# block 1

block_1/placement.png
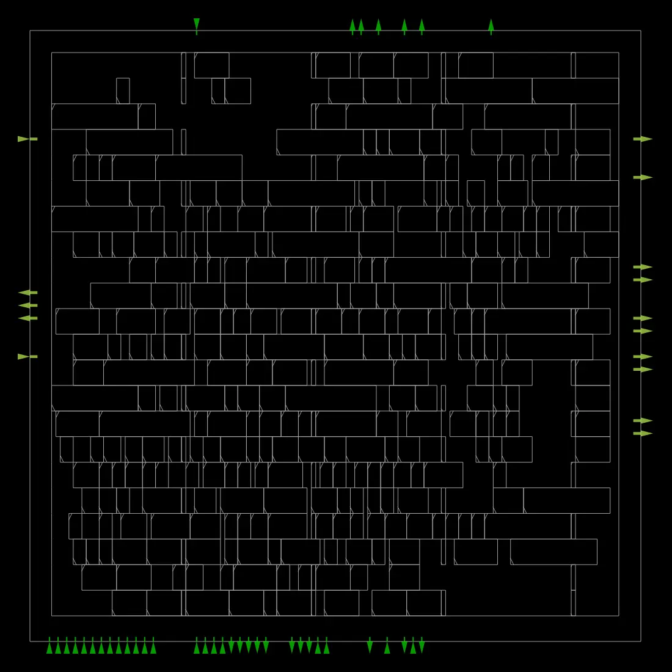
block_1/io_fan.png
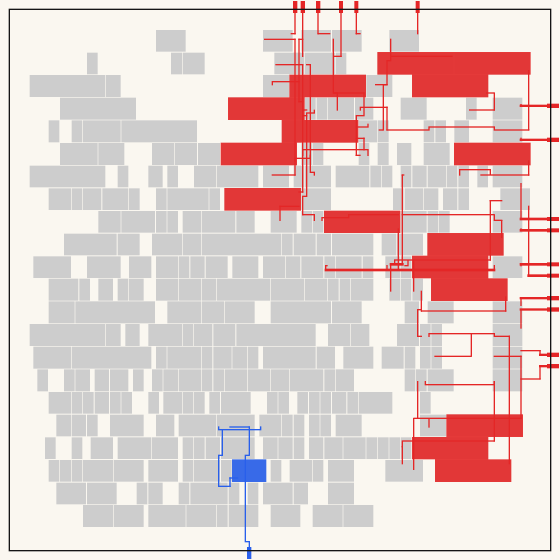
--- config.mk ---
export PLATFORM = sky130hd
export DESIGN_NAME = pc_sequencer
export DESIGN_NICKNAME = d
export VERILOG_FILES = /design/src/rtl/pc_sequencer.sv
export SDC_FILE = /design/constraint.sdc
export NUM_CORES = 1
export LEC_CHECK = 0
export ABC_AREA = 1
export CAP_MARGIN = 20
export CORE_MARGIN = 2
export CORE_UTILIZATION = 45
export DETAILED_ROUTE_END_ITERATION = 6
export HOLD_SLACK_MARGIN = 0.06
export PLACE_DENSITY = 0.78
export SLEW_MARGIN = 15
export SYNTH_ARGS = -nofsm -noshare
export SYNTH_HDL_FRONTEND = slang
export SYNTH_SLANG_ARGS = --single-unit
--- constraint.sdc ---
create_clock -name clk -period 1.8 [get_ports clk]
set_input_delay 0.18 -clock clk [delete_from_list [all_inputs] [get_ports clk]]
set_output_delay 0.18 -clock clk [all_outputs]
set_load 0.005 [all_outputs]
--- src/rtl/pc_sequencer.sv ---
// LC-3 instruction sequencer: fetch, decode and PC-changing opcodes.
// Non-control opcodes are handed to the execute unit via exec_start/exec_done.
module pc_sequencer #(
    parameter int MEM_WAIT_MAX = 15,
    parameter int CNT_W        = 16
) (
    input  logic             clk,
    input  logic             reset,
    input  logic             run,
    input  logic [15:0]      ir,
    input  logic             n,
    input  logic             z,
    input  logic             p,
    input  logic             mem_ready,
    input  logic             exec_done,
    output logic             ldPC,
    output logic [1:0]       selPC,
    output logic             gatePC,
    output logic             gateMDR,
    output logic             gateTrapVec,
    output logic             ldMAR,
    output logic             ldMDR,
    output logic             ldIR,
    output logic             ldR7,
    output logic             mem_en,
    output logic             exec_start,
    output logic             illegal_op,
    output logic             mem_err,
    output logic [CNT_W-1:0] retired
);

    localparam int WW = (MEM_WAIT_MAX > 1) ? $clog2(MEM_WAIT_MAX + 1) : 1;

    typedef enum logic [4:0] {
        S_IDLE, S_F0, S_F1, S_F2, S_DEC,
        S_BR, S_JMP, S_J0, S_J1,
        S_T0, S_T1, S_T2, S_T3,
        S_EX, S_EW, S_DONE, S_ILL
    } state_t;

    state_t        state;
    state_t        state_nx;
    logic [WW-1:0] wait_cnt;
    logic          mem_wait;
    logic          timeout;
    logic          br_take;

    assign mem_wait = (state == S_F1) || (state == S_T2);
    assign br_take  = (ir[11] & n) | (ir[10] & z) | (ir[9] & p);
    // wait_cnt holds the number of not-ready cycles already spent in this wait
    assign timeout  = (MEM_WAIT_MAX != 0) && mem_wait && !mem_ready &&
                      (int'(wait_cnt) == MEM_WAIT_MAX - 1);

    always_ff @(posedge clk or posedge reset) begin
        if (reset) begin
            state    <= S_IDLE;
            wait_cnt <= '0;
            retired  <= '0;
        end else begin
            state <= state_nx;
            if (mem_wait && !mem_ready) begin
                wait_cnt <= wait_cnt + 1'b1;
            end else begin
                wait_cnt <= '0;
            end
            if (state == S_DONE) begin
                retired <= retired + 1'b1;
            end
        end
    end

    always_comb begin
        state_nx = state;
        unique case (state)
            S_IDLE: if (run) state_nx = S_F0;
            S_F0:   state_nx = S_F1;
            S_F1: begin
                if (mem_ready)    state_nx = S_F2;
                else if (timeout) state_nx = S_IDLE;
            end
            S_F2:   state_nx = S_DEC;
            S_DEC: begin
                unique case (ir[15:12])
                    4'b0000:          state_nx = br_take ? S_BR : S_DONE;
                    4'b1100:          state_nx = S_JMP;
                    4'b0100:          state_nx = S_J0;
                    4'b1111:          state_nx = S_T0;
                    4'b1000, 4'b1101: state_nx = S_ILL;
                    default:          state_nx = S_EX;
                endcase
            end
            S_BR:   state_nx = S_DONE;
            S_JMP:  state_nx = S_DONE;
            S_J0:   state_nx = S_J1;
            S_J1:   state_nx = S_DONE;
            S_T0:   state_nx = S_T1;
            S_T1:   state_nx = S_T2;
            S_T2: begin
                if (mem_ready)    state_nx = S_T3;
                else if (timeout) state_nx = S_IDLE;
            end
            S_T3:   state_nx = S_DONE;
            S_EX:   state_nx = S_EW;
            S_EW:   if (exec_done) state_nx = S_DONE;
            S_DONE: state_nx = run ? S_F0 : S_IDLE;
            S_ILL:  state_nx = S_IDLE;
            default: state_nx = S_IDLE;
        endcase
    end

    always_comb begin
        ldPC        = 1'b0;
        selPC       = 2'b00;
        gatePC      = 1'b0;
        gateMDR     = 1'b0;
        gateTrapVec = 1'b0;
        ldMAR       = 1'b0;
        ldMDR       = 1'b0;
        ldIR        = 1'b0;
        ldR7        = 1'b0;
        mem_en      = 1'b0;
        exec_start  = 1'b0;
        illegal_op  = 1'b0;
        mem_err     = 1'b0;
        unique case (state)
            S_F0: begin
                gatePC = 1'b1;
                ldMAR  = 1'b1;
                ldPC   = 1'b1;
            end
            S_F1, S_T2: begin
                mem_en  = 1'b1;
                ldMDR   = mem_ready;
                mem_err = timeout;
            end
            S_F2: begin
                gateMDR = 1'b1;
                ldIR    = 1'b1;
            end
            S_BR: begin
                ldPC  = 1'b1;
                selPC = 2'b01;
            end
            S_JMP: begin
                ldPC  = 1'b1;
                selPC = 2'b10;
            end
            S_J0, S_T0: begin
                gatePC = 1'b1;
                ldR7   = 1'b1;
            end
            S_J1: begin
                ldPC  = 1'b1;
                selPC = ir[11] ? 2'b01 : 2'b10;
            end
            S_T1: begin
                gateTrapVec = 1'b1;
                ldMAR       = 1'b1;
            end
            S_T3: begin
                gateMDR = 1'b1;
                ldPC    = 1'b1;
                selPC   = 2'b10;
            end
            S_EX:  exec_start = 1'b1;
            S_ILL: illegal_op = 1'b1;
            default: ;
        endcase
    end

endmodule

==> flow_summary.yaml <==
# physical design summary
timing:
  setup_viol: 2
  fin_ws_ns: -0.125
  tightest_slew_ns: 0.396
  grt_setup_unrepaired: "yes"
die:
  tapCellCount: 48
critical_path:
  critPathBufInv: 3
  critPathSlowestCell: "clkdlybuf4s50_1"
  worstSetupPathDepth: 6
  reg2reg_to: "state[1]$_DFFE_PP0P_"
synthesis:
  ys_seq_share_pct: 37.5
  syn-num-nets: 254
  avgSynthCellArea_um2: 7.35
run_status:
  violations: "negative setup slack"
  status: "complete, but fails checks"
cts:
  hold_buffers: 0
  clockBufferDepth: 2
  cts_tree: "built"
cells_and_area:
  buffer_area_share_pct: 26.9
  top_area_cell_class: "multi-input combinational cells"
  mostFrequentLayoutCells: "nand2_1, nor2_1, clkdlybuf4s50_1, buf_4, inv_1"
  drive_gt1_share_pct: 25.1
  clockNetworkAreaShare_pct: 1.76
grt:
  grt_pass1_wl_mm: 6.99
  grt_max_degree: 26
place:
  postPlaceCellArea_um2: 2210
power:
  powerComb_uw: 1820
  p_comb_share_pct: 61.5
detailed_routing:
  wl_per_cell_um: 13.3
  antenna_left: 0
Notes on block_1/placement.png above:
fillers: 270
fin util: 70.8%
fin cells: 351
CORE AREA: 3610 um^2
register fraction of the total cell area: 24.7%

Notes on block_1/io_fan.png above:
gateTrapVec: marked blue, direction output, edge bottom, end cells 1, buffers 1, wire 34.0 um. retired: marked red, direction output, edge 10 right, 6 top, end cells 16, buffers 16, wire 477 um.
# IOs: 54
Port Buffers: 44

## worst max-delay path by stage
| stage | from | to | slack [ns] |
|---|---|---|---|
| after floorplan | retired[0]$_DFFE_PP0N_ | retired[14]$_DFFE_PP0N_ | 0.46 |
| after global placement | state[3]$_DFFE_PP0P_ | mem_err | 0.05 |
| after detailed placement | state[3]$_DFFE_PP0P_ | mem_err | 0.05 |
| after CTS | state[3]$_DFFE_PP0P_ | mem_err | -0.14 |
| after global routing | state[2]$_DFFE_PP0P_ | selPC[0] | -0.16 |
| final | state[2]$_DFFE_PP0P_ | selPC[0] | -0.13 |
## metal layers
metal	GRT usage (%)	wire length [um]	up-vias
li1	-	-	876
met1	24.6	1810	862
met2	39.6	2490	63
met3	3.13	248	13
met4	3.19	102	0
met5	0	0	-
## worst reg2reg max path, cell delays in order, from the launching register on
cell	delay (ns)
dfrtp_2	0.48
buf_4	0.16
nor2_4	0.14
buf_6	0.12
nand3_4	0.09
nand2_4	0.09
nand3_4	0.06
buf_4	0.16
nand2_2	0.05
nand2_1	0.04
nand2_1	0.07
nand3_2	0.05
## registers in the layout, indices dropped and copies added, names as in the netlist
name,flops
state,5
wait_cnt,4
retired,16

# block 2

block_2/placement.png
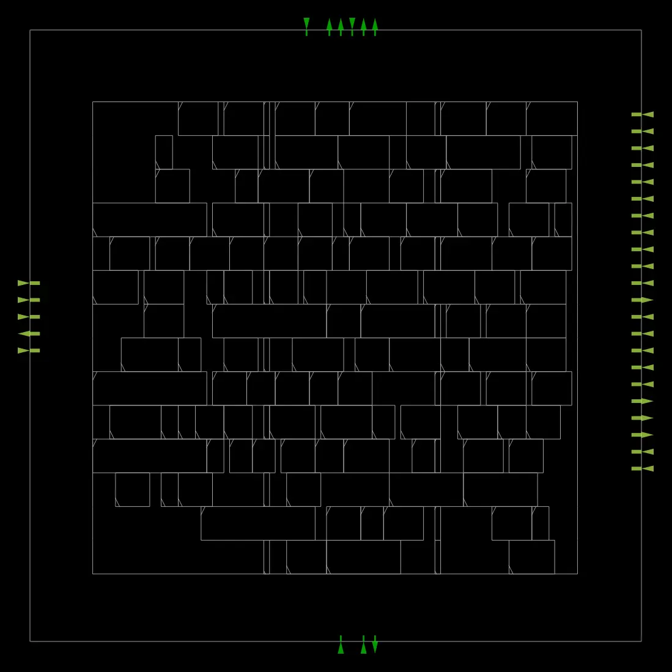
block_2/layer_met3.png
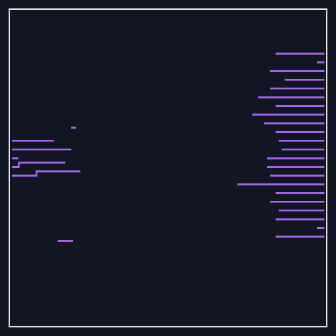
block_2/cell_density.png
10 x 10 tiles, from black (low) to pale yellow (high), 0 to 100% covered.
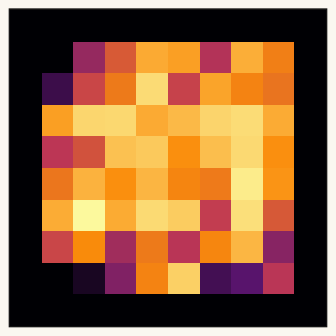
===== config.mk =====
export PLATFORM = sky130hd
export DESIGN_NAME = pipeline_ctrl
export DESIGN_NICKNAME = d
export VERILOG_FILES = /design/src/rtl/pipeline_ctrl.sv
export SDC_FILE = /design/constraint.sdc
export NUM_CORES = 1
export LEC_CHECK = 0
export CAP_MARGIN = 20
export CORE_MARGIN = 5
export CORE_UTILIZATION = 34
export DETAILED_ROUTE_END_ITERATION = 7
export PLACE_DENSITY = 0.9
export SYNTH_ARGS = -nofsm -noshare
export SYNTH_HDL_FRONTEND = slang
export SYNTH_SLANG_ARGS = --single-unit

===== constraint.sdc =====
create_clock -name i_clk -period 1.9 [get_ports i_clk]
set_input_delay 0.38 -clock i_clk [delete_from_list [all_inputs] [get_ports i_clk]]
set_output_delay 0.38 -clock i_clk [all_outputs]
set_load 0.02 [all_outputs]

===== src/rtl/pipeline_ctrl.sv =====
// Stall/flush sequencer for the 5-stage pipeline: load-use, branch flush, memory wait, drain/halt.
// Optional performance counters are enabled by defining PIPE_CTRL_PERF_EN.
module pipeline_ctrl #(
  parameter int unsigned DRAIN_CYCLES = 3,
  parameter int unsigned CNT_W        = 32
) (
  input  logic       i_clk,
  input  logic       i_rst,
  input  logic [4:0] i_id_rs1_addr,
  input  logic [4:0] i_id_rs2_addr,
  input  logic       i_id_rs1_used,
  input  logic       i_id_rs2_used,
  input  logic [4:0] i_ex_dest_addr,
  input  logic       i_ex_mem_read,
  input  logic       i_ex_branch_taken,
  input  logic       i_ex_pc_write_trap,
  input  logic       i_imem_ready,
  input  logic       i_dmem_req,
  input  logic       i_dmem_ready,
  input  logic       i_halt,
  output logic       o_pc_en,
  output logic       o_if_id_en,
  output logic       o_id_ex_en,
  output logic       o_ex_mem_en,
  output logic       o_mem_wb_en,
  output logic       o_if_id_flush,
  output logic       o_id_ex_flush,
  output logic       o_mem_wb_flush,
  output logic       o_trap,
  output logic       o_halted
`ifdef PIPE_CTRL_PERF_EN
  ,
  output logic [CNT_W-1:0] o_stall_cycles,
  output logic [CNT_W-1:0] o_flush_count
`endif
);

  localparam int unsigned CW = (DRAIN_CYCLES > 1) ? $clog2(DRAIN_CYCLES) : 1;

  typedef enum logic [1:0] {RUN, DMEM_WAIT, DRAIN, HALTED} state_e;

  state_e        state_q, state_d;
  logic [CW-1:0] cnt_q, cnt_d;
  logic          trap_q, trap_d;
  logic          load_use, mem_wait, branch_flush;

  assign load_use = i_ex_mem_read && (i_ex_dest_addr != 5'd0) &&
                    ((i_id_rs1_used && (i_id_rs1_addr == i_ex_dest_addr)) ||
                     (i_id_rs2_used && (i_id_rs2_addr == i_ex_dest_addr)));

  // Once waiting, only dmem_ready releases the freeze; elsewhere a fresh unserved request triggers it.
  assign mem_wait = (state_q == DMEM_WAIT) ? !i_dmem_ready : (i_dmem_req && !i_dmem_ready);

  // NOTE: every output of this block gets a default first so no path can infer a latch.
  always_comb begin
    state_d        = state_q;
    cnt_d          = cnt_q;
    trap_d         = trap_q;
    branch_flush   = 1'b0;
    o_pc_en        = 1'b0;
    o_if_id_en     = 1'b0;
    o_id_ex_en     = 1'b0;
    o_ex_mem_en    = 1'b0;
    o_mem_wb_en    = 1'b0;
    o_if_id_flush  = 1'b0;
    o_id_ex_flush  = 1'b0;
    o_mem_wb_flush = 1'b0;
    unique case (state_q)
      RUN, DMEM_WAIT: begin
        if (mem_wait) begin
          o_mem_wb_flush = 1'b1;
          state_d        = DMEM_WAIT;
        end else begin
          state_d = RUN;
          if (i_halt || i_ex_pc_write_trap) begin
            o_ex_mem_en   = 1'b1;
            o_mem_wb_en   = 1'b1;
            o_if_id_flush = 1'b1;
            o_id_ex_flush = 1'b1;
            trap_d        = i_ex_pc_write_trap;
            cnt_d         = CW'(DRAIN_CYCLES - 1);
            state_d       = DRAIN;
          end else if (i_ex_branch_taken) begin
            {o_pc_en, o_if_id_en, o_id_ex_en, o_ex_mem_en, o_mem_wb_en} = '1;
            o_if_id_flush = 1'b1;
            o_id_ex_flush = 1'b1;
            branch_flush  = 1'b1;
          end else if (load_use) begin
            o_id_ex_en    = 1'b1;
            o_ex_mem_en   = 1'b1;
            o_mem_wb_en   = 1'b1;
            o_id_ex_flush = 1'b1;
          end else if (!i_imem_ready) begin
            {o_if_id_en, o_id_ex_en, o_ex_mem_en, o_mem_wb_en} = '1;
            o_if_id_flush = 1'b1;
          end else begin
            {o_pc_en, o_if_id_en, o_id_ex_en, o_ex_mem_en, o_mem_wb_en} = '1;
          end
        end
      end
      DRAIN: begin
        if (mem_wait) begin
          o_mem_wb_flush = 1'b1;
        end else begin
          o_ex_mem_en   = 1'b1;
          o_mem_wb_en   = 1'b1;
          o_id_ex_flush = 1'b1;
          if (cnt_q == '0) state_d = HALTED;
          else             cnt_d   = cnt_q - 1'b1;
        end
      end
      default: ;  // HALTED: frozen until reset
    endcase
    // Held in reset: whole pipe frozen and filled with bubbles.
    if (!i_rst) begin
      {o_pc_en, o_if_id_en, o_id_ex_en, o_ex_mem_en, o_mem_wb_en} = '0;
      {o_if_id_flush, o_id_ex_flush, o_mem_wb_flush}              = '1;
    end
  end

  // NOTE: sequential state uses non-blocking assignments so all registers update from pre-edge values.
  always_ff @(posedge i_clk or negedge i_rst) begin
    if (!i_rst) begin
      state_q <= RUN;
      cnt_q   <= '0;
      trap_q  <= 1'b0;
    end else begin
      state_q <= state_d;
      cnt_q   <= cnt_d;
      trap_q  <= trap_d;
    end
  end

  assign o_trap   = trap_q;
  assign o_halted = (state_q == HALTED);

`ifdef PIPE_CTRL_PERF_EN
  logic [CNT_W-1:0] stall_q, flush_q;
  logic             in_run;

  assign in_run = (state_q == RUN) || (state_q == DMEM_WAIT);

  always_ff @(posedge i_clk or negedge i_rst) begin
    if (!i_rst) begin
      stall_q <= '0;
      flush_q <= '0;
    end else begin
      if (in_run && !o_pc_en) stall_q <= stall_q + 1'b1;
      if (branch_flush)       flush_q <= flush_q + 1'b1;
    end
  end

  assign o_stall_cycles = stall_q;
  assign o_flush_count  = flush_q;
`else
  logic unused_perf;
  assign unused_perf = (CNT_W == 0) ^ branch_flush;
`endif

endmodule


==> flow_summary.yaml <==
# physical design summary
cts:
  clk_latency_ns: 0.24
  clockBufferDepth: 2
  cts_tree: "built"
  post-cts-setup-buffers: 0
timing:
  fin_ws_ns: -0.125
  setup_viol: 4
  hold_ws_ns: 0.375
critical_path:
  critPathSlowestCell: "or4_4"
  rr_worst_depth: 5
  rr_startpoint: "state_q[0]$_DFFE_PN0P_"
  cp_common_cell: "buf_6"
  worstSetupPathDepth: 6
  reg2reg_to: "cnt_q[0]$_DFFE_PN0P_"
  arrival_ns: 1.64
  rrSetupSlack_ns: 0.40
  startpoint: "i_ex_dest_addr[2]"
  cp-end-kind: "output pin"
  critPathBufInv: 2
run_status:
  status: "complete, but fails checks"
  violations: "negative setup slack"
synthesis:
  top_area_cell: "dfrtp_1"
  synth.lib_cells_used.distinct: 33
  yosys_cells: 63
  syn-num-nets: 90
  synth-main-ff-cell: "dfrtp_1"
die:
  rows: 14
  fp.dieH_um: 49.3
  die-area_um2: 2430
place:
  dpl.cell_count: 126
  port_buffers: 35
power:
  ir_worst_vdd_uv: 401
  internal_power_uw: 322
detailed_routing:
  wl_met3_um: 202
  firstDrtPassIters: 4
  wl_met1_um: 749
  drc: 0
  top_layer: "met4"
grt:
  antenna_found_initial: 0
  groute.layer.met1.usage_pct: 18.9
  grt_overflow: 0
cells_and_area:
  stdcell_area_um2: 1070
run:
  drv_cap: 0
  warning_count: 28
About block_2/placement.png:
FFs & Latches: 5
register fraction of the total cell area: 11.7%
fillers: 121
Well Taps: 16
CORE AREA: 1490 um^2

About block_2/layer_met3.png:
The layer carries 203 um of wire. The wires run mostly horizontal. 28 nets have wire on it.
GRT met3 Usage: 4.89%
final WL: 1.99 mm

About block_2/cell_density.png:
38% of the tiles are nearly empty. The fullest tile reaches 99%. The densest ninth of the die: middle. The mean over all tiles is 43%. 32% of the tiles are over 75% full.
Pre-Place Util: 35.3%
fin util: 72.0%

cells by family after synthesis:
family / Yosys count / share of synthesized area, %
compound gates: 20 / 28.6
xor+xnor: 10 / 16.7
fa+ha+maj: 1 / 2.38
buf+inv: 6 / 5.00
flops: 5 / 23.8
mux: 1 / 2.14
simple gates: 20 / 21.4
layout make-up:
type                       instances  area (um^2)
fill                             121          417
inverter                           4         15.0
multi-input combinational         52          449
timing repair buffer              50          437
tap                               16         20.0
clock buffer                       4         26.3
sequential                         5          125
layout by cell type (no fill, tap or decap), types with 3 or more instances in the layout:
cell type        count
inv_1                4
clkbuf_4             3
dfrtp_1              5
nand2_1              3
clkdlybuf4s50_1      4
buf_4               17
xnor2_1              8
buf_6                7
dlygate4sd2_1       17
worst min-delay path by stage:
stage	to	cells after the start	slack [ns]
3_3_place_gp	o_trap$_DFFE_PN0P_	1	0.49
6_report	o_trap$_DFFE_PN0P_	2	0.37
5_1_grt	o_trap$_DFFE_PN0P_	2	0.38
3_5_place_dp	o_trap$_DFFE_PN0P_	1	0.50
2_1_floorplan	cnt_q[0]$_DFFE_PN0P_	0	0.08
4_1_cts	state_q[1]$_DFFE_PN0P_	2	0.32

# block 3

block_3/layer_met3.png
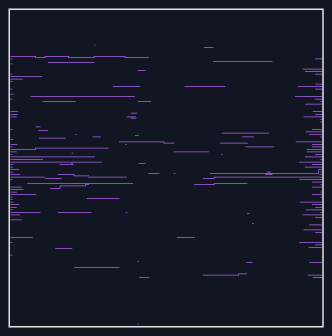
block_3/placement.png
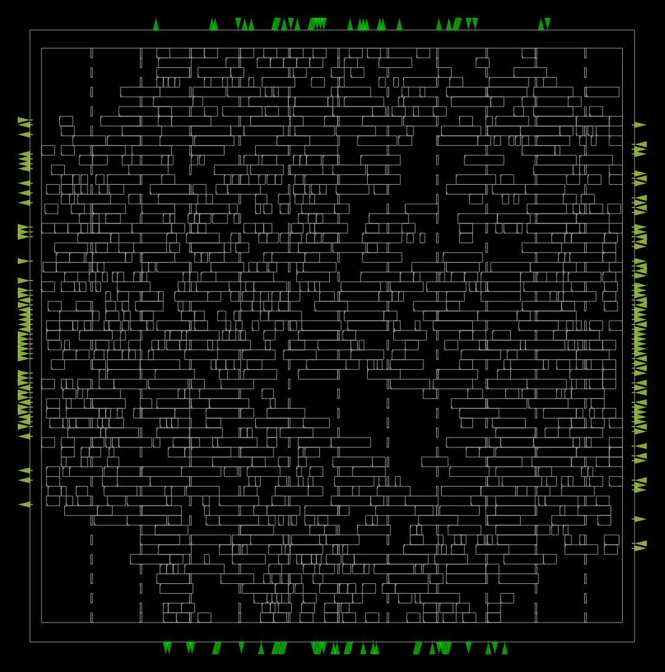
block_3/io_fan.png
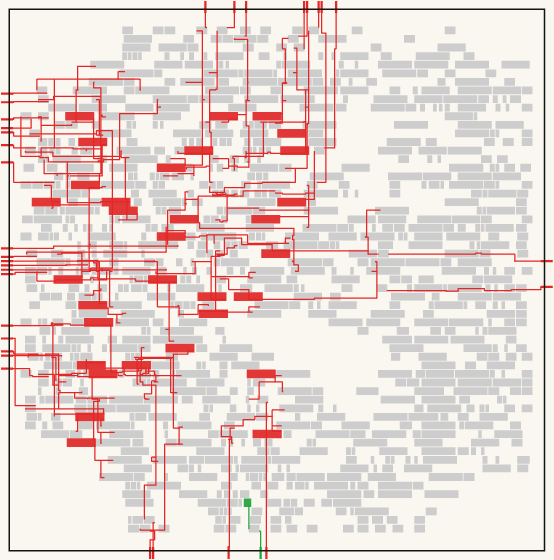
[config.mk]
export PLATFORM = sky130hd
export DESIGN_NAME = fetch_stage
export DESIGN_NICKNAME = d
export VERILOG_FILES = /design/src/rtl/fetch_stage.sv
export SDC_FILE = /design/constraint.sdc
export NUM_CORES = 1
export LEC_CHECK = 0
export CAP_MARGIN = 20
export CORE_AREA = 3 3 166 168
export CTS_BUF_LIST = sky130_fd_sc_hd__clkbuf_4 sky130_fd_sc_hd__clkbuf_8 sky130_fd_sc_hd__clkbuf_16
export CTS_CLUSTER_DIAMETER = 200
export DETAILED_ROUTE_END_ITERATION = 8
export DIE_AREA = 0 0 169 171
export GPL_TIMING_DRIVEN = 1
export PLACE_DENSITY = 0.6
export SYNTH_ARGS = -nofsm -noshare
export SYNTH_HDL_FRONTEND = slang
export SYNTH_SLANG_ARGS = --single-unit
export TNS_END_PERCENT = 100
[constraint.sdc]
create_clock -name clk -period 4 [get_ports clk]
set_input_delay 1 -clock clk [delete_from_list [all_inputs] [get_ports clk]]
set_output_delay 1 -clock clk [all_outputs]
set_load 0.05 [all_outputs]
[src/rtl/fetch_stage.sv]
// fetch_stage: PC, single-outstanding imem fetch FSM, fetch FIFO
// and the IF/ID pipeline register feeding decode.
module fetch_stage #(
  parameter logic [31:0] RESET_PC = 32'h0000_0000,
  parameter int          DEPTH    = 2,
  parameter logic [31:0] NOP      = 32'h0000_0013
) (
  input  logic        clk,
  input  logic        rst,
  output logic        imem_req_valid,
  input  logic        imem_req_ready,
  output logic [31:0] imem_addr,
  input  logic        imem_rsp_valid,
  input  logic [31:0] imem_rsp_data,
  input  logic        stall,
  input  logic        flush,
  input  logic        branch,
  input  logic [31:0] branch_addr,
  output logic [31:0] pc_o,
  output logic [31:0] inst_o,
  output logic        inst_valid_o
);

  localparam int AW = $clog2(DEPTH);
  localparam logic [AW:0] DEPTH_C = (AW+1)'(DEPTH);

  typedef enum logic [1:0] {
    IDLE, REQ, WAIT, DROP
  } state_t;

  state_t      state, state_n;
  logic [31:0] pc, pc_n;
  logic [31:0] req_addr, req_addr_n;
  logic        stale, stale_n;
  logic        redir, push, pop;

  logic [31:0] fifo_pc   [DEPTH];
  logic [31:0] fifo_inst [DEPTH];
  logic [AW-1:0] wptr, rptr;
  logic [AW:0]   count;

  // operands may be stale while decode stalls
  assign redir = branch & ~stall;
  assign pop   = ~redir & ~flush & ~stall
               & (count != '0);

  assign imem_req_valid = (state == REQ);
  assign imem_addr      = req_addr;

  always_comb begin
    state_n    = state;
    pc_n       = pc;
    req_addr_n = req_addr;
    stale_n    = stale;
    push       = 1'b0;
    unique case (state)
      IDLE: begin
        if (!redir && count < DEPTH_C) begin
          req_addr_n = pc;
          state_n    = REQ;
        end
      end
      REQ: begin
        if (imem_req_ready) begin
          state_n = (stale | redir) ? DROP : WAIT;
          if (!stale && !redir)
            pc_n = req_addr + 32'd4;
        end else if (redir) begin
          stale_n = 1'b1;
        end
      end
      WAIT: begin
        if (imem_rsp_valid) begin
          push    = ~redir;
          state_n = IDLE;
        end else if (redir) begin
          state_n = DROP;
        end
      end
      DROP: begin
        if (imem_rsp_valid) begin
          stale_n = 1'b0;
          state_n = IDLE;
        end
      end
      default: state_n = IDLE;
    endcase
    if (redir)
      pc_n = branch_addr;
  end

  always_ff @(posedge clk or negedge rst) begin
    if (!rst) begin
      state    <= IDLE;
      pc       <= RESET_PC;
      req_addr <= RESET_PC;
      stale    <= 1'b0;
    end else begin
      state    <= state_n;
      pc       <= pc_n;
      req_addr <= req_addr_n;
      stale    <= stale_n;
    end
  end

  always_ff @(posedge clk or negedge rst) begin
    if (!rst) begin
      wptr  <= '0;
      rptr  <= '0;
      count <= '0;
    end else if (redir) begin
      wptr  <= '0;
      rptr  <= '0;
      count <= '0;
    end else begin
      if (push)
        wptr <= wptr + AW'(1);
      if (pop)
        rptr <= rptr + AW'(1);
      if (push && !pop)
        count <= count + (AW+1)'(1);
      else if (pop && !push)
        count <= count - (AW+1)'(1);
    end
  end

  // storage needs no reset; count guards every read
  always_ff @(posedge clk) begin
    if (push) begin
      fifo_pc[wptr]   <= req_addr;
      fifo_inst[wptr] <= imem_rsp_data;
    end
  end

  always_ff @(posedge clk or negedge rst) begin
    if (!rst) begin
      pc_o         <= 32'd0;
      inst_o       <= NOP;
      inst_valid_o <= 1'b0;
    end else if (redir || flush) begin
      pc_o         <= 32'd0;
      inst_o       <= NOP;
      inst_valid_o <= 1'b0;
    end else if (!stall) begin
      if (pop) begin
        pc_o         <= fifo_pc[rptr];
        inst_o       <= fifo_inst[rptr];
        inst_valid_o <= 1'b1;
      end else begin
        pc_o         <= 32'd0;
        inst_o       <= NOP;
        inst_valid_o <= 1'b0;
      end
    end
  end

endmodule

==> flow_summary.yaml <==
# physical design summary
run_status:
  status: "finished clean"
timing:
  hold_ws_ns: 0.479
  fin_tns_setup_ns: 0
  setup_viol: 0
  relSlewSlack_pct: 36.1
grt:
  grt_usage_pct: 16.6
  antenna_found_initial: 0
  grt_pass1_vias: 6645
cells_and_area:
  sh_comb_area_pct: 22.0
  drive_gt1_share_pct: 9.28
  fin_cells: 1294
  nClkBuffers: 43
  clockNetworkAreaShare_pct: 7.20
  flop_area_um2: 7250
critical_path:
  rr_worst_depth: 6
  reg2reg_to: "pc[30]$_DFFE_PN0P_"
  rrSetupSlack_ns: 1.64
  crit_path_start_kind: "flop"
  cp-endpoint: "imem_req_valid"
power:
  power.leakage_uw: 0.00508
  switching_power_uw: 2950
  internal_power_uw: 5900
synthesis:
  top_area_share_pct: 37.0
  synth_adder_area_share_pct: 0.120
  ys_area_um2: 10400
  synth.lib_cells_used.distinct: 47
  compound_area_share_pct: 6.49
  syn-num-nets: 836
  avgSynthCellArea_um2: 13.6
detailed_routing:
  drc: 0
  viasPerCell: 5.07
  first_iter_violations: 293
cts:
  clkSinkCount: 264
  cts_buffers: 29
  clk_pin_slew_worst_paths_ns: 0.06
  clk_latency_ns: 0.53
die:
  rows: 59
  fp.dieH_um: 171
place:
  gp_congestion: 0.778
  dpl.cell_count: 1242
hold_path:
  min_path_type: "reg2reg"
## Picture notes: block_3/layer_met3.png
The layer carries 1480 um of wire. The wires run mostly horizontal. The layer holds 6.1% of the routed length. The longest straight run is 58.7 um.
via count: 6565
GRT met3 Usage: 3.65%
final WL: 24.2 mm

## Picture notes: block_3/placement.png
CORE AREA: 26100 um^2
fillers: 2252

## Picture notes: block_3/io_fan.png
imem_req_valid: marked green, direction output, edge bottom, end cells 1, buffers 1, wire 14.0 um. imem_addr: marked red, direction output, edge 18 left, 8 top, 4 bottom, 2 right, end cells 32, buffers 32, wire 3180 um.
Port Buffers: 168
# IOs: 169

## placed cells by master, fill, tap and decap left out, types with 3 or more instances in the layout
cell / instances
a21oi_1: 18
a31oi_1: 4
and3_1: 17
buf_4: 16
clkbuf_16: 29
clkbuf_4: 7
clkbuf_8: 7
clkdlybuf4s50_1: 167
clkinv_2: 5
dfrtp_1: 132
dfstp_2: 3
edfxtp_1: 128
inv_1: 4
mux2_1: 28
mux2_2: 3
mux2i_1: 66
nand2_1: 97
nand3_1: 11
nand4_1: 14
nor2_1: 27
nor3_1: 7
o21ai_0: 44
o21ai_1: 47
o22a_1: 3
o22ai_1: 5
xnor2_1: 9
xor2_1: 20
## per-stage QoR
stage	worst slack, ns	utilization [%]	total power [uW]
6_report	0.986	51.7	8850
5_1_grt	0.857	51.7	9280
4_1_cts	0.960	51.7	8960
3_5_place_dp	0.839	48.0	6280
3_3_place_gp	0.893	48.0	6260
2_1_floorplan	0.140	-	5370
## layer usage
metal  track usage [%]  share of wire, %  wire, um  vias up
met5                 0                 0         0        -
met4              4.09               2.1       500        0
met3              3.65               6.1      1480       42
met2              26.7                46     11200      188
met1              23.1                46     11100     3221
li1                  -                 -         -     3114

# block 4

block_4/placement.png
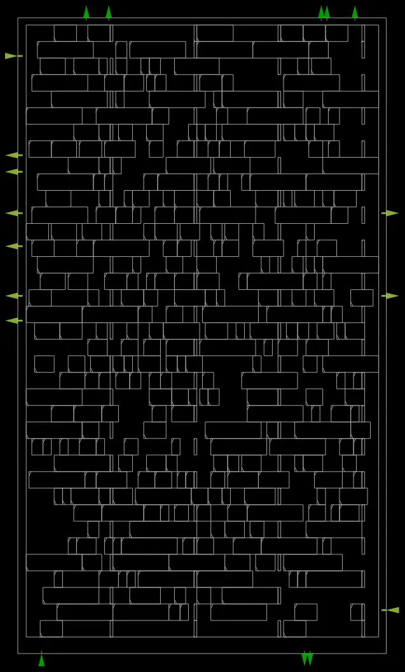
[config.mk]
export PLATFORM = sky130hd
export DESIGN_NAME = rc_pwm_decoder
export DESIGN_NICKNAME = d
export VERILOG_FILES = /design/src/rtl/rc_pwm_decoder.sv
export SDC_FILE = /design/constraint.sdc
export NUM_CORES = 1
export LEC_CHECK = 0
export CAP_MARGIN = 15
export CORE_ASPECT_RATIO = 1.75
export CORE_UTILIZATION = 50
export DETAILED_ROUTE_END_ITERATION = 10
export PLACE_DENSITY_LB_ADDON = 0.05
export SYNTH_ARGS = -nofsm -noshare
export SYNTH_HDL_FRONTEND = slang
export SYNTH_SLANG_ARGS = --single-unit
export TNS_END_PERCENT = 100
[constraint.sdc]
create_clock -name clk -period 3.07 [get_ports clk]
set_input_delay 0.4605 -clock clk [delete_from_list [all_inputs] [get_ports clk]]
set_output_delay 0.4605 -clock clk [all_outputs]
set_load 0.02 [all_outputs]
[src/rtl/rc_pwm_decoder.sv]
`default_nettype none
// ============================================================================
// Module      : rc_pwm_decoder
// Description : Measures the high-phase width of an RC receiver PWM signal in
//               microseconds, range-checks it, and flags loss of signal.
//               Optional 4-clock persistence glitch filter after the
//               synchronizer, enabled by defining RC_PWM_GLITCH_FILTER_EN.
// Ports       : clk             system clock
//               rst_n           asynchronous active-low reset
//               i_rc_in         raw PWM line (asynchronous to clk)
//               o_width_us      last accepted pulse width, microseconds
//               o_pulse_valid   1-cycle strobe, o_width_us just updated
//               o_range_err     1-cycle strobe, pulse outside MIN_US..MAX_US
//               o_signal_lost   level, no accepted pulse within TIMEOUT_MS
// Revision    : 1.0 - initial release
// ============================================================================
module rc_pwm_decoder #(
  parameter int unsigned CLK_HZ     = 50000000,
  parameter int unsigned MIN_US     = 800,
  parameter int unsigned MAX_US     = 2200,
  parameter int unsigned TIMEOUT_MS = 50
) (
  input  logic        clk,
  input  logic        rst_n,
  input  logic        i_rc_in,
  output logic [11:0] o_width_us,
  output logic        o_pulse_valid,
  output logic        o_range_err,
  output logic        o_signal_lost
);

  localparam int unsigned     C_DIV       = CLK_HZ / 1000000;
  localparam int unsigned     C_PW        = (C_DIV > 1) ? $clog2(C_DIV) : 1;
  localparam logic [C_PW-1:0] C_PRESC_MAX = C_PW'(C_DIV - 1);
  localparam int unsigned     C_TW        = (TIMEOUT_MS > 0) ? $clog2(TIMEOUT_MS + 1) : 1;
  localparam logic [C_TW-1:0] C_TO_MAX    = C_TW'(TIMEOUT_MS);
  localparam logic [11:0]     C_MIN       = 12'(MIN_US);
  localparam logic [11:0]     C_MAX       = 12'(MAX_US);
  localparam logic [11:0]     C_SAT       = 12'hFFF;

  typedef enum logic [1:0] {
    ST_ARM  = 2'd0,
    ST_LOW  = 2'd1,
    ST_HIGH = 2'd2
  } state_t;

  state_t           r_state;
  state_t           w_state_nxt;
  logic             r_sync1;
  logic             r_sync2;
  logic             w_level;
  logic             r_prev;
  logic             w_rise;
  logic             w_fall;
  logic [3:0]       r_settle;
  logic [C_PW-1:0]  r_presc;
  logic             w_us_tick;
  logic [11:0]      r_cnt;
  logic [11:0]      w_cnt_inc;
  logic             w_done;
  logic             w_in_range;
  logic             w_accept;
  logic [9:0]       r_us_cnt;
  logic             w_ms_tick;
  logic [C_TW-1:0]  r_to_cnt;
  logic [11:0]      r_width;
  logic             r_valid;
  logic             r_err;
  logic             r_lost;

  // Two-flop synchronizer.
  always_ff @(posedge clk or negedge rst_n) begin
    if (!rst_n) begin
      r_sync1 <= 1'b0;
      r_sync2 <= 1'b0;
    end else begin
      r_sync1 <= i_rc_in;
      r_sync2 <= r_sync1;
    end
  end

`ifdef RC_PWM_GLITCH_FILTER_EN
  // Persistence filter: the level follows the input only after four
  // consecutive samples that disagree with the current filtered level.
  logic       r_filt;
  logic [1:0] r_filt_cnt;

  always_ff @(posedge clk or negedge rst_n) begin
    if (!rst_n) begin
      r_filt     <= 1'b0;
      r_filt_cnt <= 2'd0;
    end else if (r_sync2 == r_filt) begin
      r_filt_cnt <= 2'd0;
    end else if (r_filt_cnt == 2'd3) begin
      r_filt     <= r_sync2;
      r_filt_cnt <= 2'd0;
    end else begin
      r_filt_cnt <= r_filt_cnt + 2'd1;
    end
  end

  assign w_level = r_filt;
`else
  assign w_level = r_sync2;
`endif

  // Edge detection against one further register.
  always_ff @(posedge clk or negedge rst_n) begin
    if (!rst_n) r_prev <= 1'b0;
    else        r_prev <= w_level;
  end

  assign w_rise = w_level & ~r_prev;
  assign w_fall = ~w_level & r_prev;

  // The reset values of the input pipeline look like a quiet low line. ARM
  // waits until the pipeline holds real samples before trusting a low level,
  // so a pulse already in progress at reset release is never measured.
  always_ff @(posedge clk or negedge rst_n) begin
    if (!rst_n)                                r_settle <= 4'd0;
    else if (r_state == ST_ARM && r_settle != 4'hF) r_settle <= r_settle + 4'd1;
  end

  always_ff @(posedge clk or negedge rst_n) begin
    if (!rst_n) r_state <= ST_ARM;
    else        r_state <= w_state_nxt;
  end

  always_comb begin
    w_state_nxt = r_state;
    case (r_state)
      ST_ARM:  if (r_settle == 4'hF && !w_level) w_state_nxt = ST_LOW;
      ST_LOW:  if (w_rise) w_state_nxt = ST_HIGH;
      ST_HIGH: if (w_fall) w_state_nxt = ST_LOW;
      default: w_state_nxt = ST_ARM;
    endcase
  end

  // 1 us prescaler, phase-aligned to each rising edge.
  assign w_us_tick = (r_presc == C_PRESC_MAX);

  always_ff @(posedge clk or negedge rst_n) begin
    if (!rst_n)                r_presc <= '0;
    else if (w_rise || w_us_tick) r_presc <= '0;
    else                       r_presc <= r_presc + C_PW'(1);
  end

  // Saturating pulse counter. The tick landing in the falling-edge cycle is
  // included so the width equals floor(high_clocks / C_DIV).
  assign w_cnt_inc = (w_us_tick && r_cnt != C_SAT) ? r_cnt + 12'd1 : r_cnt;

  always_ff @(posedge clk or negedge rst_n) begin
    if (!rst_n)                                          r_cnt <= 12'd0;
    else if (r_state != ST_HIGH && w_state_nxt == ST_HIGH) r_cnt <= 12'd0;
    else if (r_state == ST_HIGH)                         r_cnt <= w_cnt_inc;
  end

  assign w_done     = (r_state == ST_HIGH) && w_fall;
  // A saturated count is always a failure, even if MAX_US reaches 4095.
  assign w_in_range = (w_cnt_inc >= C_MIN) && (w_cnt_inc <= C_MAX) && (w_cnt_inc != C_SAT);
  assign w_accept   = w_done && w_in_range;

  always_ff @(posedge clk or negedge rst_n) begin
    if (!rst_n) begin
      r_width <= 12'd0;
      r_valid <= 1'b0;
      r_err   <= 1'b0;
    end else begin
      r_valid <= w_accept;
      r_err   <= w_done && !w_in_range;
      if (w_accept) r_width <= w_cnt_inc;
    end
  end

  // Millisecond divider and loss-of-signal timeout; both restart on every
  // accepted pulse so the timeout is measured from that strobe.
  assign w_ms_tick = w_us_tick && (r_us_cnt == 10'd999);

  always_ff @(posedge clk or negedge rst_n) begin
    if (!rst_n) begin
      r_us_cnt <= 10'd0;
      r_to_cnt <= '0;
      r_lost   <= 1'b1;
    end else if (w_accept) begin
      r_us_cnt <= 10'd0;
      r_to_cnt <= '0;
      r_lost   <= 1'b0;
    end else begin
      if (w_ms_tick)       r_us_cnt <= 10'd0;
      else if (w_us_tick)  r_us_cnt <= r_us_cnt + 10'd1;
      if (w_ms_tick && r_to_cnt != C_TO_MAX) r_to_cnt <= r_to_cnt + C_TW'(1);
      if (r_to_cnt == C_TO_MAX) r_lost <= 1'b1;
    end
  end

  assign o_width_us    = r_width;
  assign o_pulse_valid = r_valid;
  assign o_range_err   = r_err;
  assign o_signal_lost = r_lost;

endmodule
`default_nettype wire

==> flow_summary.yaml <==
# physical design summary
run_status:
  status: "finished clean"
detailed_routing:
  antenna_left: 0
cells_and_area:
  drive_gt1_share_pct: 16.7
  stdcell_area_um2: 3590
timing:
  tightest_slew_ns: 1.15
  period_needed_ns: 2.92
  grt_setup_unrepaired: "no"
grt:
  grt_pass1_vias: 2315
  grt_max_degree: 35
synthesis:
  ys_area_um2: 3000
  top_area_cell: "dfrtp_1"
place:
  post-place-ws_ns: 0.124
  gp_congestion: 0.861
critical_path:
  slowest_delay_ns: 0.40
  startpoint: "r_presc[1]$_DFF_PN0_"
  arrival_ns: 3.14
  worstSetupPathDepth: 11
## Picture notes: block_4/placement.png
register fraction of the total cell area: 40.4%
Std-Cell Rows: 37
Well Taps: 78
FFs & Latches: 58
fin cells: 414

## report_power, final
group | total [uW] | internal, uW | switching [uW]
Combinational | 104 | 37.6 | 66.7
Sequential | 824 | 790 | 33.9
Clock | 710 | 414 | 295
## metal layers
layer | part of all wire (%) | wire length [um]
met1 | 41 | 2640
met2 | 53 | 3450
met3 | 2.6 | 168
met4 | 3.8 | 248
met5 | 0 | 0
## logic make-up after synthesis
| kind of cell | count (synthesis) | synth area share [%] |
|---|---|---|
| xor+xnor | 27 | 7.87 |
| flops | 58 | 48.4 |
| fa+ha+maj | 7 | 2.92 |
| simple gates | 120 | 20.8 |
| compound gates | 53 | 11.7 |
| mux | 16 | 5.75 |
| buf+inv | 17 | 2.58 |
## cell usage after synthesis (10+ instances only)
cell type and number:
xnor2_1 11, nand2_1 23, nor2_1 35, nand3_1 12, nand4_1 11, nor3_1 11
o21ai_0 19, xor2_1 16, mux2_2 10, dfrtp_1 57
## area by class of cell
cell class / instances / area, um^2
clock buffers: 11 / 151
flip-flops and latches: 58 / 1450
multi-input cells: 223 / 1510
inverters: 6 / 22.5
repair buffers: 33 / 310
fillers: 534 / 2240
well taps: 78 / 97.6
clock inverters: 5 / 52.6

# block 5

block_5/io_fan.png
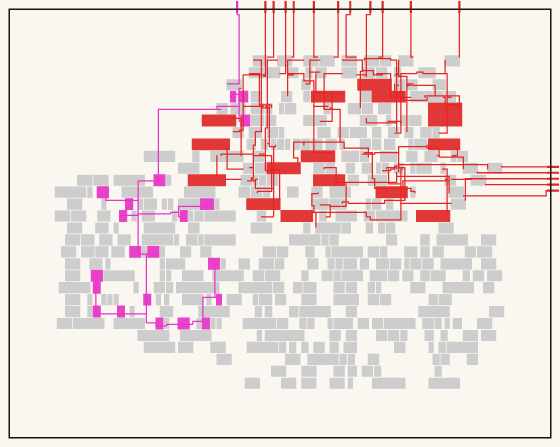
block_5/metal_density.png
25 x 19 tiles, from black (low) to pale yellow (high), scaled to the fullest tile. Values are wire area over tile area, all layers added.
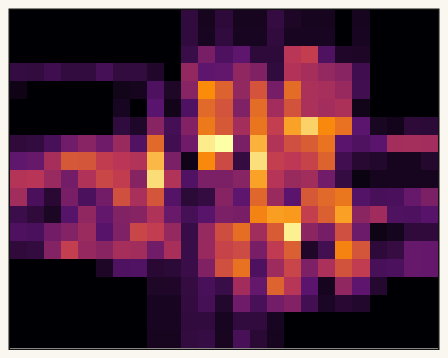
<file path="config.mk">
export PLATFORM = sky130hd
export DESIGN_NAME = hamming_rx_corrector
export DESIGN_NICKNAME = d
export VERILOG_FILES = /design/src/rtl/hamming_rx_corrector.sv
export SDC_FILE = /design/constraint.sdc
export NUM_CORES = 1
export LEC_CHECK = 0
export ABC_CLOCK_PERIOD_IN_PS = 1760
export CAP_MARGIN = 20
export CORE_ASPECT_RATIO = 0.75
export CORE_MARGIN = 10
export CORE_UTILIZATION = 30
export CTS_BUF_LIST = sky130_fd_sc_hd__clkbuf_8
export DETAILED_ROUTE_END_ITERATION = 8
export SLEW_MARGIN = 20
export SYNTH_ARGS = -nofsm -noshare
export SYNTH_HDL_FRONTEND = slang
export SYNTH_SLANG_ARGS = --single-unit
</file>
<file path="constraint.sdc">
create_clock -name clk -period 1.76 [get_ports clk]
set_clock_uncertainty 0.05 [all_clocks]
set_input_delay 0.176 -clock clk [delete_from_list [all_inputs] [get_ports clk]]
set_output_delay 0.176 -clock clk [all_outputs]
set_load 0.005 [all_outputs]
</file>
<file path="src/rtl/hamming_rx_corrector.sv">
// -----------------------------------------------------------------------------
// hamming_rx_corrector
//
// Receive side of the Hamming(7,4) link. Codewords come in over a valid/ready
// handshake, the syndrome is computed on entry, single-bit errors are corrected
// (optionally) and the 4-bit payload leaves through a 2-stage pipeline.
// Saturating counters keep track of delivered words and of errored words.
//
// Handshake semantics (both ports): a transfer happens on the rising clock edge
// where valid && ready are both 1. A producer holding valid=1 must keep its
// data stable until the transfer; in_valid may still drop without a transfer.
// in_ready only depends on the output side (out_valid, out_ready), never on
// in_valid.
//
// Ports
//   clk         rising-edge clock
//   rst         synchronous, active-high reset
//   rcvd_data   codeword [0]=p1 [1]=p2 [2]=d0 [3]=p4 [4]=d1 [5]=d2 [6]=d3
//   in_valid    rcvd_data is valid
//   in_ready    word is accepted this cycle (pipeline can advance)
//   correct_en  1 = correct single-bit errors, 0 = pass data bits raw
//   dec_data    payload {d3,d2,d1,d0}
//   err_flag    syndrome of this word was nonzero
//   err_pos     1-based codeword bit position in error (0 = none)
//   out_valid   dec_data/err_flag/err_pos are valid
//   out_ready   downstream accepts the output word
//   clr_cnt     synchronous clear of both statistic counters
//   word_cnt    delivered words since reset/clear (saturating)
//   corr_cnt    delivered words with err_flag=1 (saturating)
// -----------------------------------------------------------------------------
module hamming_rx_corrector #(
  parameter int CNT_W = 16
) (
  input  logic             clk,
  input  logic             rst,
  input  logic [6:0]       rcvd_data,
  input  logic             in_valid,
  output logic             in_ready,
  input  logic             correct_en,
  output logic [3:0]       dec_data,
  output logic             err_flag,
  output logic [2:0]       err_pos,
  output logic             out_valid,
  input  logic             out_ready,
  input  logic             clr_cnt,
  output logic [CNT_W-1:0] word_cnt,
  output logic [CNT_W-1:0] corr_cnt
);

  localparam logic [CNT_W-1:0] CNT_ONE = {{(CNT_W-1){1'b0}}, 1'b1};
  localparam logic [CNT_W-1:0] CNT_MAX = {CNT_W{1'b1}};

  // Stage 1: captured codeword plus its syndrome
  logic [6:0]       s1_cw_q,   s1_cw_d;
  logic [2:0]       s1_syn_q,  s1_syn_d;
  logic             s1_ce_q,   s1_ce_d;
  logic             s1_v_q,    s1_v_d;
  // Stage 2: registered outputs
  logic [3:0]       out_data_q, out_data_d;
  logic             out_err_q,  out_err_d;
  logic [2:0]       out_pos_q,  out_pos_d;
  logic             out_v_q,    out_v_d;
  // Statistics
  logic [CNT_W-1:0] word_cnt_q, word_cnt_d;
  logic [CNT_W-1:0] corr_cnt_q, corr_cnt_d;

  logic             advance;
  logic             out_hs;
  logic [2:0]       syn_in;
  logic [2:0]       flip_idx;
  logic [6:0]       flip_mask;
  logic [6:0]       fixed_cw;

  // The whole pipeline moves as one; a stalled output freezes stage 1 too.
  assign advance  = !out_v_q || out_ready;
  assign in_ready = advance;
  assign out_hs   = out_v_q && out_ready;

  // Syndrome bit k is the parity over all 1-based positions with bit k set.
  always_comb begin
    syn_in    = 3'd0;
    syn_in[0] = rcvd_data[0] ^ rcvd_data[2] ^ rcvd_data[4] ^ rcvd_data[6];
    syn_in[1] = rcvd_data[1] ^ rcvd_data[2] ^ rcvd_data[5] ^ rcvd_data[6];
    syn_in[2] = rcvd_data[3] ^ rcvd_data[4] ^ rcvd_data[5] ^ rcvd_data[6];
  end

  // A nonzero syndrome names the flipped bit directly (1-based position).
  always_comb begin
    flip_idx  = s1_syn_q - 3'd1;
    flip_mask = 7'd0;
    if ((s1_syn_q != 3'd0) && s1_ce_q) begin
      flip_mask = 7'b000_0001 << flip_idx;
    end
    fixed_cw = s1_cw_q ^ flip_mask;
  end

  always_comb begin
    s1_cw_d    = s1_cw_q;
    s1_syn_d   = s1_syn_q;
    s1_ce_d    = s1_ce_q;
    s1_v_d     = s1_v_q;
    out_data_d = out_data_q;
    out_err_d  = out_err_q;
    out_pos_d  = out_pos_q;
    out_v_d    = out_v_q;
    if (advance) begin
      s1_cw_d    = rcvd_data;
      s1_syn_d   = syn_in;
      s1_ce_d    = correct_en;
      s1_v_d     = in_valid;
      out_data_d = {fixed_cw[6], fixed_cw[5], fixed_cw[4], fixed_cw[2]};
      out_err_d  = (s1_syn_q != 3'd0);
      out_pos_d  = s1_syn_q;
      out_v_d    = s1_v_q;
    end
  end

  // Clear has priority over a coinciding handshake: that word is not counted.
  always_comb begin
    word_cnt_d = word_cnt_q;
    corr_cnt_d = corr_cnt_q;
    if (clr_cnt) begin
      word_cnt_d = '0;
      corr_cnt_d = '0;
    end else if (out_hs) begin
      if (word_cnt_q != CNT_MAX) word_cnt_d = word_cnt_q + CNT_ONE;
      if (out_err_q && (corr_cnt_q != CNT_MAX)) corr_cnt_d = corr_cnt_q + CNT_ONE;
    end
  end

  always_ff @(posedge clk) begin
    if (rst) begin
      s1_cw_q    <= 7'd0;
      s1_syn_q   <= 3'd0;
      s1_ce_q    <= 1'b0;
      s1_v_q     <= 1'b0;
      out_data_q <= 4'd0;
      out_err_q  <= 1'b0;
      out_pos_q  <= 3'd0;
      out_v_q    <= 1'b0;
      word_cnt_q <= '0;
      corr_cnt_q <= '0;
    end else begin
      s1_cw_q    <= s1_cw_d;
      s1_syn_q   <= s1_syn_d;
      s1_ce_q    <= s1_ce_d;
      s1_v_q     <= s1_v_d;
      out_data_q <= out_data_d;
      out_err_q  <= out_err_d;
      out_pos_q  <= out_pos_d;
      out_v_q    <= out_v_d;
      word_cnt_q <= word_cnt_d;
      corr_cnt_q <= corr_cnt_d;
    end
  end

  assign dec_data  = out_data_q;
  assign err_flag  = out_err_q;
  assign err_pos   = out_pos_q;
  assign out_valid = out_v_q;
  assign word_cnt  = word_cnt_q;
  assign corr_cnt  = corr_cnt_q;

endmodule

</file>
==> flow_summary.yaml <==
# physical design summary
run_status:
  violations: "negative setup slack"
  status: "complete, but fails checks"
synthesis:
  top_cells_by_area: "dfxtp_1, a21oi_1, nand2_1"
  ys_sh_simple_pct: 27.1
critical_path:
  worstSetupPathDepth: 4
  startpoint: "corr_cnt[11]$_SDFFE_PP0P_"
  cp_data_required_time_ns: 1.91
  path_delay_family: "simple AND/OR/NAND/NOR gates"
  critPathSlowestCell: "or4_4"
power:
  seqPwrFrac_pct: 53.5
  switching_share_pct: 23.2
  clkPwrFrac_pct: 35.0
cells_and_area:
  flop_area_um2: 1020
  area_growth_syn_to_layout_pct: 56.4
  n_antenna_cell: 0
timing:
  period_needed_ns: 1.80
  fin_ws_ns: -0.0373
  relSlewSlack_pct: 64.9
  setup_viol: 2
detailed_routing:
  viasPerCell: 5.01
hold_path:
  min_path_type: "in2reg"
  hp-start: "in_valid"
Notes on block_5/io_fan.png above:
corr_cnt: marked red, direction output, edge 11 top, 5 right, end cells 16, buffers 28, wire 990 um. rst: marked magenta, direction input, edge top, end cells 21, buffers 2, wire 199 um.
# IOs: 55
Port Buffers: 54

Notes on block_5/metal_density.png above:
15% of the tiles are over half the peak. The densest ninth of the die: middle. 29% of the tiles are nearly empty. The mean over all tiles is 0.096. The emptiest ninth of the die: top left. The fullest tile reaches 0.42.
via count: 2518
All-Layer GR Usage: 11.7%
final WL: 7.20 mm
average wire per standard cell: 14.3 um

## layout by cell type (no fill, tap or decap), drive strengths merged, types with 3 or more instances in the layout
master         instances
clkdlybuf4s50         53
clkbuf                 8
xnor2                  8
and4                   4
ha                     3
o31ai                  7
nor2                  20
or4                   10
xor2                   4
a31oi                  3
a211oi                 9
a21oi                 28
nor4                   7
buf                   62
nor3                   3
and3                   3
inv                    6
nand4                  7
o211ai                 3
nand3                 13
o21ai                 15
o311ai                 3
or3                   13
dfxtp                 50
o41ai                  6
nand2                 33
## per-stage QoR
stage | total power, uW | hold WS [ns] | setup slack [ns] | util [%] | setup TNS (ns)
6_report | 2210 | 0.389 | -0.0373 | 47.8 | -0.0555
5_1_grt | 2320 | 0.381 | -0.0950 | 47.8 | -0.352
4_1_cts | 2230 | 0.378 | -0.0494 | 46.5 | -0.0501
3_5_place_dp | 1460 | 0.394 | -0.284 | 44.6 | -2.90
3_3_place_gp | 1450 | 0.393 | -0.245 | 44.6 | -2.23
2_1_floorplan | 1330 | 0.266 | -0.0340 | - | -0.0340

# block 6

block_6/layer_met3.png
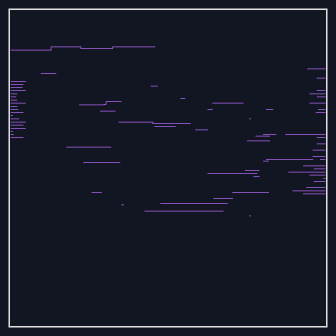
block_6/placement.png
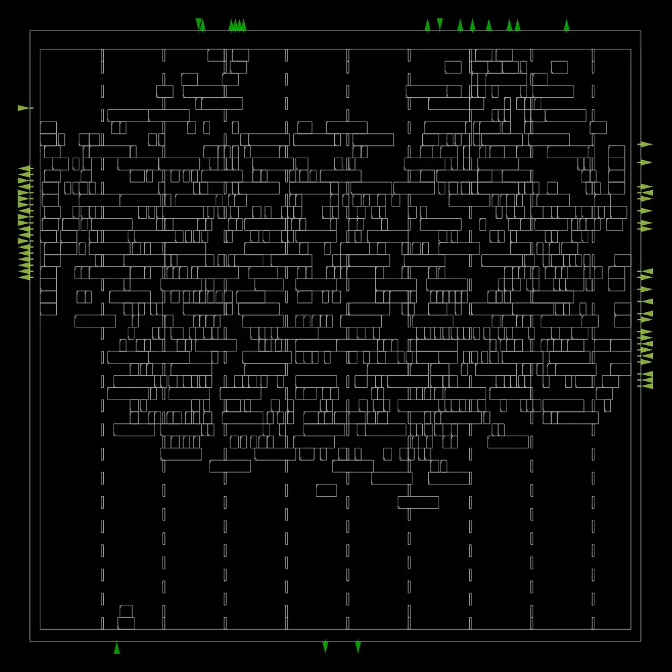
### src/rtl/alu_sequencer.sv
// rtl/alu_sequencer.sv - fetch/decode/execute controller wrapped around an external 8-bit ALU
// Owns pc, IR/IMMR, accumulator, C/Z flags and the register file; the ALU itself is combinational outside.
module alu_sequencer #(
  parameter int PC_W  = 8,
  parameter int NREGS = 8
) (
  input  logic            clk,
  input  logic            rst_n,
  output logic [PC_W-1:0] pc,
  output logic            instr_req,
  input  logic            instr_valid,
  input  logic [7:0]      instr_i,
  output logic [2:0]      alu_code,
  output logic [7:0]      alu_a,
  output logic [7:0]      alu_r,
  output logic            alu_ci,
  input  logic [7:0]      alu_out,
  input  logic            alu_co,
  output logic [7:0]      acc,
  output logic            carry,
  output logic            zero,
  output logic            halted
);

  localparam logic [2:0] ALU_ADD = 3'd0;
  localparam logic [2:0] ALU_SUB = 3'd1;
  localparam logic [2:0] ALU_AND = 3'd2;
  localparam logic [2:0] ALU_OR  = 3'd3;
  localparam logic [2:0] ALU_XOR = 3'd4;
  localparam logic [2:0] ALU_NOT = 3'd5;
  localparam logic [2:0] ALU_LD  = 3'd6;

  localparam logic [3:0] OP_ADD = 4'h1;
  localparam logic [3:0] OP_SUB = 4'h2;
  localparam logic [3:0] OP_AND = 4'h3;
  localparam logic [3:0] OP_OR  = 4'h4;
  localparam logic [3:0] OP_XOR = 4'h5;
  localparam logic [3:0] OP_NOT = 4'h6;
  localparam logic [3:0] OP_LD  = 4'h7;
  localparam logic [3:0] OP_ST  = 4'h8;
  localparam logic [3:0] OP_ADC = 4'hA;
  localparam logic [3:0] OP_SBC = 4'hB;
  localparam logic [3:0] OP_LDI = 4'hD;
  localparam logic [3:0] OP_HLT = 4'hF;

  localparam int RI_W = (NREGS > 1) ? $clog2(NREGS) : 1;

  typedef enum logic [2:0] {
    S_FETCH,
    S_DECODE,
    S_IMM,
    S_EXEC,
    S_HALT
  } state_t;

  state_t          state, next;
  logic [7:0]      ir;
  logic [7:0]      immr;
  logic [7:0]      regs [NREGS];
  logic [3:0]      op;
  logic [RI_W-1:0] rsel;
  logic            is_arith;
  logic            unused_bits;

  assign op          = ir[7:4];
  assign rsel        = RI_W'(32'(ir[2:0]) % NREGS);
  assign unused_bits = ir[3];
  assign is_arith    = (op == OP_ADD) || (op == OP_SUB) || (op == OP_ADC) || (op == OP_SBC);
  assign alu_a       = acc;
  assign halted      = (state == S_HALT);

  always_comb begin
    next      = state;
    instr_req = 1'b0;
    alu_code  = ALU_LD;
    alu_ci    = 1'b0;
    alu_r     = regs[rsel];
    unique case (state)
      S_FETCH: begin
        instr_req = 1'b1;
        if (instr_valid) next = S_DECODE;
      end
      S_DECODE: begin
        unique case (op)
          OP_ADD, OP_SUB, OP_AND, OP_OR, OP_XOR, OP_NOT,
          OP_LD, OP_ST, OP_ADC, OP_SBC: next = S_EXEC;
          OP_LDI:                       next = S_IMM;
          OP_HLT:                       next = S_HALT;
          default:                      next = S_FETCH;
        endcase
      end
      S_IMM: begin
        instr_req = 1'b1;
        if (instr_valid) next = S_EXEC;
      end
      S_EXEC: begin
        next = S_FETCH;
        unique case (op)
          OP_ADD:  alu_code = ALU_ADD;
          OP_ADC: begin
            alu_code = ALU_ADD;
            alu_ci   = carry;
          end
          OP_SUB:  alu_code = ALU_SUB;
          OP_SBC: begin
            alu_code = ALU_SUB;
            alu_ci   = carry;
          end
          OP_AND:  alu_code = ALU_AND;
          OP_OR:   alu_code = ALU_OR;
          OP_XOR:  alu_code = ALU_XOR;
          OP_NOT:  alu_code = ALU_NOT;
          OP_LDI:  alu_r    = immr;
          default: alu_code = ALU_LD;
        endcase
      end
      S_HALT:  next = S_HALT;
      default: next = S_FETCH;
    endcase
    // Memory must never see a request while the controller is held in reset.
    instr_req = instr_req & rst_n;
  end

  always_ff @(posedge clk or negedge rst_n) begin
    if (!rst_n) begin
      state <= S_FETCH;
      pc    <= '0;
      ir    <= 8'h00;
      immr  <= 8'h00;
      acc   <= 8'h00;
      carry <= 1'b0;
      zero  <= 1'b0;
      for (int i = 0; i < NREGS; i++) regs[i] <= 8'h00;
    end else begin
      state <= next;
      if ((state == S_FETCH || state == S_IMM) && instr_valid) pc <= pc + PC_W'(1);
      if (state == S_FETCH && instr_valid) ir <= instr_i;
      if (state == S_IMM && instr_valid) immr <= instr_i;
      if (state == S_EXEC) begin
        if (op == OP_ST) begin
          regs[rsel] <= acc;
        end else begin
          acc  <= alu_out;
          zero <= (alu_out == 8'h00);
          if (is_arith) carry <= alu_co;
        end
      end
    end
  end

endmodule
### config.mk
export PLATFORM = sky130hd
export DESIGN_NAME = alu_sequencer
export DESIGN_NICKNAME = d
export VERILOG_FILES = /design/src/rtl/alu_sequencer.sv
export SDC_FILE = /design/constraint.sdc
export NUM_CORES = 1
export LEC_CHECK = 0
export ABC_AREA = 1
export ABC_CLOCK_PERIOD_IN_PS = 2790
export CAP_MARGIN = 10
export CORE_MARGIN = 2
export CORE_UTILIZATION = 28
export DETAILED_ROUTE_END_ITERATION = 7
export SLEW_MARGIN = 15
export SYNTH_ARGS = -nofsm -noshare
export SYNTH_HDL_FRONTEND = slang
export SYNTH_SLANG_ARGS = --single-unit
### constraint.sdc
create_clock -name clk -period 2.79 [get_ports clk]
set_input_delay 0.279 -clock clk [delete_from_list [all_inputs] [get_ports clk]]
set_output_delay 0.279 -clock clk [all_outputs]
set_load 0.02 [all_outputs]
==> flow_summary.yaml <==
# physical design summary
grt:
  grt_usage_pct: 13.6
synthesis:
  top_area_cell: "dfrtp_1"
  ys_area_um2: 4990
  avgSynthCellArea_um2: 8.14
die:
  fp.dieH_um: 137
  coreArea_um2: 17400
  io_pins: 60
detailed_routing:
  drc: 0
cts:
  clkSinkCount: 100
  cts-htree-levels: 3
cells_and_area:
  largest_register_ffs: 64
  area_growth_syn_to_layout_pct: 21.3
  num-nonclk-buffers: 68
  flop_area_um2: 2500
  buffer_area_share_pct: 11.1
critical_path:
  startpoint: "ir[2]$_DFFE_PN0P_"
  slowest_delay_ns: 0.64
  critical_path.cell_chain: "nor2_2, buf_4, nand3_1, nand2_1, nor2_1, a21oi_1, clkdlybuf4s50_1"
  rr_startpoint: "ir[7]$_DFFE_PN0P_"
power:
  internal_power_uw: 3690
  p_comb_share_pct: 42.6
  power_density_nw_per_um2: 1050
timing:
  fin_tns_setup_ns: 0
  grt_setup_unrepaired: "no"
  hold_viol_final: 0
run_status:
  status: "finished clean"
## Picture notes: block_6/layer_met3.png
The wires run mostly horizontal. 63 nets have wire on it. The longest straight run is 34.0 um. The layer carries 591 um of wire. The layer holds 5.0% of the routed length.
via count: 4005
GRT met3 Usage: 3.05%
final WL: 11.9 mm

## Picture notes: block_6/placement.png
Well Taps: 225
register fraction of the total cell area: 41.4%
Std-Cell Rows: 48
FFs & Latches: 100
fillers: 1870

==> cells in the final DEF (no fill, tap or decap), drive strengths merged <==
cell / synthesis / layout
nor3: 1 / 1
xor2: 2 / 2
and2: 1 / 1
xnor2: 5 / 5
nor2: 49 / 49
clkdlybuf4s50: 0 / 55
dlymetal6s2s: 0 / 3
o211ai: 2 / 2
o21ai: 90 / 90
nand2: 198 / 198
dfrtp: 100 / 100
a21oi: 10 / 10
ha: 2 / 2
or2: 1 / 1
dlygate4sd3: 0 / 1
inv: 73 / 75
nand3: 45 / 45
nand4: 5 / 5
buf: 28 / 9
clkinvlp: 0 / 2
bufinv: 0 / 1
clkbuf: 1 / 10
clkinv: 0 / 1
==> per-layer routing <==
layer / share of wire, % / track usage (%) / up-vias
met1: 51 / 19.8 / 1878
met3: 5.0 / 3.05 / 10
met2: 43 / 20.4 / 96
met4: 1.1 / 3.15 / 0
met5: 0 / 0 / -
li1: - / - / 2021
==> cell families after synthesis <==
kind of cell | Yosys count | synth area share, %
and+or+nand+nor | 300 | 27.4
DFF | 100 | 50.2
xor gates and xnor gates | 7 | 1.23
AOI/OAI and AO/OA | 102 | 10.9
buffers and inverters | 102 | 9.76
adders and majority gates | 2 | 0.502

# block 7

<file path="config.mk">
export PLATFORM = sky130hd
export DESIGN_NAME = telemetry
export DESIGN_NICKNAME = d
export VERILOG_FILES = /design/src/rtl/ebike_pkg.sv /design/src/rtl/UART_tx.sv /design/src/rtl/telemetry.sv
export SDC_FILE = /design/constraint.sdc
export NUM_CORES = 1
export LEC_CHECK = 0
export CAP_MARGIN = 5
export CORE_MARGIN = 5
export CORE_UTILIZATION = 57
export CTS_CLUSTER_DIAMETER = 100
export CTS_CLUSTER_SIZE = 16
export DETAILED_ROUTE_END_ITERATION = 7
export PLACE_DENSITY_LB_ADDON = 0.05
export SLEW_MARGIN = 20
export SYNTH_ARGS = -nofsm -noshare
export SYNTH_HDL_FRONTEND = slang
export SYNTH_SLANG_ARGS = --single-unit
</file>
<file path="constraint.sdc">
create_clock -name clk -period 3.21 [get_ports clk]
set_clock_uncertainty 0.15 [all_clocks]
set_input_delay 0.8025 -clock clk [delete_from_list [all_inputs] [get_ports clk]]
set_output_delay 0.8025 -clock clk [all_outputs]
set_load 0.05 [all_outputs]
</file>
<file path="src/rtl/ebike_pkg.sv">
// Shared eBike definitions: telemetry packet headers, the telemetry FSM
// state type and the byte-order mux used to build each packet.
package ebike_pkg;

    // Two fixed header bytes that open every telemetry packet
    localparam logic [7:0] TELEM_HDR0 = 8'hAA;
    localparam logic [7:0] TELEM_HDR1 = 8'h55;

    // Index of the final byte of a packet (8 bytes, 0..7)
    localparam logic [2:0] TELEM_LAST_IDX = 3'd7;

    // UART frame: start bit, 8 data bits, stop bit -> bit indices 0..9
    localparam logic [3:0] UART_LAST_BIT = 4'd9;

    typedef enum logic [1:0] {
        IDLE = 2'd0,
        LOAD = 2'd1,
        WAIT = 2'd2
    } telem_state_t;

    // Byte idx of a packet built from the three snapshot values.
    // Each 12-bit value goes out as high nibble (zero-padded) then low byte.
    function automatic logic [7:0] telemByte(input logic [2:0]  idx,
                                             input logic [11:0] battV,
                                             input logic [11:0] currAvg,
                                             input logic [11:0] torqueAvg);
        logic [7:0] b;
        b = TELEM_HDR0;
        case (idx)
            3'd0:    b = TELEM_HDR0;
            3'd1:    b = TELEM_HDR1;
            3'd2:    b = {4'h0, battV[11:8]};
            3'd3:    b = battV[7:0];
            3'd4:    b = {4'h0, currAvg[11:8]};
            3'd5:    b = currAvg[7:0];
            3'd6:    b = {4'h0, torqueAvg[11:8]};
            default: b = torqueAvg[7:0];
        endcase
        return b;
    endfunction

endpackage

</file>
<file path="src/rtl/UART_tx.sv">
// 8N1 UART transmitter. A one-cycle trmt pulse loads a 10-bit frame
// (start, 8 data bits LSB first, stop) which is shifted out with each bit
// held for BAUD_DIV clocks. tx_done is asserted during the final clock of
// the stop bit so the next byte can be loaded with only one cycle of gap.
module UART_tx
    import ebike_pkg::*;
#(
    parameter int BAUD_DIV = 5208
) (
    input  logic       clk,
    input  logic       rst_n,
    input  logic       trmt,
    input  logic [7:0] tx_data,
    output logic       TX,
    output logic       tx_done
);

    localparam logic [12:0] BAUD_LAST = 13'(BAUD_DIV - 1);

    logic        r_active;
    logic [9:0]  r_shift;
    logic [12:0] r_baudCnt;
    logic [3:0]  r_bitCnt;

    logic w_baudDone;
    logic w_lastBit;

    assign w_baudDone = (r_baudCnt == BAUD_LAST);
    assign w_lastBit  = (r_bitCnt == UART_LAST_BIT);

    // Frame load, baud timing and shifting; shift reg idles at all ones so TX idles high
    always_ff @(posedge clk or negedge rst_n) begin
        if (!rst_n) begin
            r_active  <= 1'b0;
            r_shift   <= 10'h3FF;
            r_baudCnt <= 13'd0;
            r_bitCnt  <= 4'd0;
        end else if (trmt) begin
            r_active  <= 1'b1;
            r_shift   <= {1'b1, tx_data, 1'b0};
            r_baudCnt <= 13'd0;
            r_bitCnt  <= 4'd0;
        end else if (r_active) begin
            if (w_baudDone) begin
                r_baudCnt <= 13'd0;
                if (w_lastBit) begin
                    r_active <= 1'b0;
                    r_shift  <= 10'h3FF;
                    r_bitCnt <= 4'd0;
                end else begin
                    r_shift  <= {1'b1, r_shift[9:1]};
                    r_bitCnt <= r_bitCnt + 4'd1;
                end
            end else begin
                r_baudCnt <= r_baudCnt + 13'd1;
            end
        end
    end

    assign TX      = r_shift[0];
    assign tx_done = r_active & w_baudDone & w_lastBit;

endmodule

</file>
<file path="src/rtl/telemetry.sv">
// Periodic telemetry source. Once per 2**PERIOD_BITS clocks it snapshots
// battery voltage, average current and average torque and sends them as an
// 8-byte packet over UART_tx. Ticks that arrive while a packet is still in
// flight are dropped rather than queued.
module telemetry
    import ebike_pkg::*;
#(
    parameter int PERIOD_BITS = 20,
    parameter int BAUD_DIV    = 5208
) (
    input  logic        clk,
    input  logic        rst_n,
    input  logic [11:0] batt_v,
    input  logic [11:0] avg_curr,
    input  logic [11:0] avg_torque,
    output logic        TX,
    output logic        busy
);

    logic [PERIOD_BITS-1:0] r_periodCnt;
    logic [11:0]            r_battV;
    logic [11:0]            r_currAvg;
    logic [11:0]            r_torqueAvg;
    telem_state_t           r_state;
    logic [2:0]             r_idx;
    logic                   r_trmt;
    logic [7:0]             r_txData;
    logic                   r_busy;

    logic       w_tick;
    logic       w_snap;
    logic       w_txDone;
    logic [2:0] w_nextIdx;

    assign w_tick    = &r_periodCnt;
    assign w_snap    = (r_state == IDLE) && w_tick;
    assign w_nextIdx = r_idx + 3'd1;

    // Free-running period counter; wraps so ticks stay evenly spaced regardless of traffic
    always_ff @(posedge clk or negedge rst_n) begin
        if (!rst_n) begin
            r_periodCnt <= '0;
        end else begin
            r_periodCnt <= r_periodCnt + PERIOD_BITS'(1);
        end
    end

    // Capture all three inputs together when a packet is launched, freezing its contents
    always_ff @(posedge clk or negedge rst_n) begin
        if (!rst_n) begin
            r_battV     <= 12'd0;
            r_currAvg   <= 12'd0;
            r_torqueAvg <= 12'd0;
        end else if (w_snap) begin
            r_battV     <= batt_v;
            r_currAvg   <= avg_curr;
            r_torqueAvg <= avg_torque;
        end
    end

    // Packet sequencer: launch on tick, hand one byte at a time to the UART, wait for each to finish
    always_ff @(posedge clk or negedge rst_n) begin
        if (!rst_n) begin
            r_state  <= IDLE;
            r_idx    <= 3'd0;
            r_trmt   <= 1'b0;
            r_txData <= 8'd0;
            r_busy   <= 1'b0;
        end else begin
            r_trmt <= 1'b0;
            case (r_state)
                IDLE: begin
                    if (w_tick) begin
                        r_state  <= LOAD;
                        r_idx    <= 3'd0;
                        r_txData <= TELEM_HDR0;
                        r_trmt   <= 1'b1;
                        r_busy   <= 1'b1;
                    end
                end
                LOAD: begin
                    r_state <= WAIT;
                end
                WAIT: begin
                    if (w_txDone) begin
                        if (r_idx == TELEM_LAST_IDX) begin
                            r_state <= IDLE;
                            r_idx   <= 3'd0;
                            r_busy  <= 1'b0;
                        end else begin
                            r_state  <= LOAD;
                            r_idx    <= w_nextIdx;
                            r_txData <= telemByte(w_nextIdx, r_battV, r_currAvg, r_torqueAvg);
                            r_trmt   <= 1'b1;
                        end
                    end
                end
                default: begin
                    r_state <= IDLE;
                    r_idx   <= 3'd0;
                    r_busy  <= 1'b0;
                end
            endcase
        end
    end

    assign busy = r_busy;

    UART_tx #(
        .BAUD_DIV(BAUD_DIV)
    ) u_uart (
        .clk     (clk),
        .rst_n   (rst_n),
        .trmt    (r_trmt),
        .tx_data (r_txData),
        .TX      (TX),
        .tx_done (w_txDone)
    );

endmodule
</file>
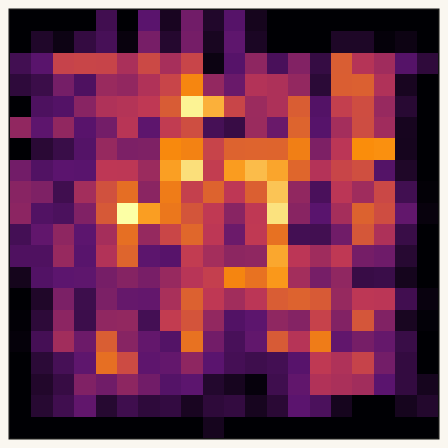
block_7/metal_density.png
20 x 20 tiles, from black (low) to pale yellow (high), scaled to the fullest tile. Values are wire area over tile area, all layers added.
The mean over all tiles is 0.14. 23% of the tiles are over half the peak. The densest ninth of the die: middle.
All-Layer GR Usage: 18.8%
via count: 3086
final WL: 8.66 mm

==> flow_summary.yaml <==
# physical design summary
synthesis:
  synth-main-ff-cell: "dfrtp_1"
  ys_area_um2: 4550
  top_cells_by_area: "dfrtp_1, mux2_2, dfstp_2"
  yosys_cells: 403
  async_flop_share_pct: 100
  synth_adder_area_share_pct: 3.02
  ys_seq_share_pct: 54.1
  synth.lib_cells_used.distinct: 50
  syn_area_um2: 4550
  ys_warn_count: 0
cts:
  cts_buffers: 9
  hold_buffers: 0
  clockBufferDepth: 2
  cts_resized: 0
cells_and_area:
  utilization_pct: 67.4
  mostFrequentLayoutCells: "dfrtp_1, nor2_1, clkdlybuf4s50_1, mux2_2, nand2_1"
run:
  warning_count: 31
hold_path:
  min_path_type: "in2async"
run_status:
  status: "finished clean"
critical_path:
  crit_path_start_kind: "flop"
  crit_path_max_fanout: 39
  startpoint: "r_periodCnt[0]$_DFF_PN0_"
  cp-endpoint: "r_battV[4]$_DFFE_PN0P_"
  cp_data_required_time_ns: 3.30
  slowest_delay_ns: 0.57
timing:
  fin_tns_setup_ns: 0
  drv_slew: 0
place:
  dpl.cell_count: 532
  post-place-ws_ns: 0.341
grt:
  busiest_layer: "met2"
  grt_pass1_vias: 3023
power:
  switching_share_pct: 21.5
  power.leakage_uw: 0.00237
  power_uw: 2200
die:
  fp_util_pct: 58.6
==> logic make-up (layout without fill, tap and decap cells) <==
group                      Yosys count  after routing
DFF                                 98             98
and+or+nand+nor                    138            138
adders and majority gates           11             11
muxes                               43             43
xor gates and xnor gates            28             28
AOI/OAI and AO/OA                   54             54
buffers and inverters               31             74
==> layout make-up <==
type                            count  share of cell area (%)
Clock buffer                       11                    2.89
Clock inverter                      5                    1.17
Inverter                           11                   0.789
Multi-Input combinational cell    274                    37.1
Sequential cell                    98                    47.0
Tap cell                          102                    2.44
Timing Repair Buffer               47                    8.55
==> power by group through the flow <==
stage | Sequential [uW] | Clock [uW] | Combinational [uW]
2_1_floorplan | 1290 | 0 | 25.1
3_3_place_gp | 1290 | 0 | 99.7
3_5_place_dp | 1290 | 0 | 103
4_1_cts | 1270 | 852 | 103
5_1_grt | 1270 | 912 | 110
6_report | 1270 | 831 | 99.1
==> sequential cells by signal, summed over array words and instances (netlist names) <==
signal            cells
r_state               2
busy                  1
r_idx                 3
u_uart.r_active       1
r_periodCnt          20
r_trmt                1
u_uart.r_bitCnt       4
u_uart.r_shift        9
u_uart.r_baudCnt     13
r_currAvg            12
r_torqueAvg          12
r_battV              12
r_txData              8

# block 8

block_8/layer_met3.png
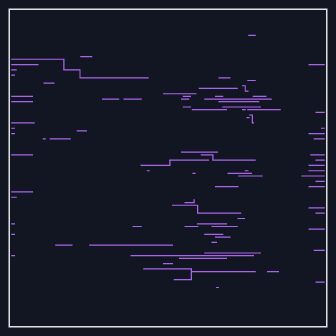
--- config.mk ---
export PLATFORM = sky130hd
export DESIGN_NAME = vga_timing_gen
export DESIGN_NICKNAME = d
export VERILOG_FILES = /design/src/rtl/vga_timing_gen.sv
export SDC_FILE = /design/constraint.sdc
export NUM_CORES = 1
export LEC_CHECK = 0
export CAP_MARGIN = 25
export CORE_MARGIN = 2
export CORE_UTILIZATION = 54
export CTS_CLUSTER_SIZE = 30
export DETAILED_ROUTE_END_ITERATION = 8
export GPL_TIMING_DRIVEN = 0
export PLACE_DENSITY = 0.81
export SYNTH_ARGS = -nofsm -noshare
export SYNTH_HDL_FRONTEND = slang
export SYNTH_SLANG_ARGS = --single-unit
--- constraint.sdc ---
create_clock -name clk_25 -period 2.7 [get_ports clk_25]
set_input_delay 0.54 -clock clk_25 [delete_from_list [all_inputs] [get_ports clk_25]]
set_output_delay 0.54 -clock clk_25 [all_outputs]
set_load 0.05 [all_outputs]
--- src/rtl/vga_timing_gen.sv ---
// Parametrised VGA timing generator: sync, active-video flag, pixel coordinates and a
// lookahead pixel-request position leading the display by LOOKAHEAD cycles.
`timescale 1ns/1ps
module vga_timing_gen #(
   parameter int H_ACTIVE  = 640,
   parameter int H_FP      = 16,
   parameter int H_SYNC    = 96,
   parameter int H_BP      = 48,
   parameter int V_ACTIVE  = 480,
   parameter int V_FP      = 10,
   parameter int V_SYNC    = 2,
   parameter int V_BP      = 33,
   parameter int HS_POL    = 0,
   parameter int VS_POL    = 0,
   parameter int LOOKAHEAD = 2,
   parameter int CW        = 11
) (
   input  logic          clk_25,
   input  logic          reset,
   input  logic          enable,
   output logic          hs,
   output logic          vs,
   output logic          bright,
   output logic [CW-1:0] h_count,
   output logic [CW-1:0] v_count,
   output logic          line_start,
   output logic          frame_start,
   output logic          req_valid,
   output logic [CW-1:0] req_x,
   output logic [CW-1:0] req_y
);

   localparam int H_TOTAL    = H_ACTIVE + H_FP + H_SYNC + H_BP;
   localparam int V_TOTAL    = V_ACTIVE + V_FP + V_SYNC + V_BP;
   localparam int H_SYNC_BEG = H_ACTIVE + H_FP;
   localparam int H_SYNC_END = H_SYNC_BEG + H_SYNC;
   localparam int V_SYNC_BEG = V_ACTIVE + V_FP;
   localparam int V_SYNC_END = V_SYNC_BEG + V_SYNC;

   // The lookahead counter starts LOOKAHEAD positions past the reset position (last cycle
   // of the frame), carrying into the line count when it crosses the line end.
   localparam int LA_SUM   = H_TOTAL - 1 + LOOKAHEAD;
   localparam int LA_H_RST = LA_SUM % H_TOTAL;
   localparam int LA_V_RST = (V_TOTAL - 1 + LA_SUM / H_TOTAL) % V_TOTAL;

   localparam logic [CW-1:0] H_LAST = CW'(H_TOTAL - 1);
   localparam logic [CW-1:0] V_LAST = CW'(V_TOTAL - 1);
   localparam logic          HS_ACT = (HS_POL != 0);
   localparam logic          VS_ACT = (VS_POL != 0);

   logic [CW-1:0] h_q, v_q, h_nxt, v_nxt;
   logic [CW-1:0] la_h_q, la_v_q, la_h_nxt, la_v_nxt;
   logic          hs_q, vs_q, bright_q, line_start_q, frame_start_q, req_valid_q;
   logic [CW-1:0] req_x_q, req_y_q;

   function automatic logic visible(logic [CW-1:0] x, logic [CW-1:0] y);
      return (x < CW'(H_ACTIVE)) && (y < CW'(V_ACTIVE));
   endfunction

   function automatic logic in_hsync(logic [CW-1:0] x);
      return (x >= CW'(H_SYNC_BEG)) && (x < CW'(H_SYNC_END));
   endfunction

   function automatic logic in_vsync(logic [CW-1:0] y);
      return (y >= CW'(V_SYNC_BEG)) && (y < CW'(V_SYNC_END));
   endfunction

   always_comb begin
      h_nxt    = (h_q == H_LAST) ? '0 : h_q + CW'(1);
      v_nxt    = v_q;
      if (h_q == H_LAST) begin
         v_nxt = (v_q == V_LAST) ? '0 : v_q + CW'(1);
      end
      la_h_nxt = (la_h_q == H_LAST) ? '0 : la_h_q + CW'(1);
      la_v_nxt = la_v_q;
      if (la_h_q == H_LAST) begin
         la_v_nxt = (la_v_q == V_LAST) ? '0 : la_v_q + CW'(1);
      end
   end

   // Outputs decode the next position so they line up with the counters they describe.
   always_ff @(posedge clk_25) begin
      if (reset) begin
         h_q           <= H_LAST;
         v_q           <= V_LAST;
         la_h_q        <= CW'(LA_H_RST);
         la_v_q        <= CW'(LA_V_RST);
         hs_q          <= ~HS_ACT;
         vs_q          <= ~VS_ACT;
         bright_q      <= 1'b0;
         line_start_q  <= 1'b0;
         frame_start_q <= 1'b0;
         req_valid_q   <= 1'b0;
         req_x_q       <= '0;
         req_y_q       <= '0;
      end else if (enable) begin
         h_q           <= h_nxt;
         v_q           <= v_nxt;
         la_h_q        <= la_h_nxt;
         la_v_q        <= la_v_nxt;
         hs_q          <= in_hsync(h_nxt) ? HS_ACT : ~HS_ACT;
         vs_q          <= in_vsync(v_nxt) ? VS_ACT : ~VS_ACT;
         bright_q      <= visible(h_nxt, v_nxt);
         line_start_q  <= (h_nxt == '0);
         frame_start_q <= (h_nxt == '0) && (v_nxt == '0);
         req_valid_q   <= visible(la_h_nxt, la_v_nxt);
         req_x_q       <= la_h_nxt;
         req_y_q       <= la_v_nxt;
      end else begin
         bright_q      <= 1'b0;
         line_start_q  <= 1'b0;
         frame_start_q <= 1'b0;
         req_valid_q   <= 1'b0;
      end
   end

   assign hs          = hs_q;
   assign vs          = vs_q;
   assign bright      = bright_q;
   assign h_count     = h_q;
   assign v_count     = v_q;
   assign line_start  = line_start_q;
   assign frame_start = frame_start_q;
   assign req_valid   = req_valid_q;
   assign req_x       = req_x_q;
   assign req_y       = req_y_q;

endmodule

==> flow_summary.yaml <==
# physical design summary
run_status:
  status: "finished clean"
cts:
  post-cts-setup-buffers: 0
  clock-root-buffer: "clkbuf_8"
synthesis:
  ys_area_um2: 3200
  synth_adder_area_share_pct: 2.35
  ys_seq_share_pct: 31.9
  syn-num-nets: 418
  synth-main-ff-cell: "dfxtp_1"
grt:
  groute.layer.met1.usage_pct: 36.7
  grt_overflow: 0
critical_path:
  cp_common_cell: "buf_2"
  cp-end-kind: "flop"
  path_delay_family: "simple AND/OR/NAND/NOR gates"
  critPathSlowestCell: "dfxtp_1"
  crit_path_start_kind: "flop"
  reg2reg_to: "frame_start$_SDFF_PP0_"
  worstSetupPathDepth: 8
  critPathBufInv: 2
die:
  fp_util_pct: 55.0
  fp.dieH_um: 81.0
timing:
  fin_ws_ns: 0.148
  setup_viol: 0
  hold_ws_ns: 0.509
  max_freq_mhz: 392
cells_and_area:
  flops: 51
  inverters: 11
  fillers: 525
  seq_share_pct: 26.2
  fin_cells: 543
place:
  gp_congestion: 0.949
power:
  seqPwrFrac_pct: 45.1
Notes on block_8/layer_met3.png above:
The wires run mostly horizontal. The longest straight run is 31.3 um. 70 nets have wire on it. The layer carries 487 um of wire. The layer holds 5.6% of the routed length.
GRT met3 Usage: 4.67%
final WL: 8.71 mm

==> state kept, by name, indices dropped and copies added (netlist names) <==
| signal | count |
|---|---|
| la_h_q | 11 |
| frame_start | 1 |
| req_valid | 1 |
| hs | 1 |
| h_count | 11 |
| req_x | 1 |
| req_y | 11 |
| line_start | 1 |
| bright | 1 |
| v_count | 11 |
| vs | 1 |
==> cell usage in the layout (no fill, tap or decap), types with 3 or more instances in the layout <==
| master | instances |
|---|---|
| or3_1 | 3 |
| clkbuf_1 | 14 |
| nand3_1 | 17 |
| clkdlybuf4s50_1 | 51 |
| a211o_1 | 3 |
| nand4_1 | 17 |
| buf_4 | 11 |
| nor2_1 | 50 |
| xor2_1 | 18 |
| nor4_1 | 7 |
| ha_1 | 6 |
| xnor2_1 | 11 |
| and2_1 | 4 |
| clkbuf_8 | 5 |
| inv_1 | 11 |
| nand3b_1 | 6 |
| dfxtp_1 | 51 |
| a21oi_1 | 25 |
| buf_2 | 8 |
| a211oi_1 | 3 |
| nor3_1 | 19 |
| o211ai_1 | 3 |
| o21ai_0 | 20 |
| and4_1 | 5 |
| and3_1 | 7 |
| nand2_1 | 36 |

# block 9

==> config.mk <==
export PLATFORM = sky130hd
export DESIGN_NAME = sat_counter
export DESIGN_NICKNAME = d
export VERILOG_FILES = /design/src/rtl/sat_counter.sv
export SDC_FILE = /design/constraint.sdc
export NUM_CORES = 1
export LEC_CHECK = 0
export CORE_MARGIN = 4
export CORE_UTILIZATION = 39
export DETAILED_ROUTE_END_ITERATION = 10
export PLACE_DENSITY = 0.7
export SETUP_SLACK_MARGIN = 0.02
export SLEW_MARGIN = 30
export SYNTH_ARGS = -nofsm -noshare
export SYNTH_HDL_FRONTEND = slang
export SYNTH_SLANG_ARGS = --single-unit
==> constraint.sdc <==
create_clock -name clk -period 4.1 [get_ports clk]
set_input_delay 1.23 -clock clk [delete_from_list [all_inputs] [get_ports clk]]
set_output_delay 1.23 -clock clk [all_outputs]
set_load 0.02 [all_outputs]
==> src/rtl/sat_counter.sv <==
// Saturating up-counter with sticky saturation flag and synchronous clear.
// One-cycle update latency; no backpressure, inc is ignored once at all-ones.
module sat_counter #(
  parameter int W = 16
) (
  input  logic         clk,
  input  logic         rst_n,
  input  logic         clr_i,
  input  logic         inc_i,
  output logic [W-1:0] cnt_o,
  output logic         sat_o
);

  localparam logic [W-1:0] MAX = '1;

  logic [W-1:0] cnt_q;
  logic         sat_q;

  always_ff @(posedge clk or negedge rst_n) begin
    if (!rst_n) begin
      cnt_q <= '0;
      sat_q <= 1'b0;
    end else if (clr_i) begin
      cnt_q <= '0;
      sat_q <= 1'b0;
    end else if (inc_i && (cnt_q != MAX)) begin
      cnt_q <= cnt_q + W'(1);
      if (cnt_q == MAX - W'(1)) sat_q <= 1'b1;
    end
  end

  assign cnt_o = cnt_q;
  assign sat_o = sat_q;

endmodule

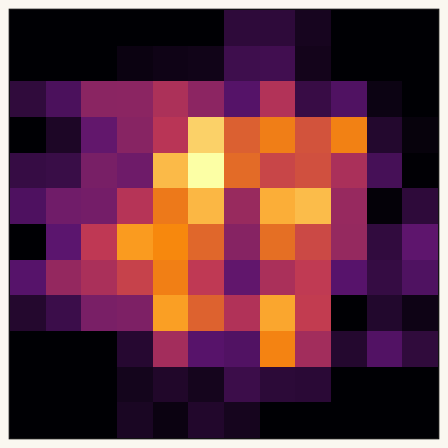
block_9/metal_density.png
12 x 12 tiles, from black (low) to pale yellow (high), scaled to the fullest tile. Values are wire area over tile area, all layers added.
20% of the tiles are over half the peak. 27% of the tiles are nearly empty. The fullest tile reaches 0.44.
final WL: 2.40 mm
All-Layer GR Usage: 15.3%
average wire per standard cell: 15.9 um
via count: 911

==> flow_summary.yaml <==
# physical design summary
timing:
  grt_setup_unrepaired: "no"
  skew_ns: 0.000854
die:
  io_pins: 21
  coreArea_um2: 2300
run_status:
  status: "finished clean"
detailed_routing:
  antenna_left: 0
  firstDrtPassIters: 4
place:
  hpwl_mm: 1.70
cts:
  cts_tree: "built"
cells_and_area:
  drive_gt1_share_pct: 5.69
  clockNetworkAreaShare_pct: 2.16
  largest_register_ffs: 16
  stdcell_area_um2: 1220
hold_path:
  min_delay_path_depth: 2
critical_path:
  rr_startpoint: "cnt_o[5]$_DFFE_PN0P_"
synthesis:
  async_flop_share_pct: 100
  ys_seq_share_pct: 43.7
  synth.lib_cells_used.distinct: 32
grt:
  met2_usage_pct: 25.6
power:
  seqPwrFrac_pct: 60.2
logic make-up after synthesis:
kind of cell             after synthesis
AND/OR/NAND/NOR                       46
AND-OR/OR-AND                         28
flip-flops                            17
buffers and inverters                  8
adder cells (fa/ha/maj)                2
XOR/XNOR                               1
multiplexers                           1
cells in the mapped netlist, drive strengths merged, types with 2 or more instances:
| library cell | count | share of area (%) |
|---|---|---|
| nand4 | 5 | 3.2 |
| o31ai | 4 | 3.1 |
| nor2b | 2 | 1.3 |
| buf | 2 | 1.0 |
| o41ai | 4 | 4.4 |
| a21oi | 13 | 6.7 |
| ha | 2 | 2.6 |
| nor2 | 6 | 2.3 |
| nor3 | 4 | 2.1 |
| nand3 | 2 | 1.0 |
| or4 | 3 | 2.3 |
| inv | 4 | 1.5 |
| and4 | 3 | 2.7 |
| o21ai | 4 | 2.1 |
| nand2 | 6 | 2.3 |
| clkbuf | 2 | 0.77 |
| nor4 | 4 | 3.9 |
| dfrtp | 17 | 44 |
| or3 | 5 | 3.2 |
critical path, stage by stage:
cell and delay (ns):
clkdlybuf4s50_1 0.60, nand4_1 0.19, or2_0 0.40, or4b_1 0.52
a21oi_1 0.16

# block 10

block_10/placement.png
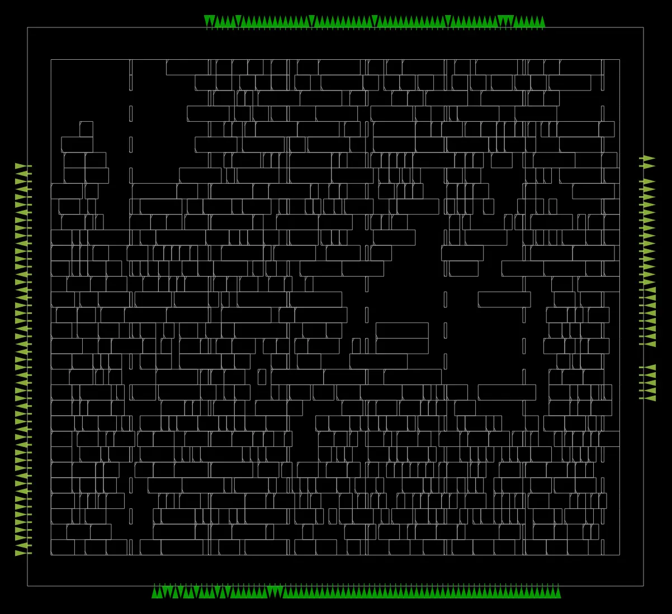
block_10/layer_met3.png
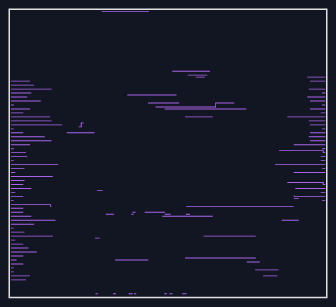
block_10/metal_density.png
22 x 20 tiles, from black (low) to pale yellow (high), scaled to the fullest tile. Values are wire area over tile area, all layers added.
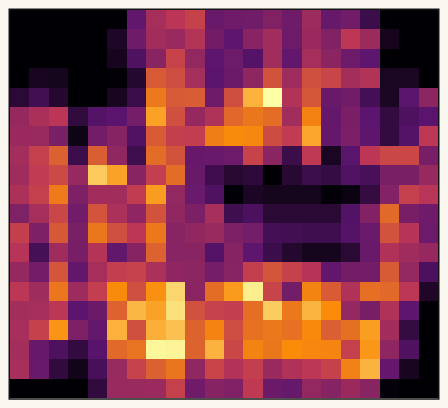
**config.mk**
```make
export PLATFORM = sky130hd
export DESIGN_NAME = subservient_sram_arbiter
export DESIGN_NICKNAME = d
export VERILOG_FILES = /design/src/rtl/subservient_sram_arbiter.sv
export SDC_FILE = /design/constraint.sdc
export NUM_CORES = 1
export LEC_CHECK = 0
export ABC_AREA = 1
export CAP_MARGIN = 20
export CORE_ASPECT_RATIO = 0.9
export CORE_MARGIN = 4
export CORE_UTILIZATION = 30
export CTS_CLUSTER_SIZE = 14
export DETAILED_ROUTE_END_ITERATION = 10
export GPL_ROUTABILITY_DRIVEN = 0
export PLACE_DENSITY = 0.78
export RECOVER_POWER = 25
export SLEW_MARGIN = 20
export SYNTH_ARGS = -nofsm -noshare
export SYNTH_HDL_FRONTEND = slang
export SYNTH_SLANG_ARGS = --single-unit
```
**constraint.sdc**
```tcl
create_clock -name i_clk -period 1.71 [get_ports i_clk]
set_input_delay 0.2565 -clock i_clk [delete_from_list [all_inputs] [get_ports i_clk]]
set_output_delay 0.2565 -clock i_clk [all_outputs]
set_load 0.05 [all_outputs]
```
**src/rtl/subservient_sram_arbiter.sv**
```systemverilog
// Shares one byte-wide SRAM between the SERV register file (absolute priority)
// and two 32-bit Wishbone ports, serialising each word access into four byte beats.
module subservient_sram_arbiter #(
  parameter int depth = 256,
  parameter int aw    = $clog2(depth)
) (
  input  logic          i_clk,
  input  logic          i_rst,
  // register file port
  input  logic [aw-1:0] i_rf_waddr,
  input  logic [7:0]    i_rf_wdata,
  input  logic          i_rf_wen,
  input  logic [aw-1:0] i_rf_raddr,
  input  logic          i_rf_ren,
  output logic [7:0]    o_rf_rdata,
  // Wishbone port 0 (CPU data bus)
  input  logic [aw-3:0] i_wb0_adr,
  input  logic [31:0]   i_wb0_dat,
  input  logic [3:0]    i_wb0_sel,
  input  logic          i_wb0_we,
  input  logic          i_wb0_stb,
  output logic [31:0]   o_wb0_rdt,
  output logic          o_wb0_ack,
  // Wishbone port 1 (debug / loader)
  input  logic [aw-3:0] i_wb1_adr,
  input  logic [31:0]   i_wb1_dat,
  input  logic [3:0]    i_wb1_sel,
  input  logic          i_wb1_we,
  input  logic          i_wb1_stb,
  output logic [31:0]   o_wb1_rdt,
  output logic          o_wb1_ack,
  // SRAM
  output logic [aw-1:0] o_sram_waddr,
  output logic [7:0]    o_sram_wdata,
  output logic          o_sram_wen,
  output logic [aw-1:0] o_sram_raddr,
  input  logic [7:0]    i_sram_rdata
);

  typedef enum logic [1:0] {
    ST_IDLE = 2'd0,
    ST_XFER = 2'd1,
    ST_ACK  = 2'd2
  } state_t;

  state_t        state_q, state_d;
  logic          grant_q, grant_d;
  logic          rr_q, rr_d;
  logic [1:0]    bsel_q, bsel_d;
  logic          cap_q, cap_d;
  logic [1:0]    cap_idx_q, cap_idx_d;
  logic [23:0]   asm_q, asm_d;

  logic [aw-3:0] adr_g;
  logic [31:0]   dat_g;
  logic [3:0]    sel_g;
  logic          we_g;
  logic          rf_cycle;
  logic          beat;
  logic          ack0, ack1;

  function automatic logic [7:0] byte_of(input logic [31:0] word, input logic [1:0] idx);
    logic [7:0] b;
    case (idx)
      2'd0:    b = word[7:0];
      2'd1:    b = word[15:8];
      2'd2:    b = word[23:16];
      2'd3:    b = word[31:24];
      default: b = 8'h00;
    endcase
    return b;
  endfunction

  assign rf_cycle = i_rf_wen | i_rf_ren;

  // Select the request fields of the latched grant
  always_comb begin
    if (grant_q) begin
      adr_g = i_wb1_adr;
      dat_g = i_wb1_dat;
      sel_g = i_wb1_sel;
      we_g  = i_wb1_we;
    end else begin
      adr_g = i_wb0_adr;
      dat_g = i_wb0_dat;
      sel_g = i_wb0_sel;
      we_g  = i_wb0_we;
    end
  end

  // Next-state, beat issue, read assembly and SRAM/ack outputs
  always_comb begin
    state_d      = state_q;
    grant_d      = grant_q;
    rr_d         = rr_q;
    bsel_d       = bsel_q;
    cap_d        = 1'b0;
    cap_idx_d    = bsel_q;
    asm_d        = asm_q;
    beat         = 1'b0;
    ack0         = 1'b0;
    ack1         = 1'b0;
    o_sram_waddr = i_rf_waddr;
    o_sram_wdata = i_rf_wdata;
    o_sram_wen   = i_rf_wen;
    o_sram_raddr = i_rf_raddr;

    // Byte read by the previous beat arrives now; byte 3 bypasses to rdt in ACK
    if (cap_q) begin
      case (cap_idx_q)
        2'd0:    asm_d[7:0]   = i_sram_rdata;
        2'd1:    asm_d[15:8]  = i_sram_rdata;
        2'd2:    asm_d[23:16] = i_sram_rdata;
        default: asm_d        = asm_q;
      endcase
    end else begin
      asm_d = asm_q;
    end

    case (state_q)
      ST_IDLE: begin
        if (i_wb0_stb || i_wb1_stb) begin
          if (i_wb0_stb && i_wb1_stb) begin
            grant_d = rr_q;
          end else begin
            grant_d = i_wb1_stb;
          end
          bsel_d  = 2'd0;
          state_d = ST_XFER;
        end else begin
          state_d = ST_IDLE;
        end
      end
      ST_XFER: begin
        // A beat held off during reset keeps an abandoned write out of the SRAM
        if (!rf_cycle && !i_rst) begin
          beat         = 1'b1;
          o_sram_waddr = {adr_g, bsel_q};
          o_sram_raddr = {adr_g, bsel_q};
          o_sram_wdata = byte_of(dat_g, bsel_q);
          o_sram_wen   = we_g & sel_g[bsel_q];
          cap_d        = 1'b1;
          bsel_d       = bsel_q + 2'd1;
          if (bsel_q == 2'd3) begin
            state_d = ST_ACK;
          end else begin
            state_d = ST_XFER;
          end
        end else begin
          state_d = ST_XFER;
        end
      end
      ST_ACK: begin
        ack0    = ~grant_q;
        ack1    = grant_q;
        rr_d    = ~grant_q;
        state_d = ST_IDLE;
      end
      default: begin
        state_d = ST_IDLE;
      end
    endcase
  end

  // State and datapath registers
  always_ff @(posedge i_clk) begin
    if (i_rst) begin
      state_q   <= ST_IDLE;
      grant_q   <= 1'b0;
      rr_q      <= 1'b0;
      bsel_q    <= 2'd0;
      cap_q     <= 1'b0;
      cap_idx_q <= 2'd0;
      asm_q     <= 24'h000000;
    end else begin
      state_q   <= state_d;
      grant_q   <= grant_d;
      rr_q      <= rr_d;
      bsel_q    <= bsel_d;
      cap_q     <= cap_d;
      cap_idx_q <= cap_idx_d;
      asm_q     <= asm_d;
    end
  end

  assign o_rf_rdata = i_sram_rdata;
  assign o_wb0_rdt  = {i_sram_rdata, asm_q};
  assign o_wb1_rdt  = {i_sram_rdata, asm_q};
  assign o_wb0_ack  = ack0;
  assign o_wb1_ack  = ack1;

endmodule

```
==> flow_summary.yaml <==
# physical design summary
critical_path:
  cp_data_required_time_ns: 1.45
  cp-end-kind: "output pin"
  path_delay_family: "flip-flops"
  critPathSlowestCell: "dfxtp_4"
timing:
  drv_slew: 0
  period_needed_ns: 1.96
  fin_ws_ns: -0.253
  grt_setup_unrepaired: "yes"
  setup_viol: 25
run_status:
  status: "complete, but fails checks"
  violations: "negative setup slack"
cts:
  hold_buffers: 0
  cts_resized: 73
place:
  hpwl_mm: 9.10
  post-place-ws_ns: -0.258
  postPlaceCellArea_um2: 5110
grt:
  groute.layer.met1.usage_pct: 25.9
  grt_pass1_wl_mm: 18.3
  busiest_layer: "met2"
  antenna_found_initial: 0
  met2_usage_pct: 38.5
power:
  power_density_nw_per_um2: 465
  ir_worst_vdd_uv: 328
synthesis:
  yosys.cell_count.top_type: "nand2_1"
  synth-main-ff-cell: "dfxtp_1"
  avgSynthCellArea_um2: 5.95
  ys_warn_count: 0
detailed_routing:
  drc: 0
cells_and_area:
  clockNetworkAreaShare_pct: 1.72
  buffer_area_share_pct: 51.6
  final_nets: 794
die:
  coreArea_um2: 8690
About block_10/placement.png:
fin util: 67.8%
FFs & Latches: 33

About block_10/layer_met3.png:
The layer holds 6.3% of the routed length. The layer carries 778 um of wire. 106 nets have wire on it. The longest straight run is 36.3 um.
final WL: 12.3 mm
GRT met3 Usage: 5.09%
via count: 3603

About block_10/metal_density.png:
The mean over all tiles is 0.19. The emptiest ninth of the die: top left. 31% of the tiles are over half the peak.
average wire per standard cell: 15.7 um
All-Layer GR Usage: 21.6%

[kinds of logic (layout without fill, tap and decap cells)]
kind of cell | Yosys count | in the layout | synth area share (%)
simple gates | 268 | 270 | 41.5
buf+inv | 96 | 306 | 21.3
compound gates | 54 | 54 | 11.0
flops | 33 | 33 | 24.4
fa+ha+maj | 4 | 4 | 1.85
[final timing paths]
kind / from / endpoint / slack [ns] / cells after the start
worst max-delay path: bsel_q[0]$_SDFFE_PP0P_ / o_sram_wdata[0] / -0.25 / 8
worst min register to register: asm_q[16]$_SDFFE_PP0P_ / asm_q[16]$_SDFFE_PP0P_ / 0.51 / 2
worst max register to register: state_q[0]$_SDFF_PP0_ / bsel_q[0]$_SDFFE_PP0P_ / 0.27 / 8
worst min-delay path: i_rst / grant_q$_SDFFE_PP0N_ / 0.49 / 3
[report_power, final]
group | total, uW | switching, uW | internal (uW) | leakage, uW
logic | 1300 | 639 | 657 | 0.00246
clock network | 651 | 287 | 364 | 0.0000542
registers | 792 | 14.0 | 778 | 0.000269
total | 2740 | 940 | 1800 | 0.00279
[sequential cells by signal (all words and copies together) (netlist names)]
register / count
grant_q: 1
cap_idx_q: 2
rr_q: 1
cap_q: 1
asm_q: 24
state_q: 2
bsel_q: 2

# block 11

$ cat config.mk
export PLATFORM = sky130hd
export DESIGN_NAME = cg_enable_seq
export DESIGN_NICKNAME = d
export VERILOG_FILES = /design/src/rtl/cg_enable_seq.sv
export SDC_FILE = /design/constraint.sdc
export NUM_CORES = 1
export LEC_CHECK = 0
export CAP_MARGIN = 20
export CORE_ASPECT_RATIO = 0.8
export CORE_MARGIN = 3
export CORE_UTILIZATION = 46
export CTS_CLUSTER_SIZE = 14
export DETAILED_ROUTE_END_ITERATION = 12
export PLACE_DENSITY = 0.77
export SYNTH_ARGS = -nofsm -noshare
export SYNTH_HDL_FRONTEND = slang
export SYNTH_SLANG_ARGS = --single-unit
$ cat constraint.sdc
create_clock -name CLK -period 3.1 [get_ports CLK]
set_input_delay 0.465 -clock CLK [delete_from_list [all_inputs] [get_ports CLK]]
set_output_delay 0.465 -clock CLK [all_outputs]
set_load 0.02 [all_outputs]
$ cat src/rtl/cg_enable_seq.sv
// cg_enable_seq: delayed fixed-width ENABLE burst sequencer for a latch clock gate; define CG_ENABLE_SEQ_REPEAT_EN for repeated bursts
module cg_enable_seq #(
  parameter int CNT_SIZE = 16
) (
  input  logic                CLK,
  input  logic                RST,
  input  logic                START,
  input  logic                ABORT,
  input  logic [CNT_SIZE-1:0] DELAY,
  input  logic [CNT_SIZE-1:0] WIDTH,
  input  logic [CNT_SIZE-1:0] REPEAT,
  output logic                ENABLE,
  output logic                BUSY,
  output logic                DONE,
  output logic [CNT_SIZE-1:0] PULSE_CNT
);
`ifdef CG_ENABLE_SEQ_REPEAT_EN
  typedef enum logic [2:0] {IDLE, WAIT, RUN, GAP, FIN} state_t;
  logic [CNT_SIZE-1:0] delay_q, rep, rep_n;
`else
  typedef enum logic [2:0] {IDLE, WAIT, RUN, FIN} state_t;
  logic unused_repeat;
  assign unused_repeat = ^REPEAT;
`endif
  localparam logic [CNT_SIZE-1:0] ONE = CNT_SIZE'(1);
  state_t state, state_n;
  logic [CNT_SIZE-1:0] cnt, cnt_n, width_q, pulse_base, pulse_n;
  logic ld;
  assign ld = state == IDLE && START && !ABORT;
  assign BUSY = state != IDLE;
  // next state: cnt is a down-counter that reloads on every phase change and exits at 1
  always_comb begin
    state_n = state;
    cnt_n = cnt;
`ifdef CG_ENABLE_SEQ_REPEAT_EN
    rep_n = rep;
`endif
    case (state)
      IDLE: if (ld) begin
        state_n = DELAY != '0 ? WAIT : WIDTH != '0 ? RUN : FIN;
        cnt_n = DELAY != '0 ? DELAY : WIDTH;
`ifdef CG_ENABLE_SEQ_REPEAT_EN
        rep_n = REPEAT != '0 ? REPEAT - ONE : '0;
`endif
      end
      WAIT: begin
        state_n = cnt != ONE ? WAIT : width_q != '0 ? RUN : FIN;
        cnt_n = cnt != ONE ? cnt - ONE : width_q;
      end
`ifdef CG_ENABLE_SEQ_REPEAT_EN
      RUN: if (cnt != ONE) cnt_n = cnt - ONE;
      else if (rep != '0) begin
        rep_n = rep - ONE;
        state_n = delay_q != '0 ? GAP : RUN;
        cnt_n = delay_q != '0 ? delay_q : width_q;
      end else state_n = FIN;
      GAP: begin
        state_n = cnt != ONE ? GAP : RUN;
        cnt_n = cnt != ONE ? cnt - ONE : width_q;
      end
`else
      RUN: begin
        state_n = cnt != ONE ? RUN : FIN;
        cnt_n = cnt - ONE;
      end
`endif
      default: state_n = IDLE;
    endcase
    if (ABORT && state != IDLE) state_n = IDLE;
    pulse_base = ld ? '0 : PULSE_CNT;
    pulse_n = (state_n == RUN && pulse_base != '1) ? pulse_base + ONE : pulse_base;
  end
  // state, counters and registered gate outputs; reset drops ENABLE without a clock
  always_ff @(posedge CLK or posedge RST) begin
    if (RST) begin
      state <= IDLE;
      cnt <= '0;
      width_q <= '0;
      ENABLE <= 1'b0;
      DONE <= 1'b0;
      PULSE_CNT <= '0;
`ifdef CG_ENABLE_SEQ_REPEAT_EN
      delay_q <= '0;
      rep <= '0;
`endif
    end else begin
      state <= state_n;
      cnt <= cnt_n;
      ENABLE <= state_n == RUN;
      DONE <= state_n == FIN;
      PULSE_CNT <= pulse_n;
      if (ld) width_q <= WIDTH;
`ifdef CG_ENABLE_SEQ_REPEAT_EN
      if (ld) delay_q <= DELAY;
      rep <= rep_n;
`endif
    end
  end
endmodule

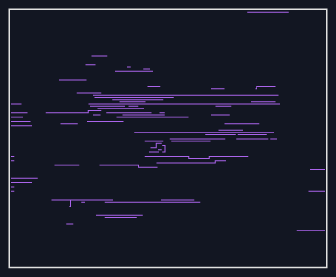
block_11/layer_met3.png
The layer carries 723 um of wire. 55 nets have wire on it.
GRT met3 Usage: 6.64%
via count: 3134
final WL: 8.88 mm

==> flow_summary.yaml <==
# physical design summary
run_status:
  status: "finished clean"
detailed_routing:
  first_iter_violations: 241
  top_layer: "met4"
  wl_met3_um: 722
  drc: 0
cells_and_area:
  drive_gt1_share_pct: 8.39
  layout_top_cell: "nand2_1"
  reg_top3: "PULSE_CNT x16, cnt x16, width_q x16"
critical_path:
  crit_path_start_kind: "flop"
  cp-end-kind: "flop"
synthesis:
  syn_area_um2: 3140
  ys_warn_count: 0
  synth-main-ff-cell: "dfrtp_1"
  mux_share_pct: 1.31
  top_area_share_pct: 42.2
  ys_seq_share_pct: 42.2
  async_flop_share_pct: 100
run:
  drv_cap: 0
cts:
  cts_buffers: 5
  cts-htree-levels: 2
  clkSinkCount: 53
  clk_pin_slew_worst_paths_ns: 0.09
  cts_resized: 0
  clock-root-buffer: "clkbuf_8"
die:
  io_pins: 71
  fp_util_pct: 48.3
timing:
  grt_setup_unrepaired: "no"
  setup_viol: 0
  max_freq_mhz: 344
grt:
  grt_pass1_wl_mm: 14.5
  grt_max_degree: 54
  grt_pass1_vias: 2968
  antenna_found_initial: 0
place:
  port_buffers: 54
power:
  top_power_group: "sequential cells"
  internal_power_uw: 1160
## final timing paths
check | end | slack (ns) | from | cells after the start
setup / recovery | PULSE_CNT[13]$_DFF_PP0_ | 0.20 | state[0]$_DFF_PP0_ | 9
hold / removal | cnt[14]$_DFFE_PP0P_ | 0.49 | cnt[14]$_DFFE_PP0P_ | 2
setup reg to reg | PULSE_CNT[13]$_DFF_PP0_ | 0.20 | state[0]$_DFF_PP0_ | 9
hold reg to reg | cnt[14]$_DFFE_PP0P_ | 0.49 | cnt[14]$_DFFE_PP0P_ | 2
max in group asynchronous | width_q[12]$_DFFE_PP0P_ | 2.01 | RST | 3
min in group asynchronous | cnt[11]$_DFFE_PP0P_ | 0.65 | RST | 3
## critical path, stage by stage, from the launching register on
cell     delay (ns)
dfrtp_1        0.43
or3_1          0.45
or2_1          0.32
and2_1         0.19
ha_1           0.21
and4_1         0.19
a31oi_4        0.29
nand4_1        0.17
or4_1          0.42
a21oi_1        0.16
## area by class of cell
type	count	area [um^2]
clock buffers	7	86.3
clock inverters	1	30.0
fillers	582	2550
inverters	11	41.3
multi-input cells	296	1680
flip-flops and latches	53	1330
well taps	84	105
repair buffers	73	683

# block 12

block_12/flops_by_reg.png
Other sequential cells in the stronger gray, the rest of the logic in the fainter gray.
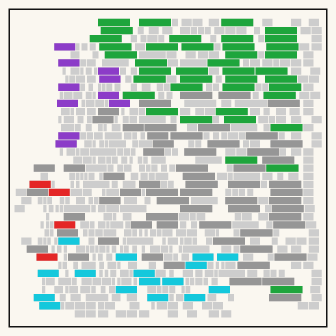
block_12/placement.png
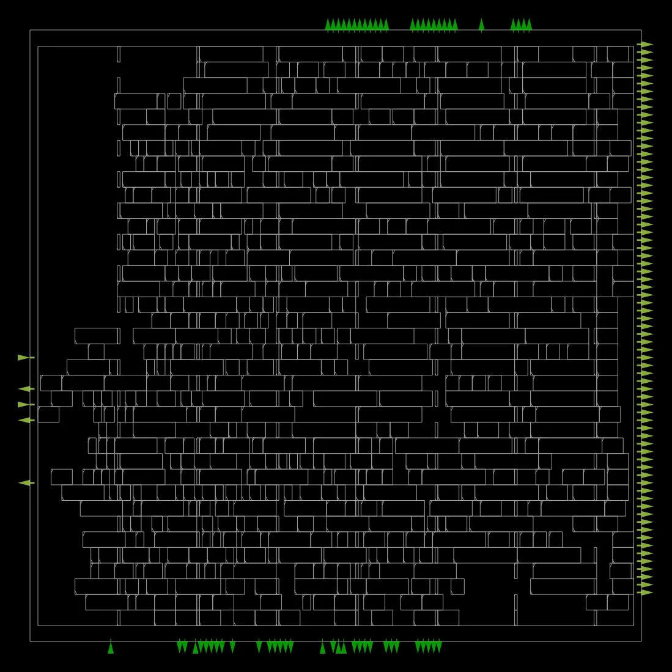
### src/rtl/maze_render_pkg.sv
// Shared types and constants for the maze render pipeline control path.
package maze_render_pkg;

  typedef enum logic [1:0] {
    ST_IDLE  = 2'd0,
    ST_INIT  = 2'd1,
    ST_DRAW  = 2'd2,
    ST_DRAIN = 2'd3
  } state_e;

  localparam logic [1:0] MODE_MOVE   = 2'b10;
  localparam logic [1:0] MODE_ROTATE = 2'b11;

  localparam int H_ACTIVE_DEF = 800;
  localparam int V_ACTIVE_DEF = 600;

  function automatic logic mode_valid(input logic [1:0] m);
    return (m == MODE_MOVE) || (m == MODE_ROTATE);
  endfunction

endpackage

### src/rtl/pixel_scan_counter.sv
// Raster-order x/y counter: clear wins over enable; last_o flags the final pixel of the frame.
module pixel_scan_counter
  import maze_render_pkg::*;
#(
  parameter int H_ACTIVE = H_ACTIVE_DEF,
  parameter int V_ACTIVE = V_ACTIVE_DEF,
  parameter int XW       = 10,
  parameter int YW       = 10
) (
  input  logic          clk_in,
  input  logic          reset_n,
  input  logic          en_i,
  input  logic          clr_i,
  output logic [XW-1:0] x_o,
  output logic [YW-1:0] y_o,
  output logic          last_o
);

  localparam logic [XW-1:0] X_MAX = XW'(H_ACTIVE - 1);
  localparam logic [YW-1:0] Y_MAX = YW'(V_ACTIVE - 1);

  logic [XW-1:0] x_q, x_d;
  logic [YW-1:0] y_q, y_d;

  always_comb begin
    x_d = x_q;
    y_d = y_q;
    if (clr_i) begin
      x_d = '0;
      y_d = '0;
    end else if (en_i) begin
      if (x_q == X_MAX) begin
        x_d = '0;
        y_d = (y_q == Y_MAX) ? '0 : y_q + 1'b1;
      end else begin
        x_d = x_q + 1'b1;
      end
    end
  end

  always_ff @(posedge clk_in) begin
    if (!reset_n) begin
      x_q <= '0;
      y_q <= '0;
    end else begin
      x_q <= x_d;
      y_q <= y_d;
    end
  end

  assign x_o    = x_q;
  assign y_o    = y_q;
  assign last_o = (x_q == X_MAX) && (y_q == Y_MAX);

endmodule

### src/rtl/maze_pixel_sequencer.sv
// Frame sequencer: camera-init handshake, then raster pixel issue through a DEPTH-stage
// valid/coordinate pipeline that freezes whenever the output holds a beat the sink refuses.
module maze_pixel_sequencer
  import maze_render_pkg::*;
#(
  parameter int H_ACTIVE = H_ACTIVE_DEF,
  parameter int V_ACTIVE = V_ACTIVE_DEF,
  parameter int XW       = 10,
  parameter int YW       = 10,
  parameter int DEPTH    = 4
) (
  input  logic               clk_in,
  input  logic               reset_n,
  input  logic               req,
  input  logic [1:0]         req_mode,
  output logic               cam_init_start,
  output logic [1:0]         cam_mode,
  input  logic               cam_init_done,
  input  logic               out_ready,
  output logic [DEPTH-1:0]   stage_valid,
  output logic [DEPTH*XW-1:0] stage_x,
  output logic [DEPTH*YW-1:0] stage_y,
  output logic               out_valid,
  output logic [XW-1:0]      out_x,
  output logic [YW-1:0]      out_y,
  output logic               out_last,
  output logic               busy,
  output logic               frame_done,
  output logic [15:0]        frame_count
);

  state_e        state_q, state_d;
  logic          pend_q, pend_d;
  logic [1:0]    pend_mode_q, pend_mode_d;
  logic [1:0]    cam_mode_q, cam_mode_d;
  logic          start_q, start_d;
  logic [15:0]   frame_count_q;
  logic [DEPTH-1:0] vld_q, last_q;
  logic [XW-1:0] x_q [DEPTH];
  logic [YW-1:0] y_q [DEPTH];

  logic [XW-1:0] cnt_x;
  logic [YW-1:0] cnt_y;
  logic          cnt_last;
  logic          advance, req_ok, drawing, done;

  assign req_ok  = req && mode_valid(req_mode);
  assign advance = out_ready || !vld_q[DEPTH-1];
  assign drawing = (state_q == ST_DRAW);
  assign done    = (state_q == ST_DRAIN) && vld_q[DEPTH-1] && last_q[DEPTH-1] && out_ready;

  pixel_scan_counter #(
    .H_ACTIVE(H_ACTIVE), .V_ACTIVE(V_ACTIVE), .XW(XW), .YW(YW)
  ) u_scan (
    .clk_in (clk_in),
    .reset_n(reset_n),
    .en_i   (drawing && advance),
    .clr_i  (state_q == ST_INIT),
    .x_o    (cnt_x),
    .y_o    (cnt_y),
    .last_o (cnt_last)
  );

  always_comb begin
    state_d     = state_q;
    pend_d      = pend_q;
    pend_mode_d = pend_mode_q;
    cam_mode_d  = cam_mode_q;
    start_d     = 1'b0;
    // Requests arriving mid-frame are remembered even while the pipeline is stalled.
    if (req_ok && state_q != ST_IDLE) begin
      pend_d      = 1'b1;
      pend_mode_d = req_mode;
    end
    if (advance) begin
      case (state_q)
        ST_IDLE: if (req_ok) begin
          state_d    = ST_INIT;
          cam_mode_d = req_mode;
          start_d    = 1'b1;
        end
        ST_INIT:  if (cam_init_done) state_d = ST_DRAW;
        ST_DRAW:  if (cnt_last) state_d = ST_DRAIN;
        ST_DRAIN: if (done) begin
          if (pend_q || req_ok) begin
            state_d    = ST_INIT;
            cam_mode_d = req_ok ? req_mode : pend_mode_q;
            pend_d     = 1'b0;
            start_d    = 1'b1;
          end else begin
            state_d = ST_IDLE;
          end
        end
        default: state_d = ST_IDLE;
      endcase
    end
  end

  always_ff @(posedge clk_in) begin
    if (!reset_n) begin
      state_q       <= ST_IDLE;
      pend_q        <= 1'b0;
      pend_mode_q   <= 2'b00;
      cam_mode_q    <= 2'b00;
      start_q       <= 1'b0;
      frame_count_q <= 16'd0;
      vld_q         <= '0;
      last_q        <= '0;
      for (int i = 0; i < DEPTH; i++) begin
        x_q[i] <= '0;
        y_q[i] <= '0;
      end
    end else begin
      state_q     <= state_d;
      pend_q      <= pend_d;
      pend_mode_q <= pend_mode_d;
      cam_mode_q  <= cam_mode_d;
      start_q     <= start_d;
      if (done) frame_count_q <= frame_count_q + 16'd1;
      if (advance) begin
        vld_q[0]  <= drawing;
        last_q[0] <= drawing && cnt_last;
        x_q[0]    <= drawing ? cnt_x : '0;
        y_q[0]    <= drawing ? cnt_y : '0;
        for (int i = 1; i < DEPTH; i++) begin
          vld_q[i]  <= vld_q[i-1];
          last_q[i] <= last_q[i-1];
          x_q[i]    <= x_q[i-1];
          y_q[i]    <= y_q[i-1];
        end
      end
    end
  end

  for (genvar g = 0; g < DEPTH; g++) begin : g_flat
    assign stage_x[g*XW +: XW] = x_q[g];
    assign stage_y[g*YW +: YW] = y_q[g];
  end

  assign stage_valid    = vld_q;
  assign out_valid      = vld_q[DEPTH-1];
  assign out_x          = x_q[DEPTH-1];
  assign out_y          = y_q[DEPTH-1];
  assign out_last       = vld_q[DEPTH-1] && last_q[DEPTH-1];
  assign cam_init_start = start_q;
  assign cam_mode       = cam_mode_q;
  assign busy           = (state_q != ST_IDLE);
  assign frame_done     = done;
  assign frame_count    = frame_count_q;

endmodule

### config.mk
export PLATFORM = sky130hd
export DESIGN_NAME = maze_pixel_sequencer
export DESIGN_NICKNAME = d
export VERILOG_FILES = /design/src/rtl/maze_render_pkg.sv /design/src/rtl/pixel_scan_counter.sv /design/src/rtl/maze_pixel_sequencer.sv
export SDC_FILE = /design/constraint.sdc
export NUM_CORES = 1
export LEC_CHECK = 0
export CORE_UTILIZATION = 52
export DETAILED_ROUTE_END_ITERATION = 8
export PLACE_DENSITY = 0.83
export SLEW_MARGIN = 30
export SYNTH_ARGS = -nofsm -noshare
export SYNTH_HDL_FRONTEND = slang
export SYNTH_HIERARCHICAL = 1
export SYNTH_SLANG_ARGS = --single-unit
### constraint.sdc
create_clock -name clk_in -period 7.2 [get_ports clk_in]
set_clock_uncertainty 0.15 [all_clocks]
set_input_delay 1.44 -clock clk_in [delete_from_list [all_inputs] [get_ports clk_in]]
set_output_delay 1.44 -clock clk_in [all_outputs]
set_load 0.01 [all_outputs]
==> flow_summary.yaml <==
# physical design summary
timing:
  grt_setup_unrepaired: "no"
  relSlewSlack_pct: 55.2
  hold_ws_ns: 0.309
  max_freq_mhz: 214
  period_used_pct: 65.0
grt:
  grt_usage_pct: 21.0
detailed_routing:
  drc: 0
  wl_mm: 11.8
  wl_met3_um: 822
cells_and_area:
  top_area_cell_class: "registers"
  stdcell_area_um2: 7450
power:
  clkPwrFrac_pct: 44.9
  internal_power_uw: 1380
synthesis:
  avgSynthCellArea_um2: 11.4
  synth_adder_area_share_pct: 1.55
  syn_area_um2: 5650
place:
  gp_congestion: 0.835
cts:
  clkSinkCount: 132
critical_path:
  rrSetupSlack_ns: 4.16
run_status:
  status: "finished clean"
Notes on block_12/flops_by_reg.png above:
u_scan/x_o: marked purple, placed flops 10, where top left. x_q: marked green, placed flops 40. frame_count: marked cyan, placed flops 16. last_q: marked red, placed flops 4.
fin util: 71.5%
register area: 3440 um^2
Seq. pwr: 825 uW
register fraction of the total cell area: 46.2%

Notes on block_12/placement.png above:
FFs & Latches: 132
Std-Cell Rows: 37
fillers: 715
Well Taps: 136

==> power groups by stage <==
stage / Clock [uW] / Sequential (uW) / Combinational (uW)
CTS: 826 / 825 / 171
global route: 851 / 827 / 187
finish: 816 / 825 / 174
detailed placement: 0 / 841 / 167
floorplan: 0 / 842 / 111
global placement: 0 / 840 / 161
==> cells in the mapped netlist, drive strengths merged, types with 2 or more instances <==
cell type / number
and3: 87
edfxtp: 80
dfxtp: 52
nand2: 38
nor2: 30
buf: 29
clkbuf: 22
a21oi: 18
nand3: 15
inv: 13
nand4: 12
xor2: 12
o21ai: 8
xnor2: 8
ha: 7
and4: 5
nand2b: 5
nor3: 5
o211ai: 5
o31ai: 5
mux2i: 4
or3: 4
nor4: 3
a22o: 2
and2: 2
nand3b: 2
nor2b: 2
o221ai: 2
or4: 2
==> flip-flops by register name (all words and copies together), names as in the netlist <==
register,cells
state_q,2
stage_valid,4
pend_q,1
last_q,4
cam_init_start,1
u_scan/y_o,10
y_q,40
x_q,40
frame_count,16
pend_mode_q,2
cam_mode,2
u_scan/x_o,10
==> worst max-delay path: cells and delay by family <==
kind | cells | cell delay [ns]
buffers and inverters | 3 | 1.48
and+or+nand+nor | 1 | 0.17


==> gallery <==
Nets reached from selected ports.
(a)
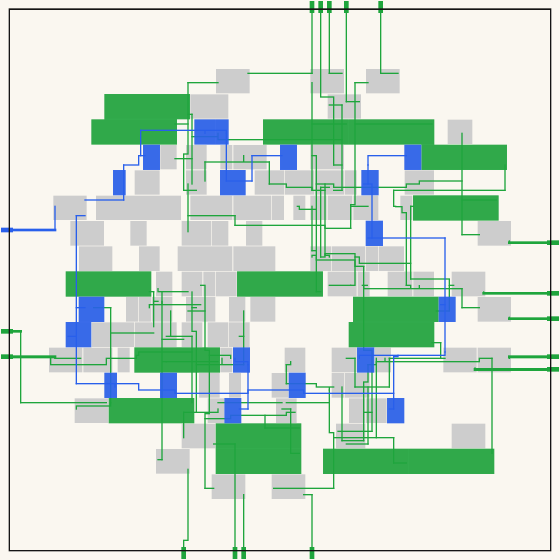
(b)
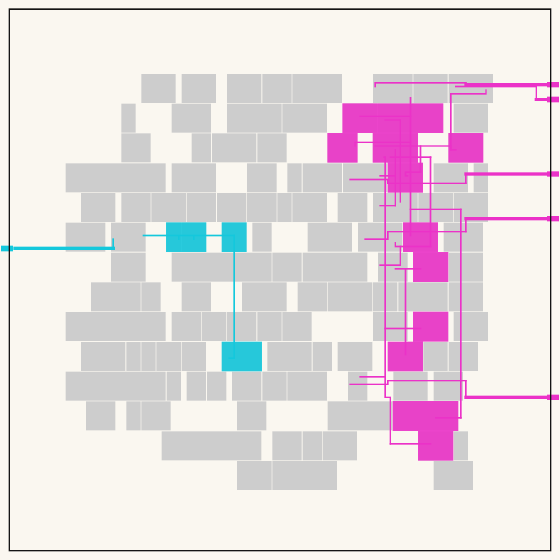
(c)
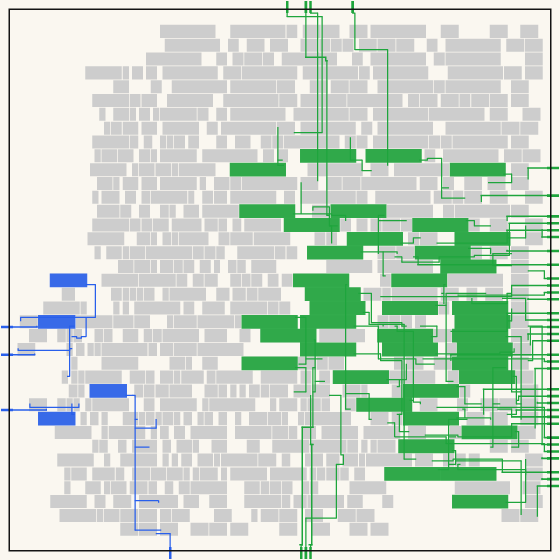
(d)
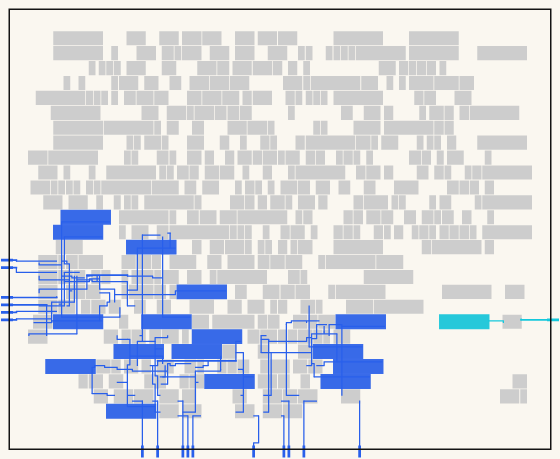
(e)
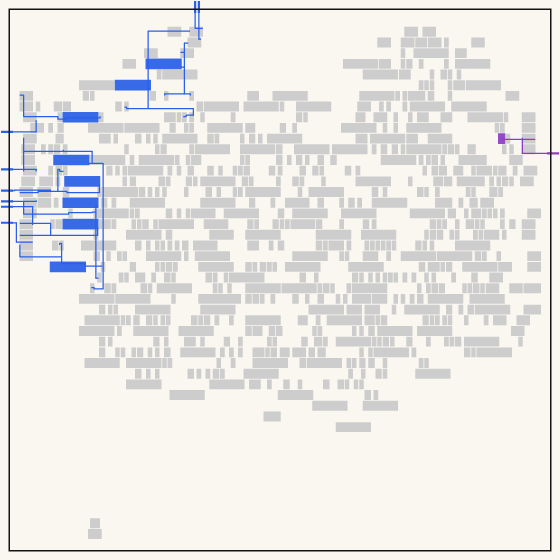
(f)
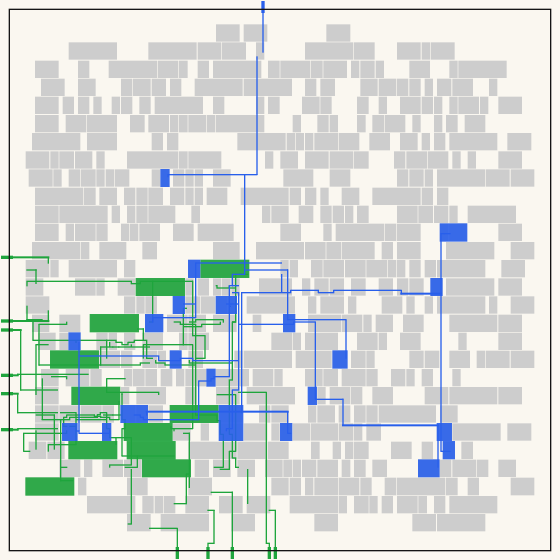
- block 6 = (e)
- block 8 = (f)
- block 12 = (c)
- block 2 = (b)
- block 9 = (a)
- block 11 = (d)


==> notes/layouts.md <==
Pictures saved along the way, in no particular order.

Nets reached from selected ports.
image #1
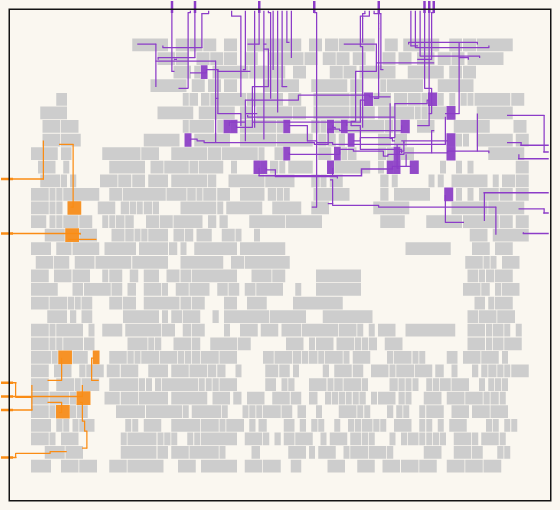
image #2
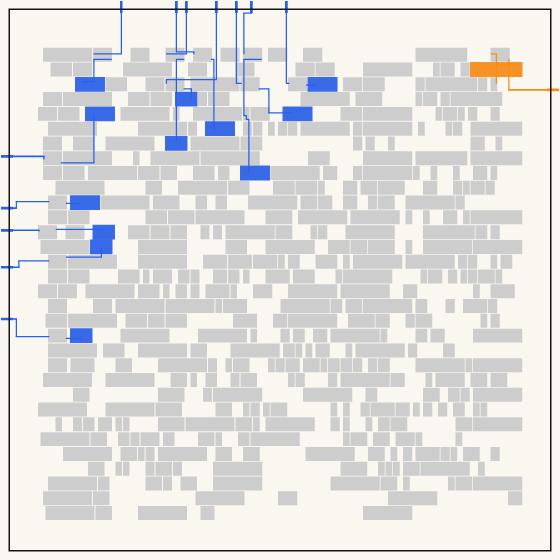
image #3
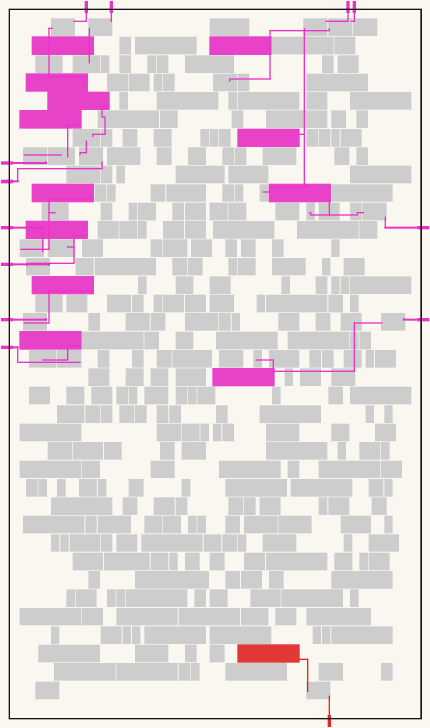
| from | picture |
|---|---|
| block 4 | image #3 |
| block 7 | image #2 |
| block 10 | image #1 |
The one with the most cells is image #1.
The one with the fewest cells is image #3.

Power figures rest on the tool's default switching activity, not on a simulated workload.
